==================== design 1
### Metal layers overlaid, design 1

Only two layers are drawn.
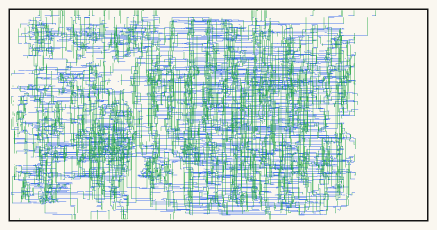
### The clock network, design 1

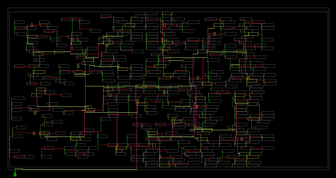
--- config.mk ---
export PLATFORM = sky130hd
export DESIGN_NAME = pcs_traffic_gen
export DESIGN_NICKNAME = d
export VERILOG_FILES = /design/src/rtl/pcs_tg_defs.sv /design/src/rtl/pcs_tg_fifo.sv /design/src/rtl/pcs_traffic_gen.sv
export SDC_FILE = /design/constraint.sdc
export NUM_CORES = 1
export LEC_CHECK = 0
export ABC_AREA = 1
export CORE_ASPECT_RATIO = 0.5
export CORE_UTILIZATION = 40
export CTS_CLUSTER_DIAMETER = 150
export DETAILED_ROUTE_END_ITERATION = 10
export GPL_TIMING_DRIVEN = 1
export SLEW_MARGIN = 0
export SYNTH_ARGS = -nofsm -noshare
export SYNTH_HDL_FRONTEND = slang
export SYNTH_HIERARCHICAL = 1
export SYNTH_SLANG_ARGS = --single-unit
--- constraint.sdc ---
create_clock -name clk -period 4.9 [get_ports clk]
set_input_delay 1.47 -clock clk [delete_from_list [all_inputs] [get_ports clk]]
set_output_delay 1.47 -clock clk [all_outputs]
set_load 0.01 [all_outputs]
--- src/rtl/pcs_tg_defs.sv ---
// Shared encodings for the PCS traffic generator: payload modes, FSM states and LFSR constants.
package pcs_tg_defs;

   typedef enum logic [1:0] {
      TG_MODE_INC   = 2'd0,
      TG_MODE_PRBS  = 2'd1,
      TG_MODE_FIXED = 2'd2,
      TG_MODE_RSVD  = 2'd3
   } tg_mode_e;

   typedef enum logic [1:0] {
      StIdle   = 2'd0,
      StSend   = 2'd1,
      StGap    = 2'd2,
      StFinish = 2'd3
   } tg_state_e;

   // x^8+x^6+x^5+x^4+1 in left-shifting Fibonacci form taps state bits 7,5,4,3
   localparam logic [7:0] TG_LFSR_TAPS         = 8'hB8;
   localparam logic [7:0] TG_LFSR_DEFAULT_SEED = 8'h01;

endpackage

--- src/rtl/pcs_tg_fifo.sv ---
// Synchronous expected-data FIFO; a push while full is accepted only when a pop frees a slot.
module pcs_tg_fifo #(
   parameter int unsigned WIDTH = 8,
   parameter int unsigned DEPTH = 32
) (
   input  logic             clk,
   input  logic             rst,
   input  logic             push,
   input  logic [WIDTH-1:0] push_data,
   input  logic             pop,
   output logic [WIDTH-1:0] head,
   output logic             full,
   output logic             empty
);

   localparam int unsigned AW = (DEPTH > 1) ? $clog2(DEPTH) : 1;

   logic [WIDTH-1:0] mem [DEPTH];
   logic [AW-1:0]    wr_ptr_q, rd_ptr_q;
   logic [AW:0]      count_q;
   logic             do_push, do_pop;

   assign empty   = (count_q == '0);
   assign full    = (count_q == (AW+1)'(DEPTH));
   assign do_pop  = pop && !empty;
   assign do_push = push && (!full || do_pop);
   assign head    = mem[rd_ptr_q];

   always_ff @(posedge clk or posedge rst) begin
      if (rst) begin
         wr_ptr_q <= '0;
         rd_ptr_q <= '0;
         count_q  <= '0;
      end else begin
         if (do_push) wr_ptr_q <= wr_ptr_q + 1'b1;
         if (do_pop)  rd_ptr_q <= rd_ptr_q + 1'b1;
         if (do_push && !do_pop)      count_q <= count_q + 1'b1;
         else if (do_pop && !do_push) count_q <= count_q - 1'b1;
      end
   end

   always_ff @(posedge clk) begin
      if (do_push) mem[wr_ptr_q] <= push_data;
   end

endmodule

--- src/rtl/pcs_traffic_gen.sv ---
// GMII-side frame generator and loopback checker for the PCS.
// Define ERR_INJECT_EN to add inj_en/inj_pos, which flip bit 0 of one byte per frame.
module pcs_traffic_gen
   import pcs_tg_defs::*;
#(
   parameter int unsigned OCTET_WIDTH = 8,
   parameter int unsigned LEN_WIDTH   = 6,
   parameter int unsigned CNT_WIDTH   = 8,
   parameter int unsigned FIFO_DEPTH  = 32,
   parameter int unsigned MIN_IFG     = 3
) (
   input  logic                   clk,
   input  logic                   mr_main_reset,
   input  logic                   start,
   input  logic [1:0]             mode,
   input  logic [OCTET_WIDTH-1:0] seed,
   input  logic [LEN_WIDTH-1:0]   frame_len,
   input  logic [LEN_WIDTH-1:0]   ifg_len,
   input  logic [CNT_WIDTH-1:0]   num_frames,
`ifdef ERR_INJECT_EN
   input  logic                   inj_en,
   input  logic [LEN_WIDTH-1:0]   inj_pos,
`endif
   output logic                   tx_en,
   output logic [OCTET_WIDTH-1:0] txd,
   output logic                   busy,
   output logic                   done,
   input  logic [OCTET_WIDTH-1:0] rxd,
   input  logic                   rx_dv,
   input  logic                   rx_er,
   output logic [CNT_WIDTH-1:0]   err_count,
   output logic [CNT_WIDTH-1:0]   rxer_count,
   output logic [CNT_WIDTH-1:0]   rx_frames,
   output logic                   fifo_ovf,
   output logic                   fifo_unf
);

   localparam int unsigned OW = OCTET_WIDTH;
   localparam int unsigned LW = LEN_WIDTH;
   localparam logic [OW-1:0] TapMask  = OW'(TG_LFSR_TAPS);
   localparam logic [OW-1:0] DefSeed  = OW'(TG_LFSR_DEFAULT_SEED);

   tg_state_e          state;
   logic [1:0]         mode_q;
   logic [OW-1:0]      seed_q, lfsr_q, txd_clean_q;
   logic [LW-1:0]      len_q, gap_q, gap_cnt_q, idx_q;
   logic [CNT_WIDTH-1:0] frames_left_q;
   logic               tx_en_q, corrupt_q, busy_q, done_q;

   logic               accept;
   logic [LW-1:0]      ifg_eff, idx_nxt;
   logic [OW-1:0]      start_seed, frame_seed, lfsr_nxt;
   logic [OW-1:0]      start_byte, frame_byte, next_byte;
   logic               inj_start, inj_frame, inj_next;

   function automatic logic [OW-1:0] lfsr_load(input logic [OW-1:0] s);
      return (s == '0) ? DefSeed : s;
   endfunction

   // PRBS falls back to the incrementing pattern when the octet is not 8 bits
   function automatic logic [OW-1:0] payload(input logic [1:0] m, input logic [OW-1:0] s,
                                             input logic [OW-1:0] lfsr, input logic [LW-1:0] k);
      if (m == TG_MODE_PRBS && OCTET_WIDTH == 8) return lfsr;
      else if (m == TG_MODE_FIXED)               return s;
      else                                       return s + OW'(k);
   endfunction

   assign accept     = (state == StIdle) && start;
   assign ifg_eff    = (ifg_len < LW'(MIN_IFG)) ? LW'(MIN_IFG) : ifg_len;
   assign idx_nxt    = idx_q + 1'b1;
   assign start_seed = lfsr_load(seed);
   assign frame_seed = lfsr_load(seed_q);
   assign lfsr_nxt   = {lfsr_q[OW-2:0], ^(lfsr_q & TapMask)};
   assign start_byte = payload(mode, seed, start_seed, '0);
   assign frame_byte = payload(mode_q, seed_q, frame_seed, '0);
   assign next_byte  = payload(mode_q, seed_q, lfsr_nxt, idx_nxt);

`ifdef ERR_INJECT_EN
   logic          inj_en_q;
   logic [LW-1:0] inj_pos_q;

   always_ff @(posedge clk or posedge mr_main_reset) begin
      if (mr_main_reset) begin
         inj_en_q  <= 1'b0;
         inj_pos_q <= '0;
      end else if (accept) begin
         inj_en_q  <= inj_en;
         inj_pos_q <= inj_pos;
      end
   end

   assign inj_start = inj_en && (inj_pos == '0);
   assign inj_frame = inj_en_q && (inj_pos_q == '0);
   assign inj_next  = inj_en_q && (inj_pos_q == idx_nxt);
`else
   assign inj_start = 1'b0;
   assign inj_frame = 1'b0;
   assign inj_next  = 1'b0;
`endif

   always_ff @(posedge clk or posedge mr_main_reset) begin
      if (mr_main_reset) begin
         state         <= StIdle;
         mode_q        <= '0;
         seed_q        <= '0;
         len_q         <= '0;
         gap_q         <= '0;
         gap_cnt_q     <= '0;
         idx_q         <= '0;
         frames_left_q <= '0;
         lfsr_q        <= '0;
         txd_clean_q   <= '0;
         tx_en_q       <= 1'b0;
         corrupt_q     <= 1'b0;
         busy_q        <= 1'b0;
         done_q        <= 1'b0;
      end else begin
         done_q <= 1'b0;
         unique case (state)
            StIdle: begin
               if (start) begin
                  mode_q        <= mode;
                  seed_q        <= seed;
                  len_q         <= (frame_len == '0) ? LW'(1) : frame_len;
                  gap_q         <= ifg_eff - LW'(1);
                  frames_left_q <= num_frames;
                  busy_q        <= 1'b1;
                  if (num_frames != '0) begin
                     state       <= StSend;
                     tx_en_q     <= 1'b1;
                     txd_clean_q <= start_byte;
                     corrupt_q   <= inj_start;
                     lfsr_q      <= start_seed;
                     idx_q       <= '0;
                  end else begin
                     state <= StFinish;
                  end
               end
            end
            StSend: begin
               if (idx_q == len_q - LW'(1)) begin
                  tx_en_q     <= 1'b0;
                  txd_clean_q <= '0;
                  corrupt_q   <= 1'b0;
                  if (frames_left_q == CNT_WIDTH'(1)) begin
                     state <= StFinish;
                  end else begin
                     frames_left_q <= frames_left_q - 1'b1;
                     gap_cnt_q     <= gap_q;
                     state         <= StGap;
                  end
               end else begin
                  idx_q       <= idx_nxt;
                  lfsr_q      <= lfsr_nxt;
                  txd_clean_q <= next_byte;
                  corrupt_q   <= inj_next;
               end
            end
            StGap: begin
               if (gap_cnt_q == '0) begin
                  state       <= StSend;
                  tx_en_q     <= 1'b1;
                  txd_clean_q <= frame_byte;
                  corrupt_q   <= inj_frame;
                  lfsr_q      <= frame_seed;
                  idx_q       <= '0;
               end else begin
                  gap_cnt_q <= gap_cnt_q - 1'b1;
               end
            end
            StFinish: begin
               state  <= StIdle;
               busy_q <= 1'b0;
               done_q <= 1'b1;
            end
            default: state <= StIdle;
         endcase
      end
   end

   assign tx_en = tx_en_q;
   assign txd   = txd_clean_q ^ {{(OW-1){1'b0}}, corrupt_q};
   assign busy  = busy_q;
   assign done  = done_q;

   // The FIFO holds the clean byte so injected corruption shows up as a mismatch
   logic [OW-1:0] fifo_head;
   logic          fifo_full, fifo_empty, fifo_pop;

   assign fifo_pop = rx_dv && !fifo_empty;

   pcs_tg_fifo #(
      .WIDTH(OCTET_WIDTH),
      .DEPTH(FIFO_DEPTH)
   ) u_fifo (
      .clk      (clk),
      .rst      (mr_main_reset),
      .push     (tx_en_q),
      .push_data(txd_clean_q),
      .pop      (fifo_pop),
      .head     (fifo_head),
      .full     (fifo_full),
      .empty    (fifo_empty)
   );

   logic [CNT_WIDTH-1:0] err_q, rxer_q, frames_q;
   logic                 ovf_q, unf_q, rx_dv_q;

   always_ff @(posedge clk or posedge mr_main_reset) begin
      if (mr_main_reset) begin
         err_q    <= '0;
         rxer_q   <= '0;
         frames_q <= '0;
         ovf_q    <= 1'b0;
         unf_q    <= 1'b0;
         rx_dv_q  <= 1'b0;
      end else begin
         rx_dv_q <= rx_dv;
         if (accept) begin
            err_q    <= '0;
            rxer_q   <= '0;
            frames_q <= '0;
            ovf_q    <= 1'b0;
            unf_q    <= 1'b0;
         end else begin
            if (rx_dv && (fifo_empty || fifo_head != rxd) && err_q != '1) err_q <= err_q + 1'b1;
            if (rx_dv && fifo_empty)                    unf_q    <= 1'b1;
            if (tx_en_q && fifo_full && !fifo_pop)      ovf_q    <= 1'b1;
            if (rx_er && rxer_q != '1)                  rxer_q   <= rxer_q + 1'b1;
            if (rx_dv_q && !rx_dv && frames_q != '1)    frames_q <= frames_q + 1'b1;
         end
      end
   end

   assign err_count  = err_q;
   assign rxer_count = rxer_q;
   assign rx_frames  = frames_q;
   assign fifo_ovf   = ovf_q;
   assign fifo_unf   = unf_q;

endmodule

==> results.txt <==
Implementation run completed; key figures follow.

Timing:
- The final timing summary puts the cycle share of the worst path at 0.750.
- Setup total negative slack on the finished layout was measured at 0 ns.
- The most critical hold endpoint after final layout shows a slack of 0.484 ns.
- The run puts the achievable frequency at 0.272 GHz.

Outcome:
- The flow ran to the end, and the final reports show no timing, DRC or antenna violations.

Synth:
- The run gives the net count entering floorplan as 2,026.
- The run gives the post-synthesis cell count from yosys as 1,949.
- Among the non-sequential cells, simple AND/OR/NAND/NOR gates take the most area.
- The synthesized netlist has a Yosys-reported chip area of 17,700 um^2.
- The run puts the share of synthesized cell area in and, or, nand and nor gates at 0.234.
- The commonest cells after synthesis are nand2_1 (592), edfxtp_1 (256), inv_1 (247).

Floorplan:
- From bottom edge to top edge, the die measures 151 um.

Global route:
- The run gives the initial antenna violation count as 1.
- The run gives the maximum number of pins on one net before global-route repair as 78.
- The run gives the layer carrying the most global-route usage as met2.
- The run puts the overall routing resource usage at 0.202.

Run:
- The stage logs contain a warning count of 36.

Critical path:
- Walking the worst path, the cells encountered are buf_4, nand2_1, nand2_1, nand2_1, a21oi_1, nor2_1, nand2_1, nand2_1, inv_1, o21ai_0, nor4_1, nand3_1, nand2_1, nand2_1, nand3_1, o21ai_0.
- The worst register-to-register path begins at u_fifo/rd_ptr_q[0].
- Data arrives at the worst endpoint at 4.08 ns.

Clock network:
- The run gives the post-CTS setup buffer count as 0.
- Per the CTS log, the maximum H-tree level is 2.
- TritonCTS built the clock tree.
- The run gives the register clock-pin slew on the reported worst setup and hold paths as 0.06 ns.
- In this run the clock root is driven by a clkbuf_16.

Layout:
- The library cells used most frequently in the layout, excluding fill and tap cells, are nand2_1 (592), edfxtp_1 (256), inv_1 (245).
- The run puts the area of all placed cells without fillers at 20,200 um^2.

Place:
- The run puts the sum of net half-perimeters after detailed placement at 29,200 um.

Worst hold path:
- According to the hold report, the worst path is of the reg -> reg type.
About 'Metal layers overlaid' of design 1:
M1 -> blue  # wire length 20.7 mm
M2 -> green  # wire length 20.2 mm

About 'The clock network' of design 1:
number of buffers created by CTS: 36
number of sinks on the clock net: 362
Worst Skew: 0.0211 ns
number of sequential cells: 362

[final cells by class]
cell class                      count  area (um^2)
Sequential cell                   362        10300
Multi-Input combinational cell   1250         5940
Inverter                          259          976
Clock buffer                       45          945
Tap cell                          577          722
Clock inverter                     19          231
Timing Repair Buffer              107         1010
Fill cell                        4048        22600
[power by group]
group,total [mW],leakage (nW),internal [mW],switching (mW)
Clock,2.80,0.565,1.64,1.17
Sequential,3.98,3.67,3.68,0.296
Combinational,3.12,4.62,1.02,2.10
[worst max-delay path by stage]
stage | start | endpoint | slack (ns)
2_1_floorplan | mr_main_reset | busy | 1.09
3_3_place_gp | rx_dv | u_fifo/count_q[3] | 0.93
3_5_place_dp | rx_dv | u_fifo/count_q[3] | 0.88
4_1_cts | u_fifo/rd_ptr_q[0] | err_count[6] | 1.30
5_1_grt | u_fifo/rd_ptr_q[0] | err_count[6] | 0.90
6_report | u_fifo/rd_ptr_q[0] | err_count[6] | 1.22
[state kept, by name (all words and copies together), names as in the netlist, 8 cells and up]
| register | count |
|---|---|
| rx_frames | 8 |
| err_count | 8 |
| u_fifo/mem | 256 |
| seed_q | 8 |
| rxer_count | 8 |
| txd_clean_q | 8 |
| lfsr_q | 8 |
| frames_left_q | 8 |

==================== design 2
### Nets reached from selected ports, design 2

The bar under the picture is 50 um long.
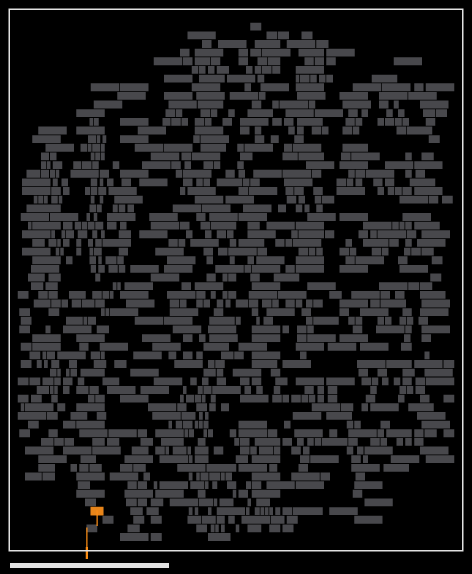
### Metal layers overlaid, design 2

Only two layers are drawn.
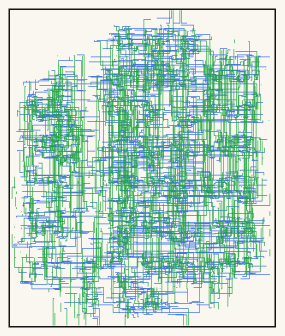
### Sequential cells grouped by signal name, design 2

The bar under the picture is 50 um long. Other sequential cells in the stronger grey, the rest of the logic in the fainter grey.
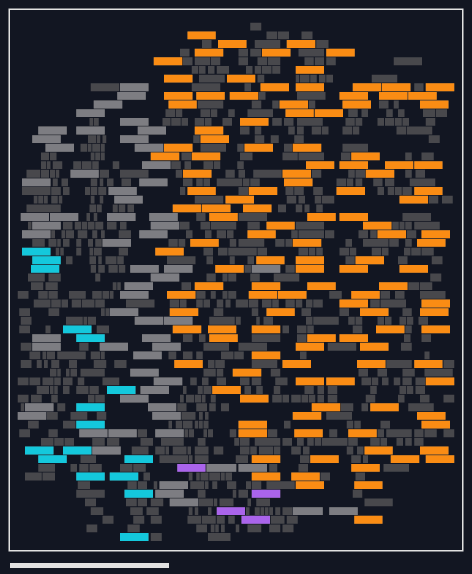
$ cat config.mk
export PLATFORM = sky130hd
export DESIGN_NAME = rle_compressor
export DESIGN_NICKNAME = d
export VERILOG_FILES = /design/src/rtl/rle_compressor.sv
export SDC_FILE = /design/constraint.sdc
export NUM_CORES = 1
export LEC_CHECK = 0
export CORE_ASPECT_RATIO = 1.2
export CORE_MARGIN = 2
export CORE_UTILIZATION = 45
export DETAILED_ROUTE_END_ITERATION = 8
export PLACE_DENSITY_LB_ADDON = 0.15
export SLEW_MARGIN = 25
export SYNTH_ARGS = -nofsm -noshare
export SYNTH_HDL_FRONTEND = slang
export SYNTH_SLANG_ARGS = --single-unit
$ cat constraint.sdc
create_clock -name CLK300MHZ -period 9.05 [get_ports CLK300MHZ]
set_input_delay 1.81 -clock CLK300MHZ [delete_from_list [all_inputs] [get_ports CLK300MHZ]]
set_output_delay 1.81 -clock CLK300MHZ [all_outputs]
set_load 0.02 [all_outputs]
$ cat src/rtl/rle_compressor.sv
// rle_compressor
//   Optional run-length compressor sitting between data_composer and fifo_16
//   in the CLK300MHZ domain. In compress mode, consecutive identical 16-bit
//   words collapse into {value, run_length} pairs. In bypass mode, words pass
//   through unchanged. A small FWFT output queue absorbs the two-word burst
//   that each run produces.
//
// Ports
//   CLK300MHZ   sampling clock
//   RST         asynchronous active-high reset
//   EN          capture enable; stb_in is ignored while low, and a fall flushes
//   rle_en      1 = compress, 0 = bypass (latched on the EN rising edge)
//   data_in     composed sample word
//   stb_in      data_in valid, single-cycle
//   flush       pulse: emit the pending run
//   ack_in      downstream can accept data_out this cycle
//   data_out    queue head word
//   stb_out     data_out valid (queue non-empty)
//   overflow    sticky: a word or pair was dropped
//   run_pending a run is held and not yet emitted
module rle_compressor #(
  parameter logic [15:0] MAX_RUN = 16'hFFFF,
  parameter int unsigned Q_DEPTH = 8
) (
  input  logic        CLK300MHZ,
  input  logic        RST,
  input  logic        EN,
  input  logic        rle_en,
  input  logic [15:0] data_in,
  input  logic        stb_in,
  input  logic        flush,
  input  logic        ack_in,
  output logic [15:0] data_out,
  output logic        stb_out,
  output logic        overflow,
  output logic        run_pending
);

  localparam int unsigned AW = $clog2(Q_DEPTH);
  localparam logic [AW:0] C_PAIR_LIM = (AW+1)'(Q_DEPTH - 2);
  localparam logic [AW:0] C_WORD_LIM = (AW+1)'(Q_DEPTH - 1);

  typedef enum logic {S_EMPTY, S_RUN} state_t;

  // Run FSM and mode tracking
  state_t      r_state;
  logic [15:0] r_val;
  logic [15:0] r_cnt;
  logic        r_flush_pend;
  logic        r_en_d;
  logic        r_mode;

  // One-cycle emission stage between the FSM and the queue
  logic [1:0]  r_push_n;
  logic [15:0] r_w0;
  logic [15:0] r_w1;

  // Output queue
  logic [15:0] r_mem [Q_DEPTH];
  logic [AW-1:0] r_wp;
  logic [AW-1:0] r_rp;
  logic [AW:0]   r_qcnt;
  logic          r_ovf;

  state_t      w_state_nxt;
  logic [15:0] w_val_nxt;
  logic [15:0] w_cnt_nxt;
  logic        w_pend_nxt;
  logic [1:0]  w_push_n;
  logic [15:0] w_w0;
  logic [15:0] w_w1;

  logic w_en_rise;
  logic w_en_fall;
  logic w_mode;
  logic w_stb;
  logic w_flush_req;
  logic w_pop;
  logic w_push_ok;
  logic [1:0] w_nq;

  assign w_en_rise   = EN & ~r_en_d;
  assign w_en_fall   = ~EN & r_en_d;
  // A strobe in the same cycle as the EN rise already uses the new mode.
  assign w_mode      = w_en_rise ? rle_en : r_mode;
  assign w_stb       = EN & stb_in;
  // EN fall and a deferred flush behave exactly like an external flush.
  assign w_flush_req = flush | r_flush_pend | w_en_fall;

  always_comb begin
    w_state_nxt = r_state;
    w_val_nxt   = r_val;
    w_cnt_nxt   = r_cnt;
    w_pend_nxt  = 1'b0;
    w_push_n    = 2'd0;
    w_w0        = r_val;
    w_w1        = r_cnt;
    if (!w_mode) begin
      w_state_nxt = S_EMPTY;
      if (w_stb) begin
        w_push_n = 2'd1;
        w_w0     = data_in;
      end
    end else if (w_stb) begin
      // The sample wins; any flush this cycle is retried next cycle.
      w_pend_nxt = w_flush_req;
      if (r_state == S_EMPTY) begin
        w_state_nxt = S_RUN;
        w_val_nxt   = data_in;
        w_cnt_nxt   = 16'd1;
      end else if (data_in == r_val && r_cnt != MAX_RUN) begin
        w_cnt_nxt = r_cnt + 16'd1;
      end else begin
        w_push_n  = 2'd2;
        w_val_nxt = data_in;
        w_cnt_nxt = 16'd1;
      end
    end else if (w_flush_req && r_state == S_RUN) begin
      w_push_n    = 2'd2;
      w_state_nxt = S_EMPTY;
      w_cnt_nxt   = '0;
    end
  end

  always_ff @(posedge CLK300MHZ or posedge RST) begin
    if (RST) begin
      r_state      <= S_EMPTY;
      r_val        <= '0;
      r_cnt        <= '0;
      r_flush_pend <= 1'b0;
      r_en_d       <= 1'b0;
      r_mode       <= 1'b0;
      r_push_n     <= 2'd0;
      r_w0         <= '0;
      r_w1         <= '0;
    end else begin
      r_state      <= w_state_nxt;
      r_val        <= w_val_nxt;
      r_cnt        <= w_cnt_nxt;
      r_flush_pend <= w_pend_nxt;
      r_en_d       <= EN;
      if (w_en_rise) r_mode <= rle_en;
      r_push_n     <= w_push_n;
      r_w0         <= w_w0;
      r_w1         <= w_w1;
    end
  end

  // Admission looks only at the start-of-cycle occupancy; a pair is
  // admitted or dropped as a whole.
  assign w_pop = (r_qcnt != '0) & ack_in;

  always_comb begin
    w_push_ok = 1'b0;
    case (r_push_n)
      2'd1:    w_push_ok = (r_qcnt <= C_WORD_LIM);
      2'd2:    w_push_ok = (r_qcnt <= C_PAIR_LIM);
      default: w_push_ok = 1'b0;
    endcase
  end

  assign w_nq = w_push_ok ? r_push_n : 2'd0;

  always_ff @(posedge CLK300MHZ or posedge RST) begin
    if (RST) begin
      for (int unsigned i = 0; i < Q_DEPTH; i++) r_mem[i] <= '0;
      r_wp   <= '0;
      r_rp   <= '0;
      r_qcnt <= '0;
      r_ovf  <= 1'b0;
    end else begin
      if (w_push_ok) begin
        r_mem[r_wp] <= r_w0;
        if (r_push_n == 2'd2) r_mem[r_wp + AW'(1)] <= r_w1;
      end
      if (r_push_n != 2'd0 && !w_push_ok) r_ovf <= 1'b1;
      r_wp   <= r_wp + AW'(w_nq);
      if (w_pop) r_rp <= r_rp + AW'(1);
      r_qcnt <= r_qcnt + (AW+1)'(w_nq) - (AW+1)'(w_pop);
    end
  end

  assign data_out    = r_mem[r_rp];
  assign stb_out     = (r_qcnt != '0);
  assign overflow    = r_ovf;
  assign run_pending = (r_state == S_RUN);

endmodule
==> results.txt <==
Implementation run completed; key figures follow.

Global route:
- The run gives the overall routing resource usage as 0.259.
- The run puts the initial antenna violation count at 0.
- The run puts the met1 capacity usage during global routing at 0.342.
- The run puts the number of global-route vias before repair at 8,084.

Critical path:
- The run gives the critical path capture point type as an output pin.
- On the critical path, the stage with the largest delay is an instance of mux4_2.
- The run gives the kind of cell with the highest combined delay on the critical path as buffers and inverters.
- The run gives the worst path buffer plus inverter count as 2.
- The run puts the cell depth of the worst flop-to-flop path at 7.
- The run gives the critical path capture point as data_out[2].

Clock network:
- Per the CTS log, the maximum H-tree level is 1.
- Clock tree synthesis selected as its root buffer the cell clkbuf_16.
- The run gives the CTS tree as done.
- The run gives the clock sink count as 209.
- The run puts the clock latency reported for the late side of the worst-skew pair at 0.51 ns.

Route:
- The run puts the total routed wire length on the met1 layer at 11,900 um.
- The run puts the final routed DRC violation total at 0.
- For this run, the detailed router's first-pass iteration total came to 5.
- The run gives the total length of routed met2 wires as 14,800 um.
- The run puts the mean routed wirelength per cell at 26.8 um.

Power:
- For this design the static power due to leakage is 4.99 nW.
- The run gives the combinational gate power as 902 uW.
- The run gives the power drawn by the sequential cells as 1.29 mW.
- The run puts the share of power burned in combinational logic at 0.292.
- Power attributed to the clock group is 898 uW.

Synth:
- Counting every net in the synthesized netlist gives 911.
- The run gives the post-synthesis cell count from yosys as 872.
- Warnings reported by Yosys during synthesis add up to 0.
- Counting flops with an async set or reset pin after synthesis yields a share of 1.00.
- The run gives the per-instance average area after synthesis as 11.8 um^2.

Floorplan:
- The run puts the die extent in x at 142 um.
- 42 I/O pins were placed.

Outcome:
- The flow ran to the end, and the final reports show no timing, DRC or antenna violations.

Layout:
- Per the cell usage report, the commonest logic cells after layout are dfrtp_1 (207), o22ai_1 (128), a2bb2oi_1 (128).
- The run gives the final net count as 892.
- The run puts the sequential standard cell area at 5230 um^2.
- The library cell used most frequently in the layout, excluding fill and tap cells, is dfrtp_1.

Timing:
- After layout, the setup clock skew is reported as 0.00945 ns.
- The run gives the shortest period the worst path allows as 4.84 ns.
Notes on 'Nets reached from selected ports' of design 2 above:
RST -> orange  # bits 1, direction input, end cells 1, wire 11.4 um

Notes on 'Metal layers overlaid' of design 2 above:
M2 -> green  # wire length 14,800 um
M1 -> blue  # wire length 11,900 um

Notes on 'Sequential cells grouped by signal name' of design 2 above:
r_qcnt -> purple  # sequential cells 4, where bottom middle
r_val -> cyan  # sequential cells 16
r_mem -> orange  # sequential cells 128
not coloured = 61

cell usage after synthesis (8+ instances only):
cell	count
nand4_1	20
inv_1	22
nand2_1	36
a2bb2oi_1	128
a21oi_1	12
dfrtp_1	209
xor2_1	10
o22ai_1	128
xnor2_1	13
ha_1	14
mux2_2	41
mux4_2	32
clkbuf_1	59
nor2_1	13
mux2_4	9
o211ai_1	8
buf_1	38
nand3_1	13
metrics by stage:
| stage | hold slack, ns | util | instance area [um^2] | instances | worst slack [ns] |
|---|---|---|---|---|---|
| after floorplan | 0.352 | - | 10300 | 872 | 1.53 |
| after global placement | 0.456 | 0.481 | 10800 | 1106 | 4.59 |
| after detailed placement | 0.471 | 0.481 | 10800 | 1107 | 4.57 |
| after CTS | 0.485 | 0.513 | 11500 | 1147 | 4.15 |
| after global routing | 0.499 | 0.514 | 11500 | 1147 | 4.08 |
| final | 0.483 | 0.514 | 11500 | 1147 | 4.21 |
cell type report:
cell class              instances  share of cell area
repair buffers                 58              0.0473
multi-input cells             539               0.399
flip-flops and latches        209               0.454
clock buffers                  30              0.0548
well taps                     279              0.0303
inverters                      22             0.00781
clock inverters                10             0.00738

==================== design 3
**src/rtl/axi4_lite_pkg.sv**
```systemverilog
// Shared AXI4-Lite types: response codes, slave FSM states and default bus widths.
package axi4_lite_pkg;

   localparam int unsigned C_DATA_WIDTH = 32;
   localparam int unsigned C_ADDR_WIDTH = 32;
   localparam int unsigned C_NUM_REGS   = 16;

   typedef enum logic [2:0] {
      OKAY   = 3'd0,
      EXOKAY = 3'd1,
      SLVERR = 3'd2,
      DECERR = 3'd3
   } resp_t;

   typedef enum logic {
      W_IDLE = 1'b0,
      W_RESP = 1'b1
   } wr_state_t;

   typedef enum logic {
      R_IDLE = 1'b0,
      R_DATA = 1'b1
   } rd_state_t;

endpackage

```
**src/rtl/axi4_lite_strb_merge.sv**
```systemverilog
// Byte-lane merge: each lane takes new_data where strb is set and keeps old_data otherwise.
module axi4_lite_strb_merge #(
   parameter int unsigned P_DATA_WIDTH = 32
) (
   input  logic [P_DATA_WIDTH-1:0]   old_data,
   input  logic [P_DATA_WIDTH-1:0]   new_data,
   input  logic [P_DATA_WIDTH/8-1:0] strb,
   output logic [P_DATA_WIDTH-1:0]   merged
);

   // Per-byte select between retained and incoming data
   always_comb begin
      merged = old_data;
      for (int b = 0; b < P_DATA_WIDTH / 8; b++) begin
         if (strb[b]) begin
            merged[b*8 +: 8] = new_data[b*8 +: 8];
         end else begin
            merged[b*8 +: 8] = old_data[b*8 +: 8];
         end
      end
   end

endmodule

```
**src/rtl/axi4_lite_slave_regfile.sv**
```systemverilog
// AXI4-Lite slave register bank with byte-strobe writes, independent read/write FSMs,
// flattened register view and per-register write pulses.
module axi4_lite_slave_regfile
   import axi4_lite_pkg::*;
#(
   parameter int unsigned P_DATA_WIDTH = C_DATA_WIDTH,
   parameter int unsigned P_ADDR_WIDTH = C_ADDR_WIDTH,
   parameter int unsigned P_NUM_REGS   = C_NUM_REGS
) (
   input  logic                               clk,
   input  logic                               rst,
   input  logic                               awvalid,
   output logic                               awready,
   input  logic [P_ADDR_WIDTH-1:0]            awaddr,
   input  logic [2:0]                         awprot,
   input  logic                               wvalid,
   output logic                               wready,
   input  logic [P_DATA_WIDTH-1:0]            wdata,
   input  logic [P_DATA_WIDTH/8-1:0]          wstrb,
   output logic                               bvalid,
   input  logic                               bready,
   output logic [2:0]                         bresp,
   input  logic                               arvalid,
   output logic                               arready,
   input  logic [P_ADDR_WIDTH-1:0]            araddr,
   input  logic [2:0]                         arprot,
   output logic                               rvalid,
   input  logic                               rready,
   output logic [P_DATA_WIDTH-1:0]            rdata,
   output logic [2:0]                         rresp,
   output logic [P_NUM_REGS*P_DATA_WIDTH-1:0] reg_o,
   output logic [P_NUM_REGS-1:0]              reg_wr_pulse_o
);

   localparam int unsigned C_STRB_W = P_DATA_WIDTH / 8;
   localparam int unsigned C_OFFS   = $clog2(C_STRB_W);
   localparam int unsigned C_IDX_W  = $clog2(P_NUM_REGS);
   localparam logic [P_ADDR_WIDTH-1:0] C_ADDR_LIMIT = P_ADDR_WIDTH'(P_NUM_REGS * C_STRB_W);

   function automatic logic in_range(input logic [P_ADDR_WIDTH-1:0] addr);
      return addr < C_ADDR_LIMIT;
   endfunction

   logic [P_DATA_WIDTH-1:0] regs_r [P_NUM_REGS];
   wr_state_t               wr_state_r, wr_state_s;
   rd_state_t               rd_state_r, rd_state_s;
   logic                    aw_got_r, aw_got_s, w_got_r, w_got_s;
   logic [P_ADDR_WIDTH-1:0] waddr_r, waddr_s;
   logic [P_DATA_WIDTH-1:0] wdata_r, wdata_s, merged_s, rdata_s;
   logic [C_STRB_W-1:0]     wstrb_r, wstrb_s;
   logic                    awready_s, wready_s, bvalid_s, arready_s, rvalid_s;
   logic [2:0]              bresp_s, rresp_s;
   logic                    commit_s, commit_ok_s;
   logic [C_IDX_W-1:0]      widx_s, ridx_s;
   logic [P_NUM_REGS-1:0]   pulse_s;
   logic                    prot_unused_s;

   assign prot_unused_s = ^{awprot, arprot};

   // Write channel: collect AW and W in any order, commit once both are held
   always_comb begin
      wr_state_s = wr_state_r;
      aw_got_s   = aw_got_r;
      w_got_s    = w_got_r;
      waddr_s    = (awvalid && awready) ? awaddr : waddr_r;
      wdata_s    = (wvalid && wready) ? wdata : wdata_r;
      wstrb_s    = (wvalid && wready) ? wstrb : wstrb_r;
      awready_s  = awready;
      wready_s   = wready;
      bvalid_s   = bvalid;
      bresp_s    = bresp;
      commit_s   = 1'b0;
      case (wr_state_r)
         W_IDLE: begin
            aw_got_s = aw_got_r || (awvalid && awready);
            w_got_s  = w_got_r || (wvalid && wready);
            if (aw_got_s && w_got_s) begin
               commit_s   = 1'b1;
               wr_state_s = W_RESP;
               aw_got_s   = 1'b0;
               w_got_s    = 1'b0;
               awready_s  = 1'b0;
               wready_s   = 1'b0;
               bvalid_s   = 1'b1;
               bresp_s    = in_range(waddr_s) ? OKAY : SLVERR;
            end else begin
               awready_s = !aw_got_s;
               wready_s  = !w_got_s;
            end
         end
         W_RESP: begin
            if (bready) begin
               wr_state_s = W_IDLE;
               bvalid_s   = 1'b0;
               awready_s  = 1'b1;
               wready_s   = 1'b1;
            end else begin
               bvalid_s = 1'b1;
            end
         end
         default: wr_state_s = W_IDLE;
      endcase
   end

   assign widx_s      = waddr_s[C_OFFS +: C_IDX_W];
   assign commit_ok_s = commit_s && in_range(waddr_s);
   assign pulse_s     = commit_ok_s ? (P_NUM_REGS'(1) << widx_s) : '0;

   axi4_lite_strb_merge #(.P_DATA_WIDTH(P_DATA_WIDTH)) u_merge (
      .old_data (regs_r[widx_s]),
      .new_data (wdata_s),
      .strb     (wstrb_s),
      .merged   (merged_s)
   );

   // Read channel: snapshot the bank at the AR handshake and hold until accepted
   always_comb begin
      rd_state_s = rd_state_r;
      arready_s  = arready;
      rvalid_s   = rvalid;
      rdata_s    = rdata;
      rresp_s    = rresp;
      ridx_s     = araddr[C_OFFS +: C_IDX_W];
      case (rd_state_r)
         R_IDLE: begin
            if (arvalid && arready) begin
               rd_state_s = R_DATA;
               arready_s  = 1'b0;
               rvalid_s   = 1'b1;
               rdata_s    = in_range(araddr) ? regs_r[ridx_s] : '0;
               rresp_s    = in_range(araddr) ? OKAY : SLVERR;
            end else begin
               arready_s = 1'b1;
            end
         end
         R_DATA: begin
            if (rready) begin
               rd_state_s = R_IDLE;
               rvalid_s   = 1'b0;
               arready_s  = 1'b1;
            end else begin
               rvalid_s = 1'b1;
            end
         end
         default: rd_state_s = R_IDLE;
      endcase
   end

   // Write FSM and write-side output registers
   always_ff @(posedge clk) begin
      if (rst) begin
         wr_state_r     <= W_IDLE;
         aw_got_r       <= 1'b0;
         w_got_r        <= 1'b0;
         waddr_r        <= '0;
         wdata_r        <= '0;
         wstrb_r        <= '0;
         awready        <= 1'b0;
         wready         <= 1'b0;
         bvalid         <= 1'b0;
         bresp          <= 3'b000;
         reg_wr_pulse_o <= '0;
      end else begin
         wr_state_r     <= wr_state_s;
         aw_got_r       <= aw_got_s;
         w_got_r        <= w_got_s;
         waddr_r        <= waddr_s;
         wdata_r        <= wdata_s;
         wstrb_r        <= wstrb_s;
         awready        <= awready_s;
         wready         <= wready_s;
         bvalid         <= bvalid_s;
         bresp          <= bresp_s;
         reg_wr_pulse_o <= pulse_s;
      end
   end

   // Read FSM and read-side output registers
   always_ff @(posedge clk) begin
      if (rst) begin
         rd_state_r <= R_IDLE;
         arready    <= 1'b0;
         rvalid     <= 1'b0;
         rdata      <= '0;
         rresp      <= 3'b000;
      end else begin
         rd_state_r <= rd_state_s;
         arready    <= arready_s;
         rvalid     <= rvalid_s;
         rdata      <= rdata_s;
         rresp      <= rresp_s;
      end
   end

   // Register bank update on an in-range commit
   always_ff @(posedge clk) begin
      if (rst) begin
         for (int i = 0; i < P_NUM_REGS; i++) begin
            regs_r[i] <= '0;
         end
      end else if (commit_ok_s) begin
         regs_r[widx_s] <= merged_s;
      end
   end

   for (genvar gi = 0; gi < P_NUM_REGS; gi++) begin : g_flat
      assign reg_o[gi*P_DATA_WIDTH +: P_DATA_WIDTH] = regs_r[gi];
   end

endmodule

```
**config.mk**
```make
export PLATFORM = sky130hd
export DESIGN_NAME = axi4_lite_slave_regfile
export DESIGN_NICKNAME = d
export VERILOG_FILES = /design/src/rtl/axi4_lite_pkg.sv /design/src/rtl/axi4_lite_strb_merge.sv /design/src/rtl/axi4_lite_slave_regfile.sv
export SDC_FILE = /design/constraint.sdc
export NUM_CORES = 1
export LEC_CHECK = 0
export CELL_PAD_IN_SITES_DETAIL_PLACEMENT = 1
export CELL_PAD_IN_SITES_GLOBAL_PLACEMENT = 1
export CORE_MARGIN = 2
export CORE_UTILIZATION = 40
export DETAILED_ROUTE_END_ITERATION = 16
export MAX_ROUTING_LAYER = met4
export PLACE_DENSITY = 0.78
export SYNTH_ARGS = -nofsm -noshare
export SYNTH_HDL_FRONTEND = slang
export SYNTH_HIERARCHICAL = 1
export SYNTH_SLANG_ARGS = --single-unit
```
**constraint.sdc**
```tcl
create_clock -name clk -period 5.06 [get_ports clk]
set_input_delay 0.506 -clock clk [delete_from_list [all_inputs] [get_ports clk]]
set_output_delay 0.506 -clock clk [all_outputs]
set_load 0.01 [all_outputs]
```
==> results.txt <==
Implementation run completed; key figures follow.

Critical path:
- OpenSTA lists the critical path startpoint as awready.
- The run puts the maximum fanout encountered on the critical timing path at 42.
- The run gives the cell depth of the worst flop-to-flop path as 9.
- The run gives the critical path startpoint category as a flip-flop.
- For reference, the most critical setup path is categorized as reg -> reg.
- The run gives the critical path capture point as regs_r[10][5].
- The kind of cell with the highest combined delay along the critical path is simple AND/OR/NAND/NOR gates.
- The run puts the instance count on the critical path at 9.

Layout:
- Leaving out fill and tap cells, the most frequent cells in the layout are clkdlybuf4s50_1 (665), nor2_1 (540), edfxtp_1 (512).
- The run puts the area of all placed cells without fillers at 43,200 um^2.
- The run gives the number of clock buffers in the layout as 100.
- The layout report lists the non-clock buffer share of cell area as 0.181.
- The register with the most flip-flops in the layout has 512 of them.
- The run gives the largest register by flop count as regs_r.
- The run gives the buffer count excluding the clock tree in the final layout as 776.
- At the end of the flow the core is filled with cells to 0.536.
- Per the final layout report, the fraction of cells sized above drive strength 1 comes to 0.125.
- The run puts the sequential standard cell area at 17,900 um^2.

Route:
- The run gives the wire length after detailed routing as 166,000 um.

Synth:
- The run gives the per-instance average area after synthesis as 11.0 um^2.
- The run gives the post-synthesis cell count from yosys as 2,968.
- The synthesis stat section lists a flop and latch total of 637.

Global route:
- The run puts the initial antenna violation count at 3.
- The run gives the number of global-route vias before repair as 30,977.
- The run gives the overall routing resource usage as 0.400.

Place:
- The run gives the post-placement setup slack as 1.10 ns.
- The final weighted congestion recorded by global placement is 0.922.
- The run puts the placed instance count at 4,534.
- The run gives the sum of net half-perimeters after detailed placement as 107,000 um.
- Per the detailed placement report, the placed cell area equals 40,900 um^2.

Outcome:
- The flow ran to the end, and the final reports show no timing, DRC or antenna violations.

Floorplan:
- According to the floorplan report, the placeable core area is 80,500 um^2.
- The run puts the number of core rows at 104.
- The run puts the floorplan core density at 0.404.
- In this run the count of I/O pins placed on the die edge is 684.

Worst hold path:
- Looking at the hold checks, the worst path lands on waddr_r[21].
- In this run the most critical hold path is launched from waddr_r[21].

Power:
- The run gives the static power due to leakage as 14.9 nW.

Clock network:
- Once the clock tree was built, the resizer swapped 0 gates to a different size.

Timing:
- The run puts the final number of max-transition violations at 0.
[routing by layer]
layer  wire (um)  share of wire  track usage
met1       59000           0.35        0.489
met2       75600           0.45        0.612
met3       19800           0.12       0.0824
met4       11900          0.072        0.242
met5           0              0            -
[cell usage after synthesis, drive strengths merged, types with 22 or more instances]
cell type  number  area [um^2]
o21ai         105          529
mux2          107         1330
nor3           34          185
dfxtp         125         2500
a211oi         56          420
nand3          65          325
nand2         274         1040
o22ai          49          307
nor2          544         2040
mux2i         145         1450
a221oi         28          245
clkbuf        129          484
o221ai         62          543
inv            65          244
a31oi          22          159
o211ai         63          473
and2           38          238
edfxtp        512        15400
o31ai          44          349
a21oi          93          465
and3           56          350
mux4           67         1510
buf           144          767
[tightest hold or removal path: stages (launching register included)]
cell     delay, ns
dfxtp_1       0.31
nand2_1       0.05
a21oi_1       0.05
[power by group]
part	switching, mW	internal (mW)
logic	1.48	0.914
clock network	2.25	3.03
registers	0.219	5.83
total	3.95	9.77
[cells by family after synthesis]
kind of cell    count (synthesis)  share of synthesized area
flops                         637                      0.550
simple gates                 1053                      0.137
other cells                     1                   0.000115
buf+inv                       338                     0.0460
compound gates                620                      0.135
mux                           319                      0.132
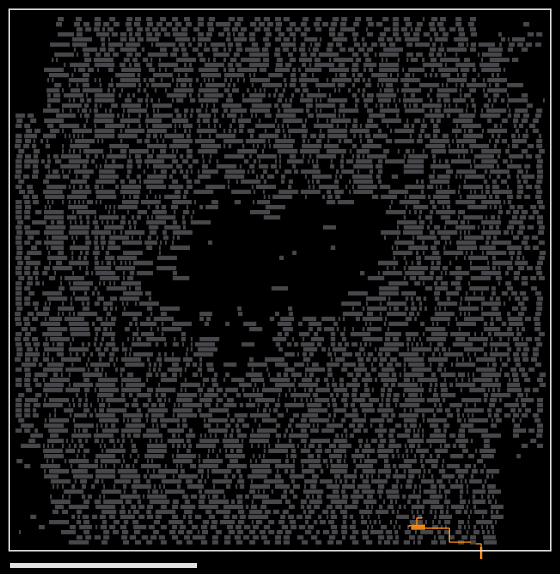
*Nets reached from selected ports, design 3*
The bar under the picture is 100 um long.
arready -> orange  # bits 1, direction output, end cells 1, wire 54.0 um

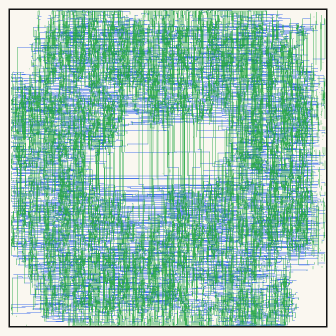
*Metal layers overlaid, design 3*
Only two layers are drawn.
M2 -> green  # wire length 75.6 mm
M1 -> blue  # wire length 59.0 mm

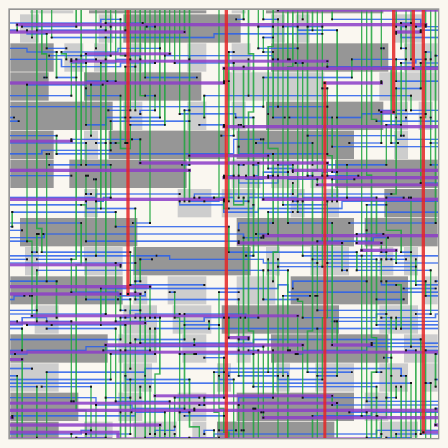
*A small window of the routed layout, design 3*
Window x 52 to 92, y 197 to 237 um. Cells in grey, sequential cells in the stronger grey; small squares are vias.
M4 -> red
M1 -> blue
M2 -> green
M3 -> purple
most frequent = edfxtp_1 (21), nor2_1 (18), clkdlybuf4s50_1 (7)
cells with their middle in the window = 80
sequential cells in the window = 21
netlist names of flops here include = regs_r (21)


==================== design 4
### A small window of the routed layout, design 4

Window x 25 to 65, y 114 to 154 um. Cells in grey, sequential cells in the stronger grey; small squares are vias.
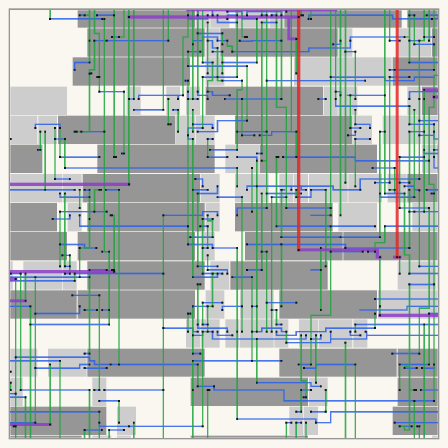
### Metal layers overlaid, design 4

Only two layers are drawn.
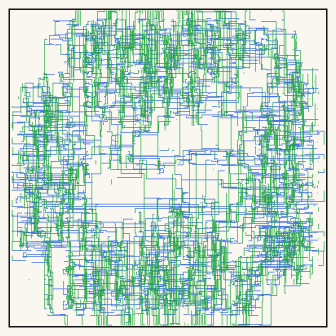
==> src/rtl/can_tx_mailbox.sv <==
// CAN transmit mailbox bank: holds up to NUM_MB frames, offers the arbitration winner to the TCU,
// and retires, retries or aborts it. Define CAN_TX_ID_PRIORITY_EN for ID-key selection (else lowest index).
module can_tx_mailbox #(
    parameter int NUM_MB = 3
) (
    input  logic              clk,
    input  logic              nRST,
    input  logic              wr_en,
    input  logic [1:0]        wr_idx,
    input  logic [28:0]       wr_ID,
    input  logic              wr_EXT,
    input  logic              wr_RTR,
    input  logic [3:0]        wr_pkt_size,
    input  logic [63:0]       wr_data,
    input  logic              abort_en,
    input  logic [1:0]        abort_idx,
    input  logic              tx_busy,
    input  logic              tx_done,
    input  logic              tx_arb_loss,
    output logic              tx_pkt_ready,
    output logic [28:0]       tx_ID,
    output logic [3:0]        tx_pkt_size,
    output logic              tx_RTR,
    output logic              tx_EXT,
    output logic [63:0]       tx_data,
    output logic [NUM_MB-1:0] mb_pending,
    output logic [NUM_MB-1:0] mb_sent,
    output logic [NUM_MB-1:0] mb_aborted,
    output logic              wr_reject
);

    typedef enum logic [1:0] {IDLE, SELECT, OFFER, ACTIVE} state_t;

    state_t r_state, w_state_next;

    logic [28:0]       r_mb_id   [NUM_MB];
    logic [3:0]        r_mb_dlc  [NUM_MB];
    logic [63:0]       r_mb_data [NUM_MB];
    logic [NUM_MB-1:0] r_mb_ext, r_mb_rtr;
    logic [NUM_MB-1:0] r_pending, r_sent, r_aborted;
    logic [1:0]        r_cur_idx;
    logic              r_abort_req, r_wr_reject;
    logic [28:0]       r_tx_id;
    logic [3:0]        r_tx_dlc;
    logic              r_tx_rtr, r_tx_ext;
    logic [63:0]       r_tx_data;

    logic [NUM_MB-1:0] w_accept, w_ab_hit, w_cur_sel, w_act_cur;
    logic [NUM_MB-1:0] w_done_clr, w_arb_abort, w_abort_set;
    logic [1:0]        w_win_idx;
    logic              w_found, w_cur_abort, w_act_abort, w_snap_en;
    logic [3:0]        w_dlc_clamped;

    assign w_dlc_clamped = (wr_pkt_size > 4'd8) ? 4'd8 : wr_pkt_size;

    // "Current" means the winner while in SELECT, the latched index in OFFER/ACTIVE.
    generate
        for (genvar gi = 0; gi < NUM_MB; gi++) begin : g_mb
            assign w_accept[gi]    = wr_en & (wr_idx == 2'(gi)) & ~r_pending[gi];
            assign w_ab_hit[gi]    = abort_en & (abort_idx == 2'(gi)) & r_pending[gi];
            assign w_cur_sel[gi]   = (r_state == SELECT) ? (w_found && (w_win_idx == 2'(gi)))
                                                         : ((r_state == OFFER) && (r_cur_idx == 2'(gi)));
            assign w_act_cur[gi]   = (r_state == ACTIVE) && (r_cur_idx == 2'(gi));
            assign w_done_clr[gi]  = w_act_cur[gi] & tx_done;
            assign w_arb_abort[gi] = w_act_cur[gi] & ~tx_done & tx_arb_loss & (r_abort_req | w_ab_hit[gi]);
            assign w_abort_set[gi] = (w_ab_hit[gi] & ~w_act_cur[gi]) | w_arb_abort[gi];
        end
    endgenerate

`ifdef CAN_TX_ID_PRIORITY_EN
    logic [31:0] w_key [NUM_MB];
    logic [31:0] w_best_key;

    generate
        for (genvar gi = 0; gi < NUM_MB; gi++) begin : g_key
            assign w_key[gi] = r_mb_ext[gi]
                ? {r_mb_id[gi][28:18], 2'b11, r_mb_id[gi][17:0], r_mb_rtr[gi]}
                : {r_mb_id[gi][10:0], r_mb_rtr[gi], 20'b0};
        end
    endgenerate

    // Strict less-than keeps ties with the lower index.
    always_comb begin
        w_found    = 1'b0;
        w_win_idx  = 2'd0;
        w_best_key = '1;
        for (int i = 0; i < NUM_MB; i++) begin
            if (r_pending[i] && (!w_found || (w_key[i] < w_best_key))) begin
                w_found    = 1'b1;
                w_win_idx  = 2'(i);
                w_best_key = w_key[i];
            end
        end
    end
`else
    always_comb begin
        w_found   = 1'b0;
        w_win_idx = 2'd0;
        for (int i = 0; i < NUM_MB; i++) begin
            if (r_pending[i] && !w_found) begin
                w_found   = 1'b1;
                w_win_idx = 2'(i);
            end
        end
    end
`endif

    assign w_cur_abort = |(w_ab_hit & w_cur_sel);
    assign w_act_abort = |(w_ab_hit & w_act_cur);
    assign w_snap_en   = (r_state == SELECT) && w_found && !w_cur_abort;

    always_comb begin
        w_state_next = r_state;
        case (r_state)
            IDLE:    if (|r_pending) w_state_next = SELECT;
            SELECT:  w_state_next = w_snap_en ? OFFER : IDLE;
            OFFER: begin
                if (w_cur_abort)  w_state_next = IDLE;
                else if (tx_busy) w_state_next = ACTIVE;
            end
            ACTIVE:  if (tx_done || tx_arb_loss) w_state_next = IDLE;
            default: w_state_next = IDLE;
        endcase
    end

    always_ff @(posedge clk) begin
        for (int i = 0; i < NUM_MB; i++) begin
            if (w_accept[i]) begin
                r_mb_id[i]   <= wr_ID;
                r_mb_dlc[i]  <= w_dlc_clamped;
                r_mb_data[i] <= wr_data;
                r_mb_ext[i]  <= wr_EXT;
                r_mb_rtr[i]  <= wr_RTR;
            end
        end
    end

    always_ff @(posedge clk or negedge nRST) begin
        if (!nRST) begin
            r_state     <= IDLE;
            r_pending   <= '0;
            r_sent      <= '0;
            r_aborted   <= '0;
            r_cur_idx   <= 2'd0;
            r_abort_req <= 1'b0;
            r_wr_reject <= 1'b0;
            r_tx_id     <= '0;
            r_tx_dlc    <= '0;
            r_tx_rtr    <= 1'b0;
            r_tx_ext    <= 1'b0;
            r_tx_data   <= '0;
        end else begin
            r_state     <= w_state_next;
            r_wr_reject <= wr_en & ~|w_accept;
            r_pending   <= (r_pending & ~(w_done_clr | w_abort_set)) | w_accept;
            r_sent      <= (r_sent & ~w_accept) | w_done_clr;
            r_aborted   <= (r_aborted & ~w_accept) | w_abort_set;
            // A pending abort only matters until the current attempt resolves.
            if (r_state == ACTIVE && !tx_done && !tx_arb_loss)
                r_abort_req <= r_abort_req | w_act_abort;
            else
                r_abort_req <= 1'b0;
            if (w_snap_en) begin
                r_cur_idx <= w_win_idx;
                r_tx_id   <= r_mb_id[w_win_idx];
                r_tx_dlc  <= r_mb_dlc[w_win_idx];
                r_tx_data <= r_mb_data[w_win_idx];
                r_tx_rtr  <= r_mb_rtr[w_win_idx];
                r_tx_ext  <= r_mb_ext[w_win_idx];
            end
        end
    end

    assign tx_pkt_ready = (r_state == OFFER);
    assign tx_ID        = r_tx_id;
    assign tx_pkt_size  = r_tx_dlc;
    assign tx_RTR       = r_tx_rtr;
    assign tx_EXT       = r_tx_ext;
    assign tx_data      = r_tx_data;
    assign mb_pending   = r_pending;
    assign mb_sent      = r_sent;
    assign mb_aborted   = r_aborted;
    assign wr_reject    = r_wr_reject;

endmodule
==> config.mk <==
export PLATFORM = sky130hd
export DESIGN_NAME = can_tx_mailbox
export DESIGN_NICKNAME = d
export VERILOG_FILES = /design/src/rtl/can_tx_mailbox.sv
export SDC_FILE = /design/constraint.sdc
export NUM_CORES = 1
export LEC_CHECK = 0
export ABC_AREA = 1
export CORE_MARGIN = 4
export CORE_UTILIZATION = 54
export CTS_CLUSTER_DIAMETER = 200
export DETAILED_ROUTE_END_ITERATION = 12
export HOLD_SLACK_MARGIN = 0.08
export PLACE_DENSITY = 0.89
export SLEW_MARGIN = 5
export SYNTH_ARGS = -nofsm -noshare
export SYNTH_HDL_FRONTEND = slang
export SYNTH_SLANG_ARGS = --single-unit
==> constraint.sdc <==
create_clock -name clk -period 14.9 [get_ports clk]
set_input_delay 2.235 -clock clk [delete_from_list [all_inputs] [get_ports clk]]
set_output_delay 2.235 -clock clk [all_outputs]
set_load 0.02 [all_outputs]
==> results.txt <==
Implementation run completed; key figures follow.

Layout:
- The run gives the final core area utilization as 0.672.
- The run gives the number of non-clock inverters in the layout as 26.
- The run puts the number of clock buffers in the layout at 60.
- The run gives the final-layout fill cell count as 1,936.
- The run gives the logic gate fraction of the total cell area as 0.173.
- The run gives the area of all placed cells without fillers as 19,300 um^2.

Timing:
- The run gives the hold violation total from the final report as 0.
- The final timing report derives a shortest allowable period of 5.38 ns.
- The run puts the achievable frequency at 0.186 GHz.
- Setup repair after global routing left no endpoint under its margin.

Synth:
- The run gives the post-synthesis cell type count as 28.
- The synthesized design spends more area on one cell type than any other, namely edfxtp_1.
- The cell-mix breakdown from Yosys lists the simple-gate area share as 0.127.
- The run puts the adder-cell share of the synthesized area at 0.

Floorplan:
- The run puts the die extent in x at 178 um.
- The run puts the area enclosed by the die boundary at 31,800 um^2.

Worst hold path:
- The launch point of the worst min-delay path is recorded as tx_data[27].

Global route:
- The number of global-route vias before repair is 9,945.

Outcome:
- The run finished with clean final reports.

Critical path:
- The setup path with the least slack is of type in -> reg.
- The run gives the cell depth of the worst flop-to-flop path as 9.

Power:
- The run gives the static power due to leakage as 7.37 nW.
- The run puts the power after layout at 3.95 mW.
- The run puts the share of power burned in combinational logic at 0.355.

Route:
- The run puts the vias per cell at 5.44.

Place:
- Per the post-place timing report, worst setup slack is 9.07 ns.

Clock network:
- In this run, post-CTS repair resized a total of 0 instances.
## Picture notes: 'A small window of the routed layout' of design 4
M3 -> purple
M2 -> green
M4 -> red
M1 -> blue
sequential cells in the window = 25
netlist names of flops here include = r_mb_data (21), tx_data (4)
cells with their middle in the window = 82
most frequent = nand2_1 (24), edfxtp_1 (21)

## Picture notes: 'Metal layers overlaid' of design 4
M2 -> green  # wire length 17,000 um
M1 -> blue  # wire length 13,000 um

==> flip-flops by register name (all words and copies together) (netlist names) <==
| signal | cells |
|---|---|
| tx_RTR | 1 |
| tx_data | 64 |
| mb_aborted | 3 |
| r_mb_id | 87 |
| r_mb_rtr | 3 |
| mb_sent | 3 |
| wr_reject | 1 |
| r_abort_req | 1 |
| r_mb_ext | 3 |
| tx_ID | 29 |
| tx_EXT | 1 |
| mb_pending | 3 |
| r_mb_data | 192 |
| r_mb_dlc | 12 |
| tx_pkt_size | 4 |
| r_cur_idx | 2 |
| r_state | 2 |
==> power groups by stage <==
| stage | combinational, mW | sequential, mW | clock, mW |
|---|---|---|---|
| after floorplan | 0.796 | 1.72 | 0 |
| after global placement | 1.36 | 1.56 | 0 |
| after detailed placement | 1.41 | 1.57 | 0 |
| after CTS | 1.42 | 1.55 | 1.02 |
| after global routing | 1.54 | 1.57 | 1.07 |
| final | 1.40 | 1.55 | 1.00 |
==> routing by layer <==
metal,vias to the layer above,part of all wire,GRT usage
li1,4591,-,-
met1,4844,0.39,0.258
met2,335,0.51,0.357
met3,83,0.065,0.0428
met4,6,0.034,0.0748
met5,-,0.0012,0

==================== design 5
==> src/rtl/mips_pkg.sv <==
// Shared definitions for the multicycle MIPS datapath: mul/div op encoding,
// mul/div control states and iteration constants.
package mips_pkg;

   typedef enum logic [1:0] {
      OP_MULTU = 2'b00,
      OP_MULT  = 2'b01,
      OP_DIVU  = 2'b10,
      OP_DIV   = 2'b11
   } muldiv_op_t;

   typedef enum logic [1:0] {
      MD_IDLE = 2'b00,
      MD_RUN  = 2'b01,
      MD_FIX  = 2'b10
   } muldiv_state_t;

   localparam int                MULDIV_ITER   = 32'd32;
   localparam int                MULDIV_CNT_W  = 32'd5;
   localparam logic [4:0]        MULDIV_LAST   = 5'd31;
   localparam logic [4:0]        MULDIV_CNT_INC = 5'd1;
   localparam logic [31:0]       DIV0_QUOTIENT = 32'hFFFFFFFF;

   function automatic logic isDivOp(input muldiv_op_t opCode);
      return (opCode == OP_DIVU) || (opCode == OP_DIV);
   endfunction

endpackage

==> src/rtl/mult_div_unit_sign_fix.sv <==
// sign_fix: conditional two's-complement negation of a WIDTH-bit value.
// Used for operand magnitudes and result sign correction.
module sign_fix #(
   parameter int WIDTH = 64
) (
   input  logic [WIDTH-1:0] value,
   input  logic             negate,
   output logic [WIDTH-1:0] result
);

   // negate on request, pass through otherwise
   always_comb begin
      result = value;
      if (negate) begin
         result = ~value + {{(WIDTH-1){1'b0}}, 1'b1};
      end else begin
         result = value;
      end
   end

endmodule

==> src/rtl/mult_div_unit.sv <==
// mult_div_unit: iterative MULT/MULTU/DIV/DIVU with architectural HI/LO.
// Signed ops are built only when SIGNED_MULDIV_EN is defined.
module mult_div_unit
   import mips_pkg::*;
#(
   parameter int WIDTH = 32
) (
   input  logic             clk,
   input  logic             rst,
   input  logic             start,
   input  logic [1:0]       op,
   input  logic [WIDTH-1:0] a,
   input  logic [WIDTH-1:0] b,
   input  logic             mthi,
   input  logic             mtlo,
   output logic             busy,
   output logic             done,
   output logic [WIDTH-1:0] hi,
   output logic [WIDTH-1:0] lo
);

   muldiv_state_t state_r, nextState_s;

   logic [MULDIV_CNT_W-1:0] iterCnt_r;
   logic [2*WIDTH-1:0]      acc_r;
   logic [2*WIDTH-1:0]      accNext_s;
   logic [WIDTH-1:0]        operand_r;
   logic                    isDiv_r;
   logic                    divZero_r;
   logic                    isDivReq_s;

   logic loadOps_s, doStep_s, writeRes_s, moveHi_s, moveLo_s;

   logic [WIDTH-1:0]   magA_s, magB_s;
   logic [2*WIDTH-1:0] fixProd_s;
   logic [WIDTH-1:0]   fixQuo_s, fixRem_s;
   logic [WIDTH:0]     mulSum_s, divTrial_s;

   assign isDivReq_s = isDivOp(muldiv_op_t'(op));

`ifdef SIGNED_MULDIV_EN
   logic negA_s, negB_s;
   logic negQ_r, negR_r;

   assign negA_s = op[0] & a[WIDTH-1];
   assign negB_s = op[0] & b[WIDTH-1];

   sign_fix #(.WIDTH(WIDTH)) uAbsA (.value(a), .negate(negA_s), .result(magA_s));
   sign_fix #(.WIDTH(WIDTH)) uAbsB (.value(b), .negate(negB_s), .result(magB_s));
   sign_fix #(.WIDTH(2*WIDTH)) uFixProd (.value(acc_r), .negate(negQ_r), .result(fixProd_s));
   sign_fix #(.WIDTH(WIDTH)) uFixQuo (.value(acc_r[WIDTH-1:0]), .negate(negQ_r), .result(fixQuo_s));
   sign_fix #(.WIDTH(WIDTH)) uFixRem (.value(acc_r[2*WIDTH-1:WIDTH]), .negate(negR_r), .result(fixRem_s));

   // result signs: product/quotient negative on sign mismatch, remainder follows dividend
   always_ff @(posedge clk) begin
      if (rst) begin
         negQ_r <= 1'b0;
         negR_r <= 1'b0;
      end else if (loadOps_s) begin
         negQ_r <= negA_s ^ negB_s;
         negR_r <= negA_s;
      end
   end
`else
   assign magA_s    = a;
   assign magB_s    = b;
   assign fixProd_s = acc_r;
   assign fixQuo_s  = acc_r[WIDTH-1:0];
   assign fixRem_s  = acc_r[2*WIDTH-1:WIDTH];
`endif

   // acc holds {upper, lower}: product accumulates in upper, remainder/quotient for divide
   assign mulSum_s   = {1'b0, acc_r[2*WIDTH-1:WIDTH]} + {1'b0, operand_r};
   assign divTrial_s = acc_r[2*WIDTH-1:WIDTH-1] - {1'b0, operand_r};

   // one shift-add or restoring shift-subtract step
   always_comb begin
      accNext_s = acc_r;
      if (isDiv_r) begin
         if (!divTrial_s[WIDTH]) begin
            accNext_s = {divTrial_s[WIDTH-1:0], acc_r[WIDTH-2:0], 1'b1};
         end else begin
            accNext_s = {acc_r[2*WIDTH-2:0], 1'b0};
         end
      end else begin
         if (acc_r[0]) begin
            accNext_s = {mulSum_s, acc_r[WIDTH-1:1]};
         end else begin
            accNext_s = {1'b0, acc_r[2*WIDTH-1:1]};
         end
      end
   end

   // control state register
   always_ff @(posedge clk) begin
      if (rst) begin
         state_r <= MD_IDLE;
      end else begin
         state_r <= nextState_s;
      end
   end

   // next-state decode
   always_comb begin
      nextState_s = state_r;
      case (state_r)
         MD_IDLE: begin
            if (start) begin
               nextState_s = MD_RUN;
            end else begin
               nextState_s = MD_IDLE;
            end
         end
         MD_RUN: begin
            if (iterCnt_r == MULDIV_LAST) begin
               nextState_s = MD_FIX;
            end else begin
               nextState_s = MD_RUN;
            end
         end
         MD_FIX:  nextState_s = MD_IDLE;
         default: nextState_s = MD_IDLE;
      endcase
   end

   // per-state control strobes; a start in IDLE wins over a register move
   always_comb begin
      loadOps_s  = 1'b0;
      doStep_s   = 1'b0;
      writeRes_s = 1'b0;
      moveHi_s   = 1'b0;
      moveLo_s   = 1'b0;
      case (state_r)
         MD_IDLE: begin
            loadOps_s = start;
            moveHi_s  = mthi & ~start;
            moveLo_s  = mtlo & ~start;
         end
         MD_RUN:  doStep_s   = 1'b1;
         MD_FIX:  writeRes_s = 1'b1;
         default: begin
            loadOps_s  = 1'b0;
            doStep_s   = 1'b0;
         end
      endcase
   end

   // operand latch and iteration datapath
   always_ff @(posedge clk) begin
      if (rst) begin
         iterCnt_r <= {MULDIV_CNT_W{1'b0}};
         acc_r     <= {(2*WIDTH){1'b0}};
         operand_r <= {WIDTH{1'b0}};
         isDiv_r   <= 1'b0;
         divZero_r <= 1'b0;
      end else if (loadOps_s) begin
         iterCnt_r <= {MULDIV_CNT_W{1'b0}};
         isDiv_r   <= isDivReq_s;
         divZero_r <= (b == {WIDTH{1'b0}});
         if (isDivReq_s) begin
            acc_r     <= {{WIDTH{1'b0}}, magA_s};
            operand_r <= magB_s;
         end else begin
            acc_r     <= {{WIDTH{1'b0}}, magB_s};
            operand_r <= magA_s;
         end
      end else if (doStep_s) begin
         acc_r     <= accNext_s;
         iterCnt_r <= iterCnt_r + MULDIV_CNT_INC;
      end
   end

   // architectural HI/LO and registered handshake outputs
   always_ff @(posedge clk) begin
      if (rst) begin
         busy <= 1'b0;
         done <= 1'b0;
         hi   <= {WIDTH{1'b0}};
         lo   <= {WIDTH{1'b0}};
      end else begin
         busy <= (nextState_s != MD_IDLE);
         done <= writeRes_s;
         if (writeRes_s) begin
            if (isDiv_r) begin
               hi <= fixRem_s;
               lo <= divZero_r ? WIDTH'(DIV0_QUOTIENT) : fixQuo_s;
            end else begin
               hi <= fixProd_s[2*WIDTH-1:WIDTH];
               lo <= fixProd_s[WIDTH-1:0];
            end
         end else begin
            if (moveHi_s) hi <= a;
            if (moveLo_s) lo <= a;
         end
      end
   end

endmodule

==> config.mk <==
export PLATFORM = sky130hd
export DESIGN_NAME = mult_div_unit
export DESIGN_NICKNAME = d
export VERILOG_FILES = /design/src/rtl/mips_pkg.sv /design/src/rtl/mult_div_unit_sign_fix.sv /design/src/rtl/mult_div_unit.sv
export SDC_FILE = /design/constraint.sdc
export NUM_CORES = 1
export LEC_CHECK = 0
export CAP_MARGIN = 20
export CORE_MARGIN = 3
export CORE_UTILIZATION = 39
export DETAILED_ROUTE_END_ITERATION = 16
export GPL_ROUTABILITY_DRIVEN = 0
export GPL_TIMING_DRIVEN = 0
export RECOVER_POWER = 100
export SLEW_MARGIN = 10
export SYNTH_ARGS = -nofsm -noshare
export SYNTH_HDL_FRONTEND = slang
export SYNTH_HIERARCHICAL = 1
export SYNTH_SLANG_ARGS = --single-unit
==> constraint.sdc <==
create_clock -name clk -period 3 [get_ports clk]
set_input_delay 0.9 -clock clk [delete_from_list [all_inputs] [get_ports clk]]
set_output_delay 0.9 -clock clk [all_outputs]
set_load 0.03 [all_outputs]
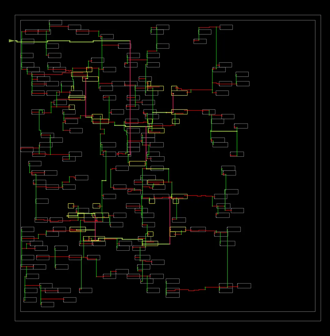
*The clock network, design 5*
total clock network power: 2.17 mW
number of buffers created by CTS: 17
number of clock buffer instances in the layout: 18

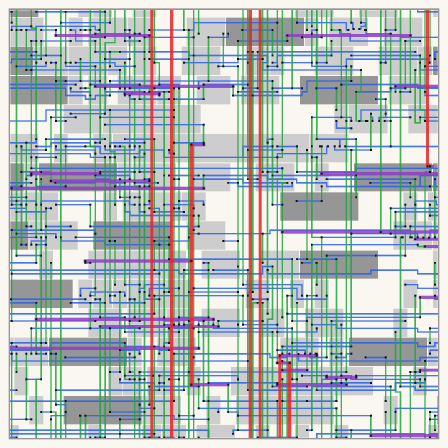
*A small window of the routed layout, design 5*
Window x 24 to 64, y 113 to 153 um. Cells in grey, sequential cells in the stronger grey; small squares are vias.
M1 -> blue
M3 -> purple
M2 -> green
M4 -> red
sequential cells in the window = 12
cells with their middle in the window = 108
most frequent = mux2i_1 (24), nor2_1 (18)
netlist names of flops here include = acc_r (6), hi (6)

==> results.txt <==
Implementation run completed; key figures follow.

Worst hold path:
- The run puts the number of instances on the worst hold path at 2.

Clock network:
- The cell sitting at the root of the clock tree is a clkbuf_16.
- The run gives the clock latency reported for the late side of the worst-skew pair as 0.44 ns.
- The run puts the post-CTS setup buffer count at 21.

Layout:
- The run gives the sequential standard cell area as 3480 um^2.
- The run puts the final instance count without filler cells at 1,944.
- The run puts the area of all placed cells without fillers at 14,700 um^2.
- The run gives the logic area as 7890 um^2.

Route:
- The run puts the detailed-routing iteration count for the pre-antenna-repair pass at 7.
- The run puts the overall via count from detail_route at 11,561.
- The run puts the total length of routed met2 wires at 19,800 um.

Floorplan:
- The run puts the floorplan core density at 0.397.
- The run gives the die extent in x as 177 um.
- The run gives the vertical die dimension as 177 um.
- The floorplan has 62 rows.

Place:
- The run puts the number of buffer cells added on primary ports at 133.
- The HPWL after detailed placement is 32,800 um.

Global route:
- The run gives the initial antenna violation count as 0.
- The number of global-route vias before repair came to 11,452.
- The run puts the maximum number of pins on one net before global-route repair at 18.

Critical path:
- The setup path with the least slack is of type reg -> reg.
- STA lists the startpoint of the worst register-to-register path as acc_r[31].
- The run gives the worst path arrival time as 3.46 ns.
- The run gives the critical path capture point as acc_r[60].
- The run gives the critical path capture point type as a flip-flop.

Outcome:
- The run finished, with violations left.
- The checks that failed: negative setup slack.

Timing:
- The run puts the achievable frequency at 0.319 GHz.
- The run gives the hold violation total from the final report as 0.
- The run puts the final setup violation count at 20.
- The run gives the final worst setup slack as -0.134 ns.
- In the finished design, the share of the clock period the worst path needs comes to 1.04.

Power:
- The run puts the maximum VDD drop at 0.402 mV.

Synth:
- Per the synth stats, the flop cell with the highest instance count is dfxtp_1.
- After synthesis the cells add up to 11,400 um^2.
- The run puts the proportion of netlist area held by the largest area contributor at 0.300.
- After synthesis, the share of flip-flops with an asynchronous set or reset is 0.
-- placed cells by master (no fill, tap or decap), drive strengths merged, types with 26 or more instances in the layout --
cell type	netlist	final
a222oi	32	32
dfxtp	171	171
inv	48	56
xnor2	36	36
a21oi	122	122
nor2	142	142
a21o	26	26
clkbuf	75	95
a211oi	53	53
ha	66	66
clkdlybuf4s50	0	65
dlygate4sd3	0	68
mux2i	110	110
o21ai	49	49
o221ai	38	38
nand2	107	107
buf	17	51
-- power by group --
group          internal, mW  switching, mW  total (mW)  leakage (nW)
clock network          1.10           1.08        2.17         0.273
registers              2.41          0.168        2.57          1.41
logic                 0.858           1.17        2.02          4.15
-- cell type report --
class | count | share of cell area
plain buffers | 90 | 0.0262
flip-flops and latches | 171 | 0.237
inverters | 49 | 0.0127
multi-input cells | 1047 | 0.538
well taps | 384 | 0.0328
repair buffers | 171 | 0.115
clock inverters | 14 | 0.00887
clock buffers | 18 | 0.0293
-- cells by family after synthesis --
logic type,share of synthesized area
fa+ha+maj,0.0758
xor+xnor,0.0501
compound gates,0.292
flops,0.300
mux,0.102
buf+inv,0.0482
simple gates,0.132

==================== design 6
### Metal layers overlaid, design 6

Only two layers are drawn.
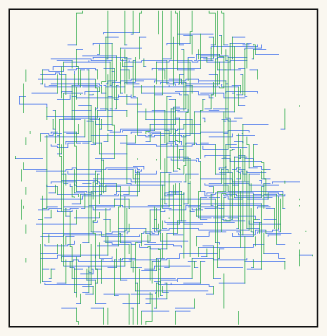
### Nets reached from selected ports, design 6

The bar under the picture is 20 um long.
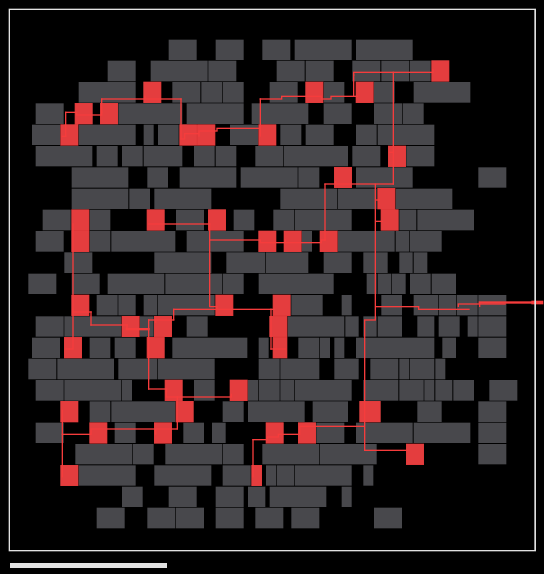
### A small window of the routed layout, design 6

Window x 0 to 40, y 29 to 69 um. Cells in grey, sequential cells in the stronger grey; small squares are vias.
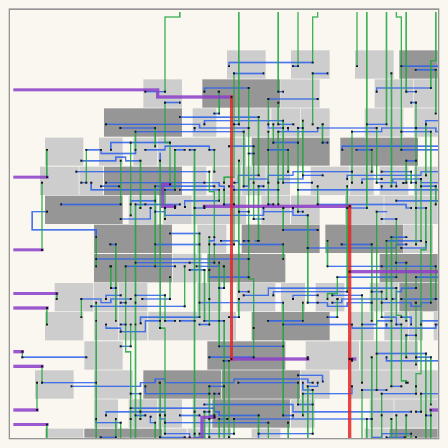
`config.mk`:
```
export PLATFORM = sky130hd
export DESIGN_NAME = i2s_tx_param
export DESIGN_NICKNAME = d
export VERILOG_FILES = /design/src/rtl/i2s_pkg.sv /design/src/rtl/i2s_slot_counter.sv /design/src/rtl/i2s_tx_param.sv
export SDC_FILE = /design/constraint.sdc
export NUM_CORES = 1
export LEC_CHECK = 0
export CORE_AREA = 2 2 65 67
export DETAILED_ROUTE_END_ITERATION = 7
export DIE_AREA = 0 0 67 69
export GPL_TIMING_DRIVEN = 1
export PLACE_DENSITY = 0.82
export SLEW_MARGIN = 0
export SYNTH_ARGS = -nofsm -noshare
export SYNTH_HDL_FRONTEND = slang
export SYNTH_SLANG_ARGS = --single-unit
```
`constraint.sdc`:
```
create_clock -name serial_clk -period 4.2 [get_ports serial_clk]
set_input_delay 1.05 -clock serial_clk [delete_from_list [all_inputs] [get_ports serial_clk]]
set_output_delay 1.05 -clock serial_clk [all_outputs]
set_load 0.005 [all_outputs]
```
`src/rtl/i2s_pkg.sv`:
```
// i2s_pkg
// Shared types and default sizes for the I2S transmitter.
//   i2s_mode_e       : I2S_PHILIPS (data one bit after the word_select edge) or
//                      I2S_LEFT_JUST (data aligned with the word_select edge)
//   I2S_SAMPLE_W_DEF : default bits per channel sample
//   I2S_SLOT_W_DEF   : default bit clocks per channel slot
package i2s_pkg;

  typedef enum logic {
    I2S_PHILIPS   = 1'b0,
    I2S_LEFT_JUST = 1'b1
  } i2s_mode_e;

  localparam int I2S_SAMPLE_W_DEF = 16;
  localparam int I2S_SLOT_W_DEF   = 32;

endpackage

```
`src/rtl/i2s_slot_counter.sv`:
```
// i2s_slot_counter
// Free-running frame position counter, 0 .. 2*SLOT_W-1, wrapping to 0.
// Ports:
//   serial_clk : bit clock, rising edge
//   reset      : synchronous, active-low
//   count      : registered frame position (the visible bit_counter)
//   count_nxt  : value count takes on the next edge, so the owner can
//                register other outputs aligned with count
//   last_bit   : registered, high while count == 2*SLOT_W-1
//   slot       : registered, high while count >= SLOT_W (right channel)
module i2s_slot_counter
  import i2s_pkg::*;
#(
  parameter int SLOT_W = I2S_SLOT_W_DEF,
  parameter int CNT_W  = $clog2(2*SLOT_W)
) (
  input  logic             serial_clk,
  input  logic             reset,
  output logic [CNT_W-1:0] count,
  output logic [CNT_W-1:0] count_nxt,
  output logic             last_bit,
  output logic             slot
);

  localparam logic [CNT_W-1:0] LAST = CNT_W'(2*SLOT_W-1);
  localparam logic [CNT_W-1:0] HALF = CNT_W'(SLOT_W);

  always_comb begin
    count_nxt = (count == LAST) ? '0 : count + CNT_W'(1);
  end

  // strobes are derived from count_nxt so they line up with count
  always_ff @(posedge serial_clk) begin
    if (!reset) begin
      count    <= '0;
      last_bit <= 1'b0;
      slot     <= 1'b0;
    end else begin
      count    <= count_nxt;
      last_bit <= (count_nxt == LAST);
      slot     <= (count_nxt >= HALF);
    end
  end

endmodule

```
`src/rtl/i2s_tx_param.sv`:
```
// i2s_tx_param
// Parametrised I2S serial transmitter. Stereo PCM frames are accepted through a
// valid/ready handshake once per frame and shifted out MSB-first.
// Build option: define I2S_TX_HOLD_ON_UNDERRUN_EN to repeat the last frame on an
// underrun; by default an underrun produces a silent (all-zero) frame.
// Ports:
//   serial_clk    : bit clock, all logic on its rising edge
//   reset         : synchronous, active-low
//   s_valid       : source holds a frame
//   s_ready       : capture strobe, high while bit_counter == 2*SLOT_W-1
//   s_left        : left sample, two's complement, SAMPLE_W bits
//   s_right       : right sample, two's complement, SAMPLE_W bits
//   word_select   : 0 = left slot, 1 = right slot
//   sound_bit_out : serial data
//   bit_counter   : position in frame, 0 .. 2*SLOT_W-1
//   underrun      : one-cycle pulse at c = 0 when no frame was available
module i2s_tx_param
  import i2s_pkg::*;
#(
  parameter int        SAMPLE_W = I2S_SAMPLE_W_DEF,
  parameter int        SLOT_W   = I2S_SLOT_W_DEF,
  parameter i2s_mode_e MODE     = I2S_PHILIPS
) (
  input  logic                          serial_clk,
  input  logic                          reset,
  input  logic                          s_valid,
  output logic                          s_ready,
  input  logic signed [SAMPLE_W-1:0]    s_left,
  input  logic signed [SAMPLE_W-1:0]    s_right,
  output logic                          word_select,
  output logic                          sound_bit_out,
  output logic [$clog2(2*SLOT_W)-1:0]   bit_counter,
  output logic                          underrun
);

  localparam int CNT_W = $clog2(2*SLOT_W);

  if (SAMPLE_W < 8 || SAMPLE_W > 32) begin : g_bad_sample_w
    $error("i2s_tx_param: SAMPLE_W=%0d outside 8..32", SAMPLE_W);
  end
  if (SLOT_W < SAMPLE_W || SLOT_W < 8) begin : g_bad_slot_w
    $error("i2s_tx_param: SLOT_W=%0d must be >= SAMPLE_W and >= 8", SLOT_W);
  end

  // Left-justified stream bit for frame position c. Shifting the sample left by
  // the in-slot position puts the wanted bit at the MSB; positions past the
  // sample width shift everything out, giving the zero padding for free.
  function automatic logic stream_bit(input logic [CNT_W-1:0]        c,
                                      input logic signed [SAMPLE_W-1:0] l,
                                      input logic signed [SAMPLE_W-1:0] r);
    logic [CNT_W-1:0]    pos;
    logic [SAMPLE_W-1:0] sh;
    if (c >= CNT_W'(SLOT_W)) begin
      pos = c - CNT_W'(SLOT_W);
      sh  = $unsigned(r) << pos;
    end else begin
      pos = c;
      sh  = $unsigned(l) << pos;
    end
    return sh[SAMPLE_W-1];
  endfunction

  logic [CNT_W-1:0]           cnt_nxt;
  logic                       last_bit;
  logic                       slot;
  logic signed [SAMPLE_W-1:0] left_p0, right_p0;
  logic signed [SAMPLE_W-1:0] left_nxt, right_nxt;
  logic                       under_nxt;
  logic                       lj_p0;
  logic                       lj_nxt;
  logic                       sdo_nxt;

  i2s_slot_counter #(
    .SLOT_W (SLOT_W),
    .CNT_W  (CNT_W)
  ) u_slot_counter (
    .serial_clk (serial_clk),
    .reset      (reset),
    .count      (bit_counter),
    .count_nxt  (cnt_nxt),
    .last_bit   (last_bit),
    .slot       (slot)
  );

  assign s_ready     = last_bit;
  assign word_select = slot;

  always_comb begin
    left_nxt  = left_p0;
    right_nxt = right_p0;
    under_nxt = 1'b0;
    if (s_ready) begin
      if (s_valid) begin
        left_nxt  = s_left;
        right_nxt = s_right;
      end else begin
        under_nxt = 1'b1;
`ifdef I2S_TX_HOLD_ON_UNDERRUN_EN
        // keep the previous frame so it repeats
`else
        left_nxt  = '0;
        right_nxt = '0;
`endif
      end
    end
    // the new frame is already in left_nxt/right_nxt when cnt_nxt wraps to 0,
    // so the final bit of the old frame and a capture never collide
    lj_nxt  = stream_bit(cnt_nxt, left_nxt, right_nxt);
    sdo_nxt = (MODE == I2S_LEFT_JUST) ? lj_nxt : lj_p0;
  end

  // stage p0: frame register, one-bit Philips delay and serial output
  always_ff @(posedge serial_clk) begin
    if (!reset) begin
      left_p0       <= '0;
      right_p0      <= '0;
      lj_p0         <= 1'b0;
      sound_bit_out <= 1'b0;
      underrun      <= 1'b0;
    end else begin
      left_p0       <= left_nxt;
      right_p0      <= right_nxt;
      lj_p0         <= lj_nxt;
      sound_bit_out <= sdo_nxt;
      underrun      <= under_nxt;
    end
  end

endmodule

```
==> results.txt <==
Implementation run completed; key figures follow.

Clock network:
- The run gives the CTS tree as done.
- The run puts the clock sink count at 43.
- The run puts the post-CTS setup buffer count at 0.
- The run gives the clock tree buffer depth as 2.
- The run gives the clock latency reported for the late side of the worst-skew pair as 0.29 ns.
- The run puts the number of resized instances in the post-cts repair step at 0.

Critical path:
- STA classifies the critical path startpoint as an input pin.
- The OpenROAD report gives the critical path a data arrival time of 3.46 ns.
- The run puts the cell depth of the worst flop-to-flop path at 7.
- The startpoint identified for the worst register-to-register timing path is u_slot_counter.count[0].
- The launch point of the critical path was reported as s_valid.

Layout:
- The run gives the fraction of cell area in non-clock buffers as 0.182.
- Ranking logic cells in the layout by count gives the top entries clkdlybuf4s50_1 (44), dfxtp_1 (43), nor2b_1 (35).
- After the last flow step, the layout net total stands at 274.
- The run puts the buffer count excluding the clock tree in the final layout at 47.
- In the final layout, the share of cells above drive strength 1 is 0.0966.
- The run gives the final core area utilization as 0.651.
- Looking at the area split, the leading class of cells is combinational gates.
- The run puts the final instance count without filler cells at 288.
- The run puts the flip-flop and latch count at 43.
- Per the layout area report, the combinational gate area comes to 1070 um^2.
- The run gives the logic gate fraction of the total cell area as 0.421.

Route:
- The run gives the mean routed wirelength per cell as 13.9 um.
- The routed layout reports a DRC error count of 0.

Synth:
- The run puts the area of the mapped netlist at 2040 um^2.
- The run gives the dominant synthesized flop cell as dfxtp_1.
- Ranked by total cell area, the synthesized netlist is headed by dfxtp_1 (42%), a22oi_1 (11%), nor2b_1 (11%), mux4_2 (4.4%), mux4_1 (2.6%).
- The run gives the cell type with the largest total area as dfxtp_1.
- Ranked by instance count, the synthesized netlist is headed by dfxtp_1 (43), nor2b_1 (35), a22oi_1 (31).
- The run gives the yosys synthesis warning count as 0.
- The run puts the net count entering floorplan at 236.
- A synthesized cell averages 10.2 um^2.
- The run gives the number of synthesized flops with an enable pin as 0.

Timing:
- Based on the critical path, the design can be clocked at up to 0.306 GHz.
- The final timing report lists a max-slew violation count of 0.
- The run gives the slew of the pin with the lowest slew margin as 0.938 ns.
- The run puts the final worst setup slack at 0.933 ns.
- The run puts the final setup violation count at 0.
- The run puts the total negative setup slack at 0 ns.

Floorplan:
- The run gives the floorplan core density as 0.521.
- The die is 69 um tall.
- In this run the full chip footprint comes out at 4620 um^2.
- The total area inside the core boundary comes to 3910 um^2.
- The run gives the number of core rows as 23.

Place:
- Summed over all nets, the half-perimeter wirelength after detailed placement is 2810 um.
- The run puts the post-detailed-placement cell area at 2470 um^2.
- At the placement stage, the worst setup path has a slack of 0.652 ns.

Power:
- The run gives the internal cell power as 581 uW.
- Sequential cells consume a total of 416 uW.

Run:
- The run puts the max-capacitance violation count at 0.

Worst hold path:
- The run gives the startpoint of the tightest hold check path as lj_p0.
- The tightest min-delay check is of the reg -> reg type.
- In the hold report, the worst path ends at sound_bit_out.

Outcome:
- The run finished with clean final reports.

Global route:
- The run gives the initial antenna violation count as 0.
- The run puts the met3 layer usage reported by global route at 0.0538.
## Picture notes: 'Metal layers overlaid' of design 6
M1 -> blue  # wire length 1,920 um
M2 -> green  # wire length 1,880 um

## Picture notes: 'Nets reached from selected ports' of design 6
reset -> red  # bits 1, direction input, end cells 42, wire 328 um

## Picture notes: 'A small window of the routed layout' of design 6
M2 -> green
M3 -> purple
M4 -> red
M1 -> blue
most frequent = nor2b_1 (17), clkdlybuf4s50_1 (17), dfxtp_1 (17)
sequential cells in the window = 17
cells with their middle in the window = 83
netlist names of flops here include = right_p0 (13), left_p0 (4)

state kept, by name, summed over array words and instances, names as in the netlist:
register,count
left_p0,16
right_p0,16
u_slot_counter.count,6
lj_p0,1
sound_bit_out,1
u_slot_counter.last_bit,1
u_slot_counter.slot,1
underrun,1
metal layers:
| layer | up-vias | routed length [um] |
|---|---|---|
| met2 | 36 | 1880 |
| met1 | 726 | 1920 |
| met4 | 0 | 51 |
| met3 | 6 | 152 |
| li1 | 800 | - |
| met5 | - | 0 |
cell families (layout without fill, tap and decap cells):
| logic type | count (synthesis) | after routing | share of synthesized area |
|---|---|---|---|
| AND-OR/OR-AND | 51 | 51 | 0.198 |
| XOR/XNOR | 3 | 3 | 0.0129 |
| adder cells (fa/ha/maj) | 2 | 2 | 0.0123 |
| buffers and inverters | 18 | 57 | 0.0516 |
| flip-flops | 43 | 43 | 0.422 |
| multiplexers | 11 | 11 | 0.0945 |
| AND/OR/NAND/NOR | 71 | 71 | 0.209 |
worst max-delay path, delay by kind of cell:
kind            cells  cell delay (ns)
compound gates      2             0.54
buf+inv             1             0.48
mux                 2             0.73
simple gates        2             0.66

==================== design 7
### A small window of the routed layout, design 7

Window x 13 to 53, y 79 to 119 um. Cells in grey, sequential cells in the stronger grey; small squares are vias.
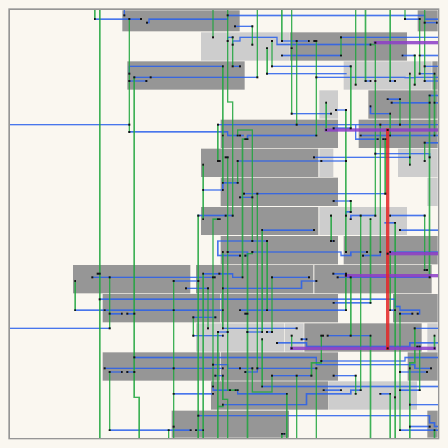
### Sequential cells grouped by signal name, design 7

The bar under the picture is 50 um long. Other sequential cells in the stronger grey, the rest of the logic in the fainter grey.
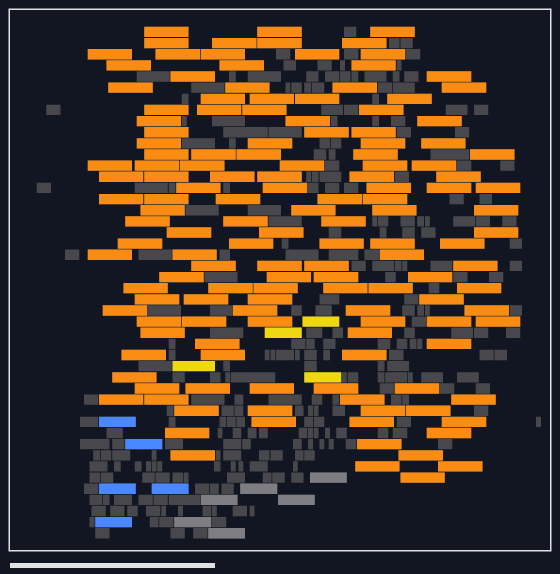
==> src/rtl/serial_rx_fifo.sv <==
// serial_rx_fifo: captures one frame per rx_valid rising edge into a FWFT circular FIFO
// with sticky overrun. Define SERIAL_RX_FIFO_IRQ_EN to build the fill/overrun interrupt.
module serial_rx_fifo #(
    parameter int DATA_W    = 8,
    parameter int DEPTH     = 16,
    parameter int ADDR_W    = 4,
    parameter int IRQ_LEVEL = 8
) (
    input  logic              clk,
    input  logic              rst,
    input  logic [DATA_W-1:0] rx_data,
    input  logic              rx_valid,
    input  logic              rx_error,
    input  logic              rd_en,
    input  logic              clr_ovr,
    output logic [DATA_W-1:0] rd_data,
    output logic              rd_err,
    output logic              empty,
    output logic              full,
    output logic [ADDR_W:0]   count,
    output logic              overrun,
    output logic              irq
);

    localparam logic [ADDR_W:0] FULL_CNT = (ADDR_W+1)'(DEPTH);

    logic [DATA_W:0]   r_mem [DEPTH];
    logic [ADDR_W-1:0] r_wr_ptr;
    logic [ADDR_W-1:0] r_rd_ptr;
    logic [ADDR_W:0]   r_count;
    logic [ADDR_W:0]   w_count_next;
    logic              r_v_q;
    logic              r_overrun;
    logic              w_overrun_next;
    logic              w_empty;
    logic              w_full;
    logic              w_wr_req;
    logic              w_pop;
    logic              w_wr;
    logic              w_drop;

    assign w_empty  = (r_count == '0);
    assign w_full   = (r_count == FULL_CNT);
    assign w_wr_req = rx_valid & ~r_v_q;
    assign w_pop    = rd_en & ~w_empty;
    // A pop on a full FIFO frees the slot the incoming frame lands in.
    assign w_wr     = w_wr_req & (~w_full | w_pop);
    assign w_drop   = w_wr_req & w_full & ~w_pop;

    assign w_overrun_next = w_drop | (r_overrun & ~clr_ovr);

    always_comb begin
        w_count_next = r_count;
        if (w_wr && !w_pop)
            w_count_next = r_count + 1'b1;
        else if (!w_wr && w_pop)
            w_count_next = r_count - 1'b1;
    end

    always_ff @(posedge clk or posedge rst) begin
        if (rst) begin
            r_v_q     <= 1'b0;
            r_wr_ptr  <= '0;
            r_rd_ptr  <= '0;
            r_count   <= '0;
            r_overrun <= 1'b0;
        end else begin
            r_v_q     <= rx_valid;
            r_count   <= w_count_next;
            r_overrun <= w_overrun_next;
            if (w_wr)
                r_wr_ptr <= r_wr_ptr + 1'b1;
            if (w_pop)
                r_rd_ptr <= r_rd_ptr + 1'b1;
        end
    end

    // Storage is deliberately left out of reset.
    always_ff @(posedge clk) begin
        if (w_wr)
            r_mem[r_wr_ptr] <= {rx_error, rx_data};
    end

    assign rd_data = r_mem[r_rd_ptr][DATA_W-1:0];
    assign rd_err  = r_mem[r_rd_ptr][DATA_W];
    assign empty   = w_empty;
    assign full    = w_full;
    assign count   = r_count;
    assign overrun = r_overrun;

`ifdef SERIAL_RX_FIFO_IRQ_EN
    localparam logic [ADDR_W:0] IRQ_CNT = (ADDR_W+1)'(IRQ_LEVEL);

    logic r_irq;

    always_ff @(posedge clk or posedge rst) begin
        if (rst)
            r_irq <= 1'b0;
        else
            r_irq <= (w_count_next >= IRQ_CNT) | w_overrun_next;
    end

    assign irq = r_irq;
`else
    assign irq = 1'b0;
`endif

endmodule

==> config.mk <==
export PLATFORM = sky130hd
export DESIGN_NAME = serial_rx_fifo
export DESIGN_NICKNAME = d
export VERILOG_FILES = /design/src/rtl/serial_rx_fifo.sv
export SDC_FILE = /design/constraint.sdc
export NUM_CORES = 1
export LEC_CHECK = 0
export CAP_MARGIN = 0
export CORE_MARGIN = 2
export CORE_UTILIZATION = 40
export CTS_BUF_LIST = sky130_fd_sc_hd__clkbuf_2
export DETAILED_ROUTE_END_ITERATION = 8
export PLACE_DENSITY = 0.63
export SLEW_MARGIN = 20
export SYNTH_ARGS = -nofsm -noshare
export SYNTH_HDL_FRONTEND = slang
export SYNTH_SLANG_ARGS = --single-unit
==> constraint.sdc <==
create_clock -name clk -period 3.6 [get_ports clk]
set_input_delay 0.72 -clock clk [delete_from_list [all_inputs] [get_ports clk]]
set_output_delay 0.72 -clock clk [all_outputs]
set_load 0.02 [all_outputs]
==> results.txt <==
Implementation run completed; key figures follow.

Outcome:
- The flow ran to the end, and the final reports show no timing, DRC or antenna violations.

Timing:
- The run puts the final setup skew at 0.0382 ns.
- The run puts the final critical-path share of the clock period at 0.943.
- The run puts the total negative setup slack at 0 ns.
- The run puts the max-slew headroom at the worst pin at 0.571.
- The run gives the achievable frequency as 0.295 GHz.

Critical path:
- The run gives the launching point of the worst reg2reg path as count[0].
- The run gives the critical path capture point as rd_err.
- The run puts the cell depth of the worst flop-to-flop path at 10.
- Looking at the setup timing report, the critical path kind is reg -> out.
- In this run the register-to-register setup slack is 0.61 ns.

Power:
- The internal power of the cells totals 3.43 mW.
- The run gives the combinational gate power as 2.10 mW.
- The run gives the register share of total power as 0.431.
- The run gives the top power consumer group as sequential cells.
- The power report attributes to the combinational group a share of 0.391.

Layout:
- Non-clock inverters in the final layout number 12.
- The run gives the number of clock buffers in the layout as 19.
- The run puts the clock network contribution to total cell area at 0.0313.
- The run puts the number of multi-input combinational cells at 172.
- Of the cells placed in the final design, the portion with a size suffix greater than 1 is 0.200.
- The run gives the logic area as 1720 um^2.

Clock network:
- The run gives the count of hold-fix buffers inserted at cts as 0.
- The clock reaches the later pin of the worst-skew pair after 0.69 ns.
- The run gives the clock tree buffer depth as 2.

Route:
- The run puts the wire length after detailed routing at 12,900 um.
- The run puts the overall via count from detail_route at 3,284.
- The run puts the violation count after the first detailed-route iteration at 309.
- TritonRoute output was used to compute an average wire per cell of 20.2 um.
- The routed wirelength on the met1 layer is recorded as 5760 um.

Global route:
- The run puts the maximum number of pins on one net before global-route repair at 25.
- The first global-routing pass estimated 19,800 um of wire.
- The number of global-route vias before repair came to 3,385.
- The run gives the layer carrying the most global-route usage as met2.
- The initial antenna violation count was 1.
- The run gives the met3 layer usage reported by global route as 0.0358.

Synth:
- The run gives the area of the mapped netlist as 6540 um^2.
- The run puts the post-synthesis cell count from yosys at 359.
- The run puts the share of async-settable or async-resettable flops after synthesis at 0.0943.
- The area fraction of the largest cell type after synthesis is 0.661.
- Ranked by instance count, the synthesized netlist is headed by edfxtp_1 (144), mux2i_1 (37), mux4_2 (18), nand2_1 (18), dfrtp_1 (15).
- The Yosys step of the flow raised 0 warnings.

Worst hold path:
- The run gives the path category of the worst min-delay check as in -> async.

Floorplan:
- The run puts the area enclosed by the die boundary at 17,400 um^2.
- For this configuration, the core starts out at a cell density of 0.410.
- The run gives the vertical die dimension as 132 um.

Place:
- The congestion estimate from routability-driven global placement came to 0.758.

Run:
- The run puts the max-capacitance violation count at 0.
About 'A small window of the routed layout' of design 7:
M1 -> blue
M4 -> red
M3 -> purple
M2 -> green
sequential cells in the window = 21
netlist names of flops here include = r_mem (21)
most frequent = edfxtp_1 (21), mux4_2 (5), clkbuf_2 (3)
cells with their middle in the window = 30

About 'Sequential cells grouped by signal name' of design 7:
r_mem -> orange  # sequential cells 144
count -> blue  # sequential cells 5, where bottom left
r_rd_ptr -> yellow  # sequential cells 4

## kinds of logic (layout without fill, tap and decap cells)
logic type	Yosys count	count (layout)	share of synthesized area
buf+inv	28	89	0.0253
xor+xnor	10	10	0.0134
simple gates	49	49	0.0398
fa+ha+maj	10	10	0.0203
flops	159	159	0.719
mux	56	56	0.120
other cells	1	2	0.000574
compound gates	46	46	0.0614
## worst max-delay path, stage by stage, from the launching register on
cell and delay (ns):
dfrtp_1 0.47, buf_6 0.20, and2_1 0.19, buf_6 0.19
a221oi_1 0.36, a22oi_1 0.13, nand2_1 0.10, dlygate4sd2_1 0.34
## repair_timing
action,in CTS,in global routing
gates resized,12,7
setup endpoints to repair,9,8
buffers inserted,4,0
pin swaps,0,0
## sequential cells by signal (all words and copies together), names as in the netlist
signal and count:
r_v_q 1, overrun 1, r_rd_ptr 4, count 5, r_wr_ptr 4, r_mem 144
## stage by stage
step | cells | area, um^2 | setup WS (ns) | utilization
detailed placement | 600 | 7090 | 0.398 | 0.445
global route | 637 | 7400 | 0.0206 | 0.464
finish | 637 | 7400 | 0.205 | 0.464
floorplan | 359 | 6540 | 0.844 | -
CTS | 636 | 7360 | 0.0733 | 0.462
global placement | 600 | 7090 | 0.448 | 0.445

==================== design 8
### config.mk
export PLATFORM = sky130hd
export DESIGN_NAME = step_pulse_generator
export DESIGN_NICKNAME = d
export VERILOG_FILES = /design/src/rtl/step_pulse_generator.sv
export SDC_FILE = /design/constraint.sdc
export NUM_CORES = 1
export LEC_CHECK = 0
export ABC_AREA = 1
export CAP_MARGIN = 20
export CORE_UTILIZATION = 60
export CTS_CLUSTER_SIZE = 28
export DETAILED_ROUTE_END_ITERATION = 10
export HOLD_SLACK_MARGIN = 0.05
export PLACE_DENSITY = 0.92
export SYNTH_ARGS = -nofsm -noshare
export SYNTH_HDL_FRONTEND = slang
export SYNTH_SLANG_ARGS = --single-unit
### constraint.sdc
create_clock -name clk100MHz -period 7.1 [get_ports clk100MHz]
set_input_delay 1.42 -clock clk100MHz [delete_from_list [all_inputs] [get_ports clk100MHz]]
set_output_delay 1.42 -clock clk100MHz [all_outputs]
set_load 0.05 [all_outputs]
### src/rtl/step_pulse_generator.sv
`default_nettype none
// +----------------------------------------------------------------------+
// | Module  : step_pulse_generator                                       |
// | Brief   : Phase-accumulator step pulse source with fixed and hybrid  |
// |           per-second rate schedules, window and pulse counters.      |
// | Revision: 1.0 - initial release                                      |
// +----------------------------------------------------------------------+
module step_pulse_generator #(
    parameter int CLK_HZ = 100000000
) (
    input  logic        clk100MHz,
    input  logic        reset,
    input  logic        start,
    input  logic        stop,
    input  logic [1:0]  mode,
    output logic        X,
    output logic        running,
    output logic [7:0]  sec_count,
    output logic [19:0] pulse_total
);

    // Accumulator holds < CLK_HZ; adding a rate (< 256 <= CLK_HZ) stays below 2*CLK_HZ.
    localparam int                 c_ACC_W    = $clog2(CLK_HZ) + 1;
    localparam logic [c_ACC_W-1:0] c_CLK_HZ   = c_ACC_W'(CLK_HZ);
    localparam logic [c_ACC_W-1:0] c_WIN_LAST = c_ACC_W'(CLK_HZ - 1);
    localparam logic [c_ACC_W-1:0] c_ONE      = c_ACC_W'(1);
    localparam logic [0:0]         c_ST_IDLE  = 1'b0;
    localparam logic [0:0]         c_ST_RUN   = 1'b1;

    logic [0:0]         r_state;
    logic [0:0]         w_state_next;
    logic [c_ACC_W-1:0] r_acc;
    logic [c_ACC_W-1:0] r_cyc;
    logic [3:0]         r_hidx;
    logic [1:0]         r_mode;
    logic               r_x;
    logic [7:0]         r_sec;
    logic [19:0]        r_pulses;

    logic [7:0]         w_hyb_rate;
    logic [7:0]         w_rate;
    logic [c_ACC_W-1:0] w_sum;
    logic               w_fire;
    logic               w_win_end;
    logic               w_enter;
    logic               w_active;

    always_comb begin
        w_hyb_rate = 8'd20;
        case (r_hidx)
            4'd0:    w_hyb_rate = 8'd20;
            4'd1:    w_hyb_rate = 8'd33;
            4'd2:    w_hyb_rate = 8'd66;
            4'd3:    w_hyb_rate = 8'd27;
            4'd4:    w_hyb_rate = 8'd70;
            4'd5:    w_hyb_rate = 8'd30;
            4'd6:    w_hyb_rate = 8'd19;
            4'd7:    w_hyb_rate = 8'd30;
            4'd8:    w_hyb_rate = 8'd33;
            default: w_hyb_rate = 8'd20;
        endcase
    end

    always_comb begin
        w_rate = 8'd32;
        case (r_mode)
            2'd0:    w_rate = 8'd32;
            2'd1:    w_rate = 8'd64;
            2'd2:    w_rate = 8'd128;
            default: w_rate = w_hyb_rate;
        endcase
    end

    assign w_sum     = r_acc + c_ACC_W'(w_rate);
    assign w_fire    = (w_sum >= c_CLK_HZ);
    assign w_win_end = (r_cyc == c_WIN_LAST);

    always_comb begin
        w_state_next = r_state;
        case (r_state)
            c_ST_IDLE: if (start && !stop) w_state_next = c_ST_RUN;
            c_ST_RUN:  if (stop)           w_state_next = c_ST_IDLE;
            default:                       w_state_next = c_ST_IDLE;
        endcase
    end

    assign w_enter  = (r_state == c_ST_IDLE) && (w_state_next == c_ST_RUN);
    assign w_active = (r_state == c_ST_RUN) && !stop;

    always_ff @(posedge clk100MHz or posedge reset) begin
        if (reset) begin
            r_state <= c_ST_IDLE;
        end else begin
            r_state <= w_state_next;
        end
    end

    // A stopping cycle neither accumulates nor fires, so a pending pulse is dropped.
    always_ff @(posedge clk100MHz or posedge reset) begin
        if (reset) begin
            r_acc    <= '0;
            r_cyc    <= '0;
            r_hidx   <= 4'd0;
            r_mode   <= 2'd0;
            r_x      <= 1'b0;
            r_sec    <= 8'd0;
            r_pulses <= 20'd0;
        end else begin
            r_x <= 1'b0;
            if (w_enter) begin
                r_acc    <= '0;
                r_cyc    <= '0;
                r_hidx   <= 4'd0;
                r_mode   <= mode;
                r_sec    <= 8'd0;
                r_pulses <= 20'd0;
            end else if (w_active) begin
                r_acc <= w_fire ? (w_sum - c_CLK_HZ) : w_sum;
                r_x   <= w_fire;
                if (w_fire && (r_pulses != 20'hFFFFF)) begin
                    r_pulses <= r_pulses + 20'd1;
                end
                if (w_win_end) begin
                    r_cyc  <= '0;
                    r_hidx <= (r_hidx == 4'd8) ? 4'd0 : (r_hidx + 4'd1);
                    r_mode <= mode;
                    if (r_sec != 8'hFF) begin
                        r_sec <= r_sec + 8'd1;
                    end
                end else begin
                    r_cyc <= r_cyc + c_ONE;
                end
            end
        end
    end

    assign X           = r_x;
    assign running     = (r_state == c_ST_RUN);
    assign sec_count   = r_sec;
    assign pulse_total = r_pulses;

endmodule
`default_nettype wire

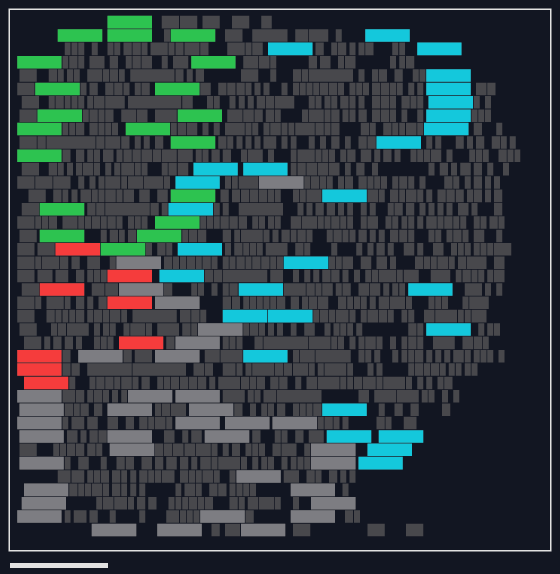
*Sequential cells grouped by signal name, design 8*
The bar under the picture is 20 um long. Other sequential cells in the stronger grey, the rest of the logic in the fainter grey.
pulse_total -> green  # sequential cells 20, where top left
r_acc -> cyan  # sequential cells 28
sec_count -> red  # sequential cells 8, where left middle
not coloured = 36

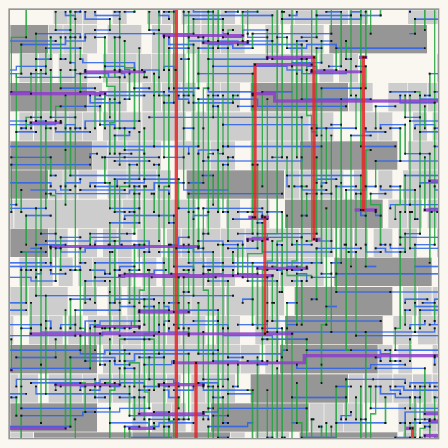
*A small window of the routed layout, design 8*
Window x 7 to 47, y 62 to 102 um. Cells in grey, sequential cells in the stronger grey; small squares are vias.
M1 -> blue
M4 -> red
M2 -> green
M3 -> purple
cells with their middle in the window = 179
netlist names of flops here include = pulse_total (12), r_acc (3)
most frequent = nand2_1 (47), nand3_1 (30), inv_1 (20)
sequential cells in the window = 15

==> results.txt <==
Implementation run completed; key figures follow.

Route:
- The run gives the highest layer used for signal routing as met4.
- The run puts the overall via count from detail_route at 7,229.
- The run puts the final routed DRC violation total at 0.
- The run puts the total length of routed met2 wires at 8460 um.
- The run puts the violation count after the first detailed-route iteration at 803.

Timing:
- The run gives the final critical-path share of the clock period as 0.671.
- In the final report, the number of endpoints failing setup comes to 0.

Outcome:
- The flow ran to the end, and the final reports show no timing, DRC or antenna violations.

Layout:
- The run gives the final core area utilization as 0.685.
- In the final design, more cell area goes to combinational gates than to any other class.
- The run gives the fraction of cell area in non-clock buffers as 0.0514.
- Among logic cells in the layout, the one with the most instances is nand2_1.
- The run puts the sequential share of cell area at 0.296.
- Clock buffers in the final layout number 10.
- The layout contains a multi-input combinational cell count of 781.

Worst hold path:
- The run gives the startpoint of the tightest hold check path as r_acc[5].
- STA shows the worst min-delay path finishing at r_acc[5].

Global route:
- The run puts the initial antenna violation count at 0.
- The run gives the first-pass GRT wire length as 30,000 um.

Clock network:
- TritonCTS built the clock tree.
- The run puts the CTS H-tree depth at 3.
- The run gives the count of hold-fix buffers inserted at cts as 0.

Place:
- The run puts the sum of net half-perimeters after detailed placement at 12,900 um.

Power:
- The run gives the maximum VDD drop as 0.238 mV.

Floorplan:
- For this design the top-level I/O count stands at 36.

Synth:
- Warnings reported by Yosys during synthesis add up to 0.
- The run puts the post-synthesis cell type count at 47.
- Per the synth stats, the flop cell with the highest instance count is dfrtp_1.
- The largest total area in the synthesized netlist belongs to dfrtp_1.

Critical path:
- The run gives the worst path buffer plus inverter count as 5.
- The run gives the maximum fanout encountered on the critical timing path as 25.
## power by group
part | internal, mW | switching (mW) | leakage (nW)
Combinational | 0.168 | 0.341 | 2.35
Clock | 0.313 | 0.215 | 0.155
Sequential | 0.576 | 0.0615 | 1.26
## per-stage QoR
stage	cells	worst slack [ns]	hold slack (ns)	total power [mW]	instance area, um^2
2_1_floorplan	1061	3.29	0.456	1.00	6990
3_3_place_gp	1219	2.23	0.472	1.12	7430
3_5_place_dp	1219	2.07	0.481	1.13	7430
4_1_cts	1235	2.41	0.496	1.66	7760
5_1_grt	1236	1.83	0.516	1.76	7780
6_report	1236	2.33	0.493	1.67	7780
## synth_stat cells, drive strengths merged (2+ instances only)
cell and count:
o21ai 46, inv 165, a211oi 6, ha 18, xnor2 2, nand3b 4, nor4 10, nor3 29
nor3b 2, or2 3, nand3 148, dfrtp 92, buf 10, clkbuf 13, a31oi 3, o22ai 4
nand2 305, xor2 19, a22o 2, o21a 2, a21oi 34, nand4 30, nor2 104
## state kept, by name (all words and copies together), names as in the netlist
signal	cells
pulse_total	20
r_cyc	28
r_acc	28
X	1
r_mode	2
r_hidx	4
sec_count	8
running	1

==================== design 9
### A small window of the routed layout, design 9

Window x 0 to 40, y 30 to 70 um. Cells in grey, sequential cells in the stronger grey; small squares are vias.
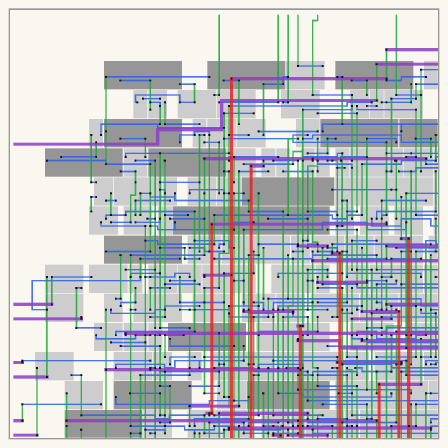
### Metal layers overlaid, design 9

Only two layers are drawn.
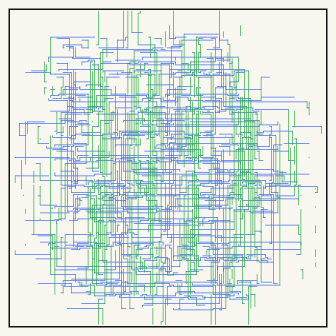
### The clock network, design 9

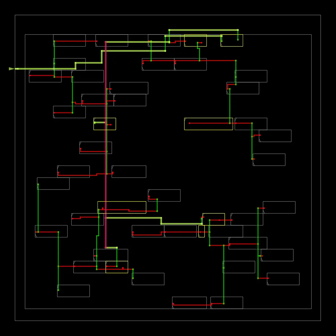
===== src/rtl/sort_pkg.sv =====
// Shared types and helpers for the odd-even transposition sorter.
package sort_pkg;

    typedef enum logic [0:0] {
        SORT_IDLE = 1'b0,
        SORT_RUN  = 1'b1
    } sort_state_e;

    localparam logic ORDER_ASC  = 1'b0;
    localparam logic ORDER_DESC = 1'b1;

    // Phase counter width: clog2(n), never narrower than one bit.
    function automatic int unsigned phase_w(input int unsigned n);
        int unsigned w;
        w = $clog2(n);
        if (w < 1) begin
            w = 1;
        end
        return w;
    endfunction

endpackage


===== src/rtl/sort_engine_if.sv =====
// Start/done handshake and data bus of the sorter.
interface sort_engine_if #(
    parameter int unsigned N = 4,
    parameter int unsigned W = 4
);
    logic             start;
    logic             descending;
    logic [N*W-1:0]   unsorted_flat;
    logic [N*W-1:0]   sorted_flat;
    logic             busy;
    logic             done;
    logic             start_display;

    modport master (
        output start, descending, unsorted_flat,
        input  sorted_flat, busy, done, start_display
    );

    modport slave (
        input  start, descending, unsorted_flat,
        output sorted_flat, busy, done, start_display
    );
endinterface


===== src/rtl/sort_cmp_swap.sv =====
// Combinational compare-exchange of one adjacent pair; lo feeds the lower slot.
module sort_cmp_swap
    import sort_pkg::*;
#(
    parameter int unsigned W = 4
) (
    input  logic [W-1:0] a,
    input  logic [W-1:0] b,
    input  logic         descending,
    output logic [W-1:0] lo,
    output logic [W-1:0] hi,
    output logic         swapped
);

    // Strict compare keeps equal values in place, which makes the sort stable.
    always_comb begin
        swapped = (descending == ORDER_DESC) ? (a < b) : (a > b);
        lo      = swapped ? b : a;
        hi      = swapped ? a : b;
    end

endmodule


===== src/rtl/sort_engine.sv =====
// Multi-cycle odd-even transposition sorter, one phase per clock.
// Optional build macro SORT_EARLY_EXIT_EN: stop after two consecutive swap-free phases.
module sort_engine
    import sort_pkg::*;
#(
    parameter int unsigned N = 4,
    parameter int unsigned W = 4
) (
    input  logic          clk,
    input  logic          rst,
    sort_engine_if.slave  bus
);

    localparam int unsigned PW        = phase_w(N);
    localparam int unsigned NUM_EVEN  = N / 2;
    localparam int unsigned NUM_ODD   = (N - 1) / 2;
    localparam int unsigned NUM_ODD_A = (NUM_ODD == 0) ? 1 : NUM_ODD;

    sort_state_e     state_q, state_d;
    logic [W-1:0]    arr_q [N];
    logic [W-1:0]    arr_d [N];
    logic [W-1:0]    phase_arr [N];
    logic [PW-1:0]   phase_q, phase_d;
    logic            desc_q, desc_d;
    logic [N*W-1:0]  sorted_q, sorted_d;
    logic            busy_q, busy_d;
    logic            done_q, done_d;
    logic            disp_q, disp_d;
    logic            last_phase;

    logic [W-1:0]         even_lo [NUM_EVEN];
    logic [W-1:0]         even_hi [NUM_EVEN];
    logic [NUM_EVEN-1:0]  even_sw;
    logic [W-1:0]         odd_lo [NUM_ODD_A];
    logic [W-1:0]         odd_hi [NUM_ODD_A];
    logic [NUM_ODD_A-1:0] odd_sw;

    // Even-phase comparators on pairs (0,1), (2,3), ...
    for (genvar i = 0; i < NUM_EVEN; i++) begin : g_even
        sort_cmp_swap #(.W(W)) u_cmp (
            .a          (arr_q[2*i]),
            .b          (arr_q[2*i+1]),
            .descending (desc_q),
            .lo         (even_lo[i]),
            .hi         (even_hi[i]),
            .swapped    (even_sw[i])
        );
    end

    // Odd-phase comparators on pairs (1,2), (3,4), ...
    if (NUM_ODD > 0) begin : g_odd
        for (genvar i = 0; i < NUM_ODD; i++) begin : g_pair
            sort_cmp_swap #(.W(W)) u_cmp (
                .a          (arr_q[2*i+1]),
                .b          (arr_q[2*i+2]),
                .descending (desc_q),
                .lo         (odd_lo[i]),
                .hi         (odd_hi[i]),
                .swapped    (odd_sw[i])
            );
        end
    end else begin : g_no_odd
        assign odd_lo[0] = '0;
        assign odd_hi[0] = '0;
        assign odd_sw    = '0;
    end

    // Array after the current phase; unpaired end elements pass through.
    always_comb begin
        phase_arr = arr_q;
        if (!phase_q[0]) begin
            for (int i = 0; i < NUM_EVEN; i++) begin
                phase_arr[2*i]   = even_lo[i];
                phase_arr[2*i+1] = even_hi[i];
            end
        end else begin
            for (int i = 0; i < NUM_ODD; i++) begin
                phase_arr[2*i+1] = odd_lo[i];
                phase_arr[2*i+2] = odd_hi[i];
            end
        end
    end

`ifdef SORT_EARLY_EXIT_EN
    logic any_swap;
    logic prev_swap_q, prev_swap_d;

    // Terminate on the last phase or after two consecutive swap-free phases.
    always_comb begin
        any_swap    = phase_q[0] ? (|odd_sw) : (|even_sw);
        prev_swap_d = (state_q == SORT_RUN) ? any_swap : 1'b0;
        last_phase  = (phase_q == PW'(N - 1)) ||
                      ((phase_q != '0) && !any_swap && !prev_swap_q);
    end

    // Swap flag of the previous phase.
    always_ff @(posedge clk) begin
        if (rst) begin
            prev_swap_q <= 1'b0;
        end else begin
            prev_swap_q <= prev_swap_d;
        end
    end
`else
    logic sw_unused;
    assign sw_unused = ^{even_sw, odd_sw};

    // Fixed latency: always run all N phases.
    always_comb begin
        last_phase = (phase_q == PW'(N - 1));
    end
`endif

    // State register.
    always_ff @(posedge clk) begin
        if (rst) begin
            state_q <= SORT_IDLE;
        end else begin
            state_q <= state_d;
        end
    end

    // Next-state logic.
    always_comb begin
        state_d = state_q;
        case (state_q)
            SORT_IDLE: if (bus.start)  state_d = SORT_RUN;
            SORT_RUN:  if (last_phase) state_d = SORT_IDLE;
            default:   state_d = SORT_IDLE;
        endcase
    end

    // Datapath and output register next values.
    always_comb begin
        arr_d    = arr_q;
        phase_d  = phase_q;
        desc_d   = desc_q;
        sorted_d = sorted_q;
        busy_d   = busy_q;
        done_d   = 1'b0;
        disp_d   = disp_q;
        case (state_q)
            SORT_IDLE: begin
                if (bus.start) begin
                    for (int i = 0; i < N; i++) begin
                        arr_d[i] = bus.unsorted_flat[i*W +: W];
                    end
                    desc_d  = (bus.descending == ORDER_DESC);
                    phase_d = '0;
                    busy_d  = 1'b1;
                end
            end
            SORT_RUN: begin
                arr_d   = phase_arr;
                phase_d = phase_q + PW'(1);
                if (last_phase) begin
                    for (int i = 0; i < N; i++) begin
                        sorted_d[i*W +: W] = phase_arr[i];
                    end
                    phase_d = '0;
                    done_d  = 1'b1;
                    busy_d  = 1'b0;
                    disp_d  = 1'b1;
                end
            end
            default: begin
                busy_d = 1'b0;
            end
        endcase
    end

    // Array, phase counter and output registers.
    always_ff @(posedge clk) begin
        if (rst) begin
            for (int i = 0; i < N; i++) begin
                arr_q[i] <= '0;
            end
            phase_q  <= '0;
            desc_q   <= 1'b0;
            sorted_q <= '0;
            busy_q   <= 1'b0;
            done_q   <= 1'b0;
            disp_q   <= 1'b0;
        end else begin
            arr_q    <= arr_d;
            phase_q  <= phase_d;
            desc_q   <= desc_d;
            sorted_q <= sorted_d;
            busy_q   <= busy_d;
            done_q   <= done_d;
            disp_q   <= disp_d;
        end
    end

    assign bus.sorted_flat   = sorted_q;
    assign bus.busy          = busy_q;
    assign bus.done          = done_q;
    assign bus.start_display = disp_q;

endmodule


===== src/flat_wrapper.sv =====
// flat-port wrapper written by rule: the top's interface ports become plain ports
module sort_engine_flat import sort_pkg::*;
#(
    parameter int unsigned N = 4,
    parameter int unsigned W = 4
)
  (clk, rst, bus_start, bus_descending, bus_unsorted_flat, bus_sorted_flat, bus_busy, bus_done, bus_start_display);
  sort_engine_if #(.N(N), .W(W)) bus_i ();
  input  logic clk;
  input  logic rst;
  input wire logic [$bits(bus_i.start)-1:0] bus_start;
  input wire logic [$bits(bus_i.descending)-1:0] bus_descending;
  input wire logic [$bits(bus_i.unsorted_flat)-1:0] bus_unsorted_flat;
  output wire logic [$bits(bus_i.sorted_flat)-1:0] bus_sorted_flat;
  output wire logic [$bits(bus_i.busy)-1:0] bus_busy;
  output wire logic [$bits(bus_i.done)-1:0] bus_done;
  output wire logic [$bits(bus_i.start_display)-1:0] bus_start_display;
  assign bus_i.start = bus_start;
  assign bus_i.descending = bus_descending;
  assign bus_i.unsorted_flat = bus_unsorted_flat;
  assign bus_sorted_flat = bus_i.sorted_flat;
  assign bus_busy = bus_i.busy;
  assign bus_done = bus_i.done;
  assign bus_start_display = bus_i.start_display;
  sort_engine #(.N(N), .W(W)) u_core (.clk(clk), .rst(rst), .bus(bus_i));
endmodule

===== config.mk =====
export PLATFORM = sky130hd
export DESIGN_NAME = sort_engine_flat
export DESIGN_NICKNAME = d
export VERILOG_FILES = /design/src/rtl/sort_pkg.sv /design/src/rtl/sort_engine_if.sv /design/src/rtl/sort_cmp_swap.sv /design/src/rtl/sort_engine.sv /design/src/flat_wrapper.sv
export SDC_FILE = /design/constraint.sdc
export NUM_CORES = 1
export LEC_CHECK = 0
export CORE_MARGIN = 2
export CORE_UTILIZATION = 49
export CTS_BUF_LIST = sky130_fd_sc_hd__clkbuf_8
export DETAILED_ROUTE_END_ITERATION = 12
export GPL_ROUTABILITY_DRIVEN = 1
export MAX_ROUTING_LAYER = met4
export PLACE_DENSITY = 0.9
export SLEW_MARGIN = 20
export SYNTH_ARGS = -nofsm -noshare
export SYNTH_HDL_FRONTEND = slang
export SYNTH_SLANG_ARGS = --single-unit

===== constraint.sdc =====
create_clock -name clk -period 2 [get_ports clk]
set_input_delay 0.4 -clock clk [delete_from_list [all_inputs] [get_ports clk]]
set_output_delay 0.4 -clock clk [all_outputs]
set_load 0.02 [all_outputs]

==> results.txt <==
Implementation run completed; key figures follow.

Critical path:
- The run gives the required time at the endpoint of the critical path as 2.19 ns.
- The run gives the reg-to-reg setup timing slack as -0.08 ns.
- STA classifies the critical path endpoint as a flip-flop.
- Listed in order, past its start point the critical path passes inv_2, ha_4, nor2b_4, o211a_1, o2111a_2, buf_6, nor2_1, mux2i_1, a311oi_1.
- The longest incremental delay of any stage on the critical path is reported as 0.36 ns.
- In this run the worst setup path begins at u_core.arr_q[5].

Timing:
- The run puts the final setup violation count at 4.
- Setup slack on the critical path of the routed design comes to -0.0792 ns.
- The run gives the total negative setup slack as -0.141 ns.

Synth:
- Yosys attributes the largest share of cell area to dfxtp_1 (37%), a211oi_1 (8.5%), ha_1 (7.7%), mux2i_1 (7.6%), nor2_1 (4.8%).
- The run gives the proportion of netlist area held by the largest area contributor as 0.369.
- The run puts the synthesis-stage register bit count at 39.

Route:
- The routed layout has 2,201 vias.
- The run gives the mean routed wirelength per cell as 18.8 um.
- The run puts the detailed-routing iteration count for the pre-antenna-repair pass at 5.

Worst hold path:
- Along the worst hold path, the cell count comes to 2.

Floorplan:
- According to the I/O placement log, the pin count is 39.

Global route:
- The run puts the first-pass GRT wire length at 9670 um.
- The run puts the maximum number of pins on one net before global-route repair at 36.
- The run gives the met3 layer usage reported by global route as 0.0538.
- The initial antenna violation count was 0.

Outcome:
- The final reports fail on negative setup slack.
- The flow ran to the end, but the final reports show violations.

Power:
- The run puts the power drawn by the sequential cells at 857 uW.

Run:
- The run gives the max-capacitance violation count as 0.

Layout:
- The run gives the sequential standard cell area as 793 um^2.
About 'A small window of the routed layout' of design 9:
M2 -> green
M4 -> red
M1 -> blue
M3 -> purple
netlist names of flops here include = u_core.bus.sorted_flat (5), u_core.arr_q (4), u_core.phase_q (2)
cells with their middle in the window = 107
most frequent = dfxtp_1 (13), clkdlybuf4s50_1 (12)
sequential cells in the window = 15

About 'Metal layers overlaid' of design 9:
M2 -> green  # wire length 3,020 um
M1 -> blue  # wire length 2,810 um

About 'The clock network' of design 9:
number of clock buffer instances in the layout: 5
number of sequential cells: 39
Worst Skew: 0.00426 ns

synthesized netlist by cell type, drive strengths merged:
cell type  number
a21oi           8
nor2           27
o2111a          1
nand2b          2
inv            16
dfxtp          39
a211oi         24
o211a           1
o21a            1
mux2            2
nand2          22
clkinv          1
o21bai          1
clkbuf         10
nor3b           1
or2             1
nor2b           7
nand4b          1
o21ai          28
mux2i          16
a32oi           8
a22oi           1
ha             13
a311oi          8
buf             8
nand4           1
cell families (layout without fill, tap and decap cells):
logic type	Yosys count	in the layout	share of synthesized area
muxes	18	18	0.0863
and+or+nand+nor	62	62	0.130
AOI/OAI and AO/OA	81	82	0.264
adders and majority gates	13	13	0.0768
DFF	39	39	0.369
buffers and inverters	35	92	0.0739
layout make-up:
cell class	instances	share of cell area
Multi-Input combinational cell	175	0.441
Clock inverter	3	0.0213
Clock buffer	5	0.0230
Inverter	17	0.0213
Sequential cell	39	0.265
Tap cell	50	0.0209
Timing Repair Buffer	67	0.208
what timing repair did:
| action | in CTS | in global routing |
|---|---|---|
| pin swaps | 0 | 9 |
| gates resized | 4 | 31 |
| gates cloned | 0 | 1 |
| buffers inserted | 0 | 5 |
| endpoints found under the setup margin | 14 | 23 |

==================== design 10
### src/rtl/alu_pkg.sv
// Shared constants for the 8-bit ALU datapath.
package alu_pkg;
    localparam int   DATA_W     = 8;
    localparam logic ALU_OP_ADD = 1'b0;
    localparam logic ALU_OP_SLL = 1'b1;
endpackage

### src/rtl/adder_8.sv
// Ripple-carry adder built from 1-bit full-adder stages with no carry-in.
module adder_8
    import alu_pkg::*;
(
    input  logic [DATA_W-1:0] a,
    input  logic [DATA_W-1:0] b,
    output logic [DATA_W-1:0] sum,
    output logic              cout
);
    logic [DATA_W:0] carry;

    assign carry[0] = 1'b0;

    for (genvar gi = 0; gi < DATA_W; gi++) begin : g_fa
        assign sum[gi]       = a[gi] ^ b[gi] ^ carry[gi];
        assign carry[gi + 1] = (a[gi] & b[gi]) | (carry[gi] & (a[gi] ^ b[gi]));
    end

    assign cout = carry[DATA_W];
endmodule

### src/rtl/alu_8.sv
// Registered 8-bit ALU: ADD with carry-out or logical left shift, one-cycle latency.
module alu_8
    import alu_pkg::*;
(
    input  logic              clk,
    input  logic              rst_n,
    input  logic [DATA_W-1:0] a,
    input  logic [DATA_W-1:0] b,
    input  logic              aluOp,
    output logic [DATA_W-1:0] out,
    output logic              cout
);
    logic [DATA_W-1:0] add_sum;
    logic              add_cout;
    logic [DATA_W-1:0] out_d,  out_q;
    logic              cout_d, cout_q;

    adder_8 u_adder (
        .a    (a),
        .b    (b),
        .sum  (add_sum),
        .cout (add_cout)
    );

    // Shifter works on a 9-bit {carry,value} vector so the last bit shifted out lands in bit 8.
    logic [DATA_W:0] shift_stage [0:3];
    assign shift_stage[0] = {1'b0, a};

    for (genvar gi = 0; gi < 3; gi++) begin : g_shift
        assign shift_stage[gi + 1] = b[gi]
            ? {shift_stage[gi][DATA_W - (1 << gi):0], {(1 << gi){1'b0}}}
            : shift_stage[gi];
    end

    logic [DATA_W:0] sll_res;

    always_comb begin
        sll_res = '0;
        if (b[7:3] == 5'd0) begin
            sll_res = shift_stage[3];
        end else if (b == 8'd8) begin
            // Shift by exactly 8: only a[0] survives, and it lands in the carry.
            sll_res = {a[0], {DATA_W{1'b0}}};
        end
    end

    always_comb begin
        out_d  = add_sum;
        cout_d = add_cout;
        if (aluOp == ALU_OP_SLL) begin
            out_d  = sll_res[DATA_W-1:0];
            cout_d = sll_res[DATA_W];
        end
    end

    always_ff @(posedge clk) begin
        if (!rst_n) begin
            out_q  <= '0;
            cout_q <= 1'b0;
        end else begin
            out_q  <= out_d;
            cout_q <= cout_d;
        end
    end

    assign out  = out_q;
    assign cout = cout_q;
endmodule

### config.mk
export PLATFORM = sky130hd
export DESIGN_NAME = alu_8
export DESIGN_NICKNAME = d
export VERILOG_FILES = /design/src/rtl/alu_pkg.sv /design/src/rtl/adder_8.sv /design/src/rtl/alu_8.sv
export SDC_FILE = /design/constraint.sdc
export NUM_CORES = 1
export LEC_CHECK = 0
export CAP_MARGIN = 20
export CELL_PAD_IN_SITES_DETAIL_PLACEMENT = 1
export CELL_PAD_IN_SITES_GLOBAL_PLACEMENT = 1
export CORE_MARGIN = 1
export CORE_UTILIZATION = 33
export DETAILED_ROUTE_END_ITERATION = 10
export PLACE_DENSITY_LB_ADDON = 0.1
export SETUP_SLACK_MARGIN = 0.4
export SLEW_MARGIN = 30
export SYNTH_ARGS = -nofsm -noshare
export SYNTH_HDL_FRONTEND = slang
export SYNTH_HIERARCHICAL = 1
export SYNTH_SLANG_ARGS = --single-unit
### constraint.sdc
create_clock -name clk -period 4.1 [get_ports clk]
set_input_delay 0.41 -clock clk [delete_from_list [all_inputs] [get_ports clk]]
set_output_delay 0.41 -clock clk [all_outputs]
set_load 0.005 [all_outputs]
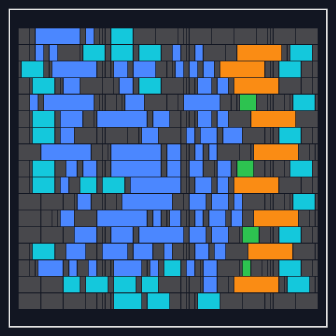
*Cells coloured by class, design 10*
Fill, decap, tap and diode cells in grey.
clock drivers and dummy loads -> green  # cells 4, share of their area 2.3%
registers -> orange  # cells 9, share of their area 16%
remaining logic cells -> blue  # cells 76, share of their area 56%
remaining buffers and delay cells -> cyan  # cells 31, share of their area 26%

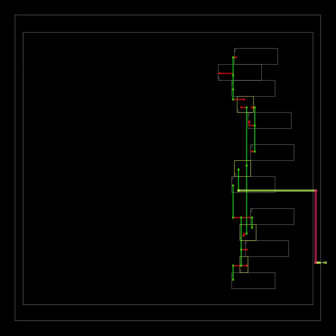
*The clock network, design 10*
number of clock buffer instances in the layout: 4
number of buffers created by CTS: 3
number of sinks on the clock net: 9
total clock network power: 62.8 uW
number of sequential cells: 9

==> results.txt <==
Implementation run completed; key figures follow.

Outcome:
- The run finished with clean final reports.

Synth:
- The run gives the post-synthesis share of cell area spent on xor and xnor gates as 0.
- Sorting the synthesized cells by how often they occur yields inv_1 (13), dfxtp_1 (9), fa_1 (7).
- The run puts the share of synthesized cell area in and, or, nand and nor gates at 0.199.
- The chip area line in the Yosys stat output reads 822 um^2.
- The run gives the most common cell in the synthesized netlist as inv_1.
- In the Yosys report the total cell count is 88.
- The run gives the net count entering floorplan as 115.
- Synthesis produced 88 cells.
- By area, the combinational part of the netlist is dominated by simple AND/OR/NAND/NOR gates.
- The run puts the multiplexer share of the synthesized area at 0.174.
- The run puts the synthesis-stage register bit count at 9.
- The cell type that accounts for the most area after synthesis is dfxtp_1.
- The run gives the post-synthesis cell type count as 31.
- The run gives the number of synthesized flops with an enable pin as 0.
- For this run, the leading register cell type out of synthesis is dfxtp_1.

Run:
- The tool warning count for the run is 26.

Timing:
- The run puts the slew of the pin with the lowest slew margin at 0.647 ns.
- The run puts the final setup violation count at 0.
- The final timing report derives a shortest allowable period of 3.52 ns.

Clock network:
- The run puts the number of resized instances in the post-cts repair step at 2.
- The run puts the count of hold-fix buffers inserted at cts at 0.
- The longest clock path from root to sink contains 2 buffers.

Layout:
- The run puts the logic gate fraction of the total cell area at 0.504.
- The top cell types in the final layout, fill and taps aside, are clkdlybuf4s50_1 (26), inv_1 (13), dfxtp_1 (9).
- Registers represent a cell area share of 0.151.
- The run gives the sequential standard cell area as 180 um^2.
- The run puts the clock network contribution to total cell area at 0.0220.
- The run gives the share of post-route cells with drive strength above 1 as 0.208.
- In the layout the tool counted multi-input logic cells amounting to 63.
- The run gives the most common cell after layout, fill and taps aside as clkdlybuf4s50_1.
- The run puts the area of all placed cells without fillers at 1190 um^2.
- The run puts the count of inserted antenna diode cells at 0.

Place:
- According to the dpl log, the detail-placed design has an HPWL of 1780 um.
- The run gives the last weighted congestion value of the routability-driven placer as 0.756.
- Port buffering added 27 buffers.

Route:
- The run gives the overall via count from detail_route as 779.
- Per the post-route antenna check, the number of violating nets is 0.
- Per the log, the first TritonRoute iteration ended with a DRC count of 7.
- After detailed routing, the average wire length per cell comes to 13.9 um.
- The DRC violation total left in the routed layout is recorded as 0.

Global route:
- In the global route stage, met1 resource usage came out at 0.215.
- The run gives the maximum number of pins on one net before global-route repair as 13.
- The run gives the final global-route overflow total as 0.
- The run puts the met3 layer usage reported by global route at 0.00877.

Floorplan:
- The run puts the standard cell core area at 2280 um^2.
- The run gives the floorplan core density as 0.361.
- The run puts the inserted tap cell count at 28.
- In this run the core area contains 17 standard-cell rows.
- The run puts the vertical die dimension at 51.9 um.

Worst hold path:
- The run puts the number of instances on the worst hold path at 4.
- According to the hold report, the worst path is of the in -> reg type.
- The run gives the hold path endpoint as out[0].

Critical path:
- The run puts the delay contributed by the slowest stage of the critical path at 0.42 ns.
- STA classifies the critical path endpoint as a flip-flop.
- Data on the critical path is required at its endpoint by 4.22 ns.

Power:
- Per the power-grid run, VDD falls by no more than 0.130 mV.
- For this design the total switching power over the nets is 72.8 uW.
- The run puts the static power due to leakage at 0.475 nW.
- The run puts the register share of total power at 0.362.
## flip-flops by register name (all words and copies together) (netlist names)
register,cells
cout,1
out,8
## critical path, delay by kind of cell
kind,cells,cell delay [ns]
adder cells (fa/ha/maj),8,2.22
AND-OR/OR-AND,2,0.22
AND/OR/NAND/NOR,1,0.13
buffers and inverters,5,0.65
## stage by stage
step           hold slack [ns]  instances  power, mW  setup WS (ns)
6_report                 0.695        148      0.263          0.583
2_1_floorplan            0.528         88      0.146          0.740
5_1_grt                  0.721        148      0.282          0.408
3_5_place_dp              1.02        144      0.200         0.0448
4_1_cts                  0.758        148      0.265          0.409
3_3_place_gp             0.994        144      0.197         0.0933
## power groups by stage
stage	logic [mW]	clock network, mW	registers (mW)
after global placement	0.0997	0	0.0969
after floorplan	0.0475	0	0.0981
after global routing	0.117	0.0691	0.0956
after detailed placement	0.103	0	0.0971
after CTS	0.104	0.0659	0.0952
final	0.105	0.0628	0.0951
## routing by layer
metal | part of all wire | vias up
li1 | - | 367
met1 | 0.44 | 380
met2 | 0.50 | 26
met3 | 0.036 | 6
met4 | 0.022 | 0
met5 | 0 | -


==> notes/layouts.md <==
Pictures saved along the way, in no particular order.

The clock network.
picture 1
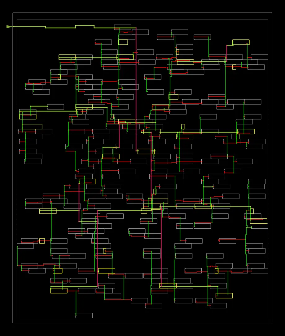
picture 2
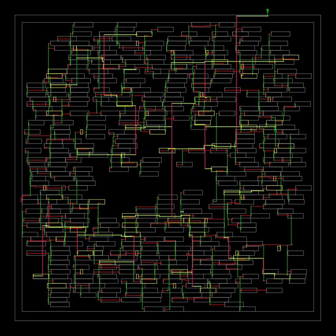
picture 3
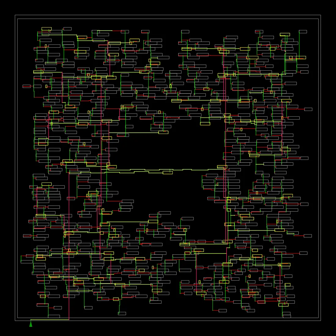
picture 4
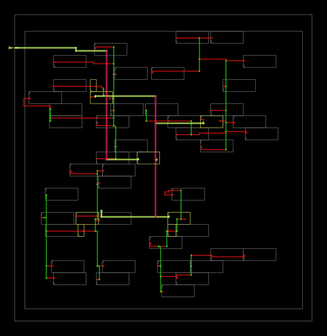
picture 5
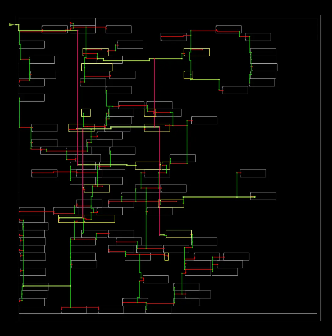
picture 6
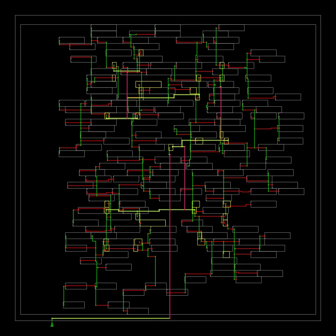
Design 8 is picture 5.
Design 3 is picture 3.
Design 2 is picture 1.
Design 7 is picture 6.
Design 4 is picture 2.
Design 6 is picture 4.
- most sequential cells: picture 3


==> gallery <==
Metal layers overlaid.
Only two layers are drawn.
Plate I
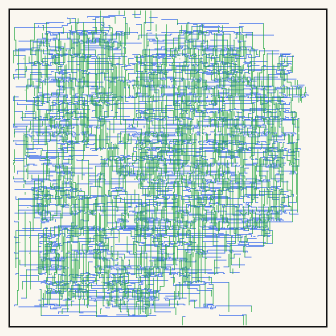
Plate II
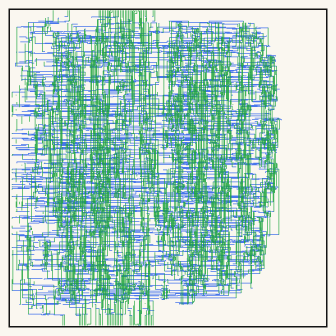
Plate III
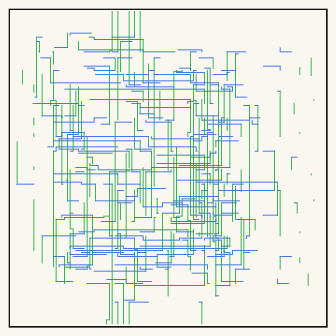
Plate IV
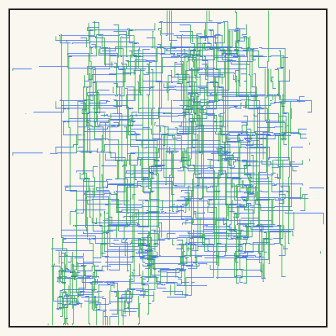
Plate II -> design 5
Plate III -> design 10
Plate IV -> design 7
Plate I -> design 8

Key to Plate I:
M1 -> blue  # wire length 7,680 um
M2 -> green  # wire length 8,460 um

Power is estimated from default activity; no workload was simulated.
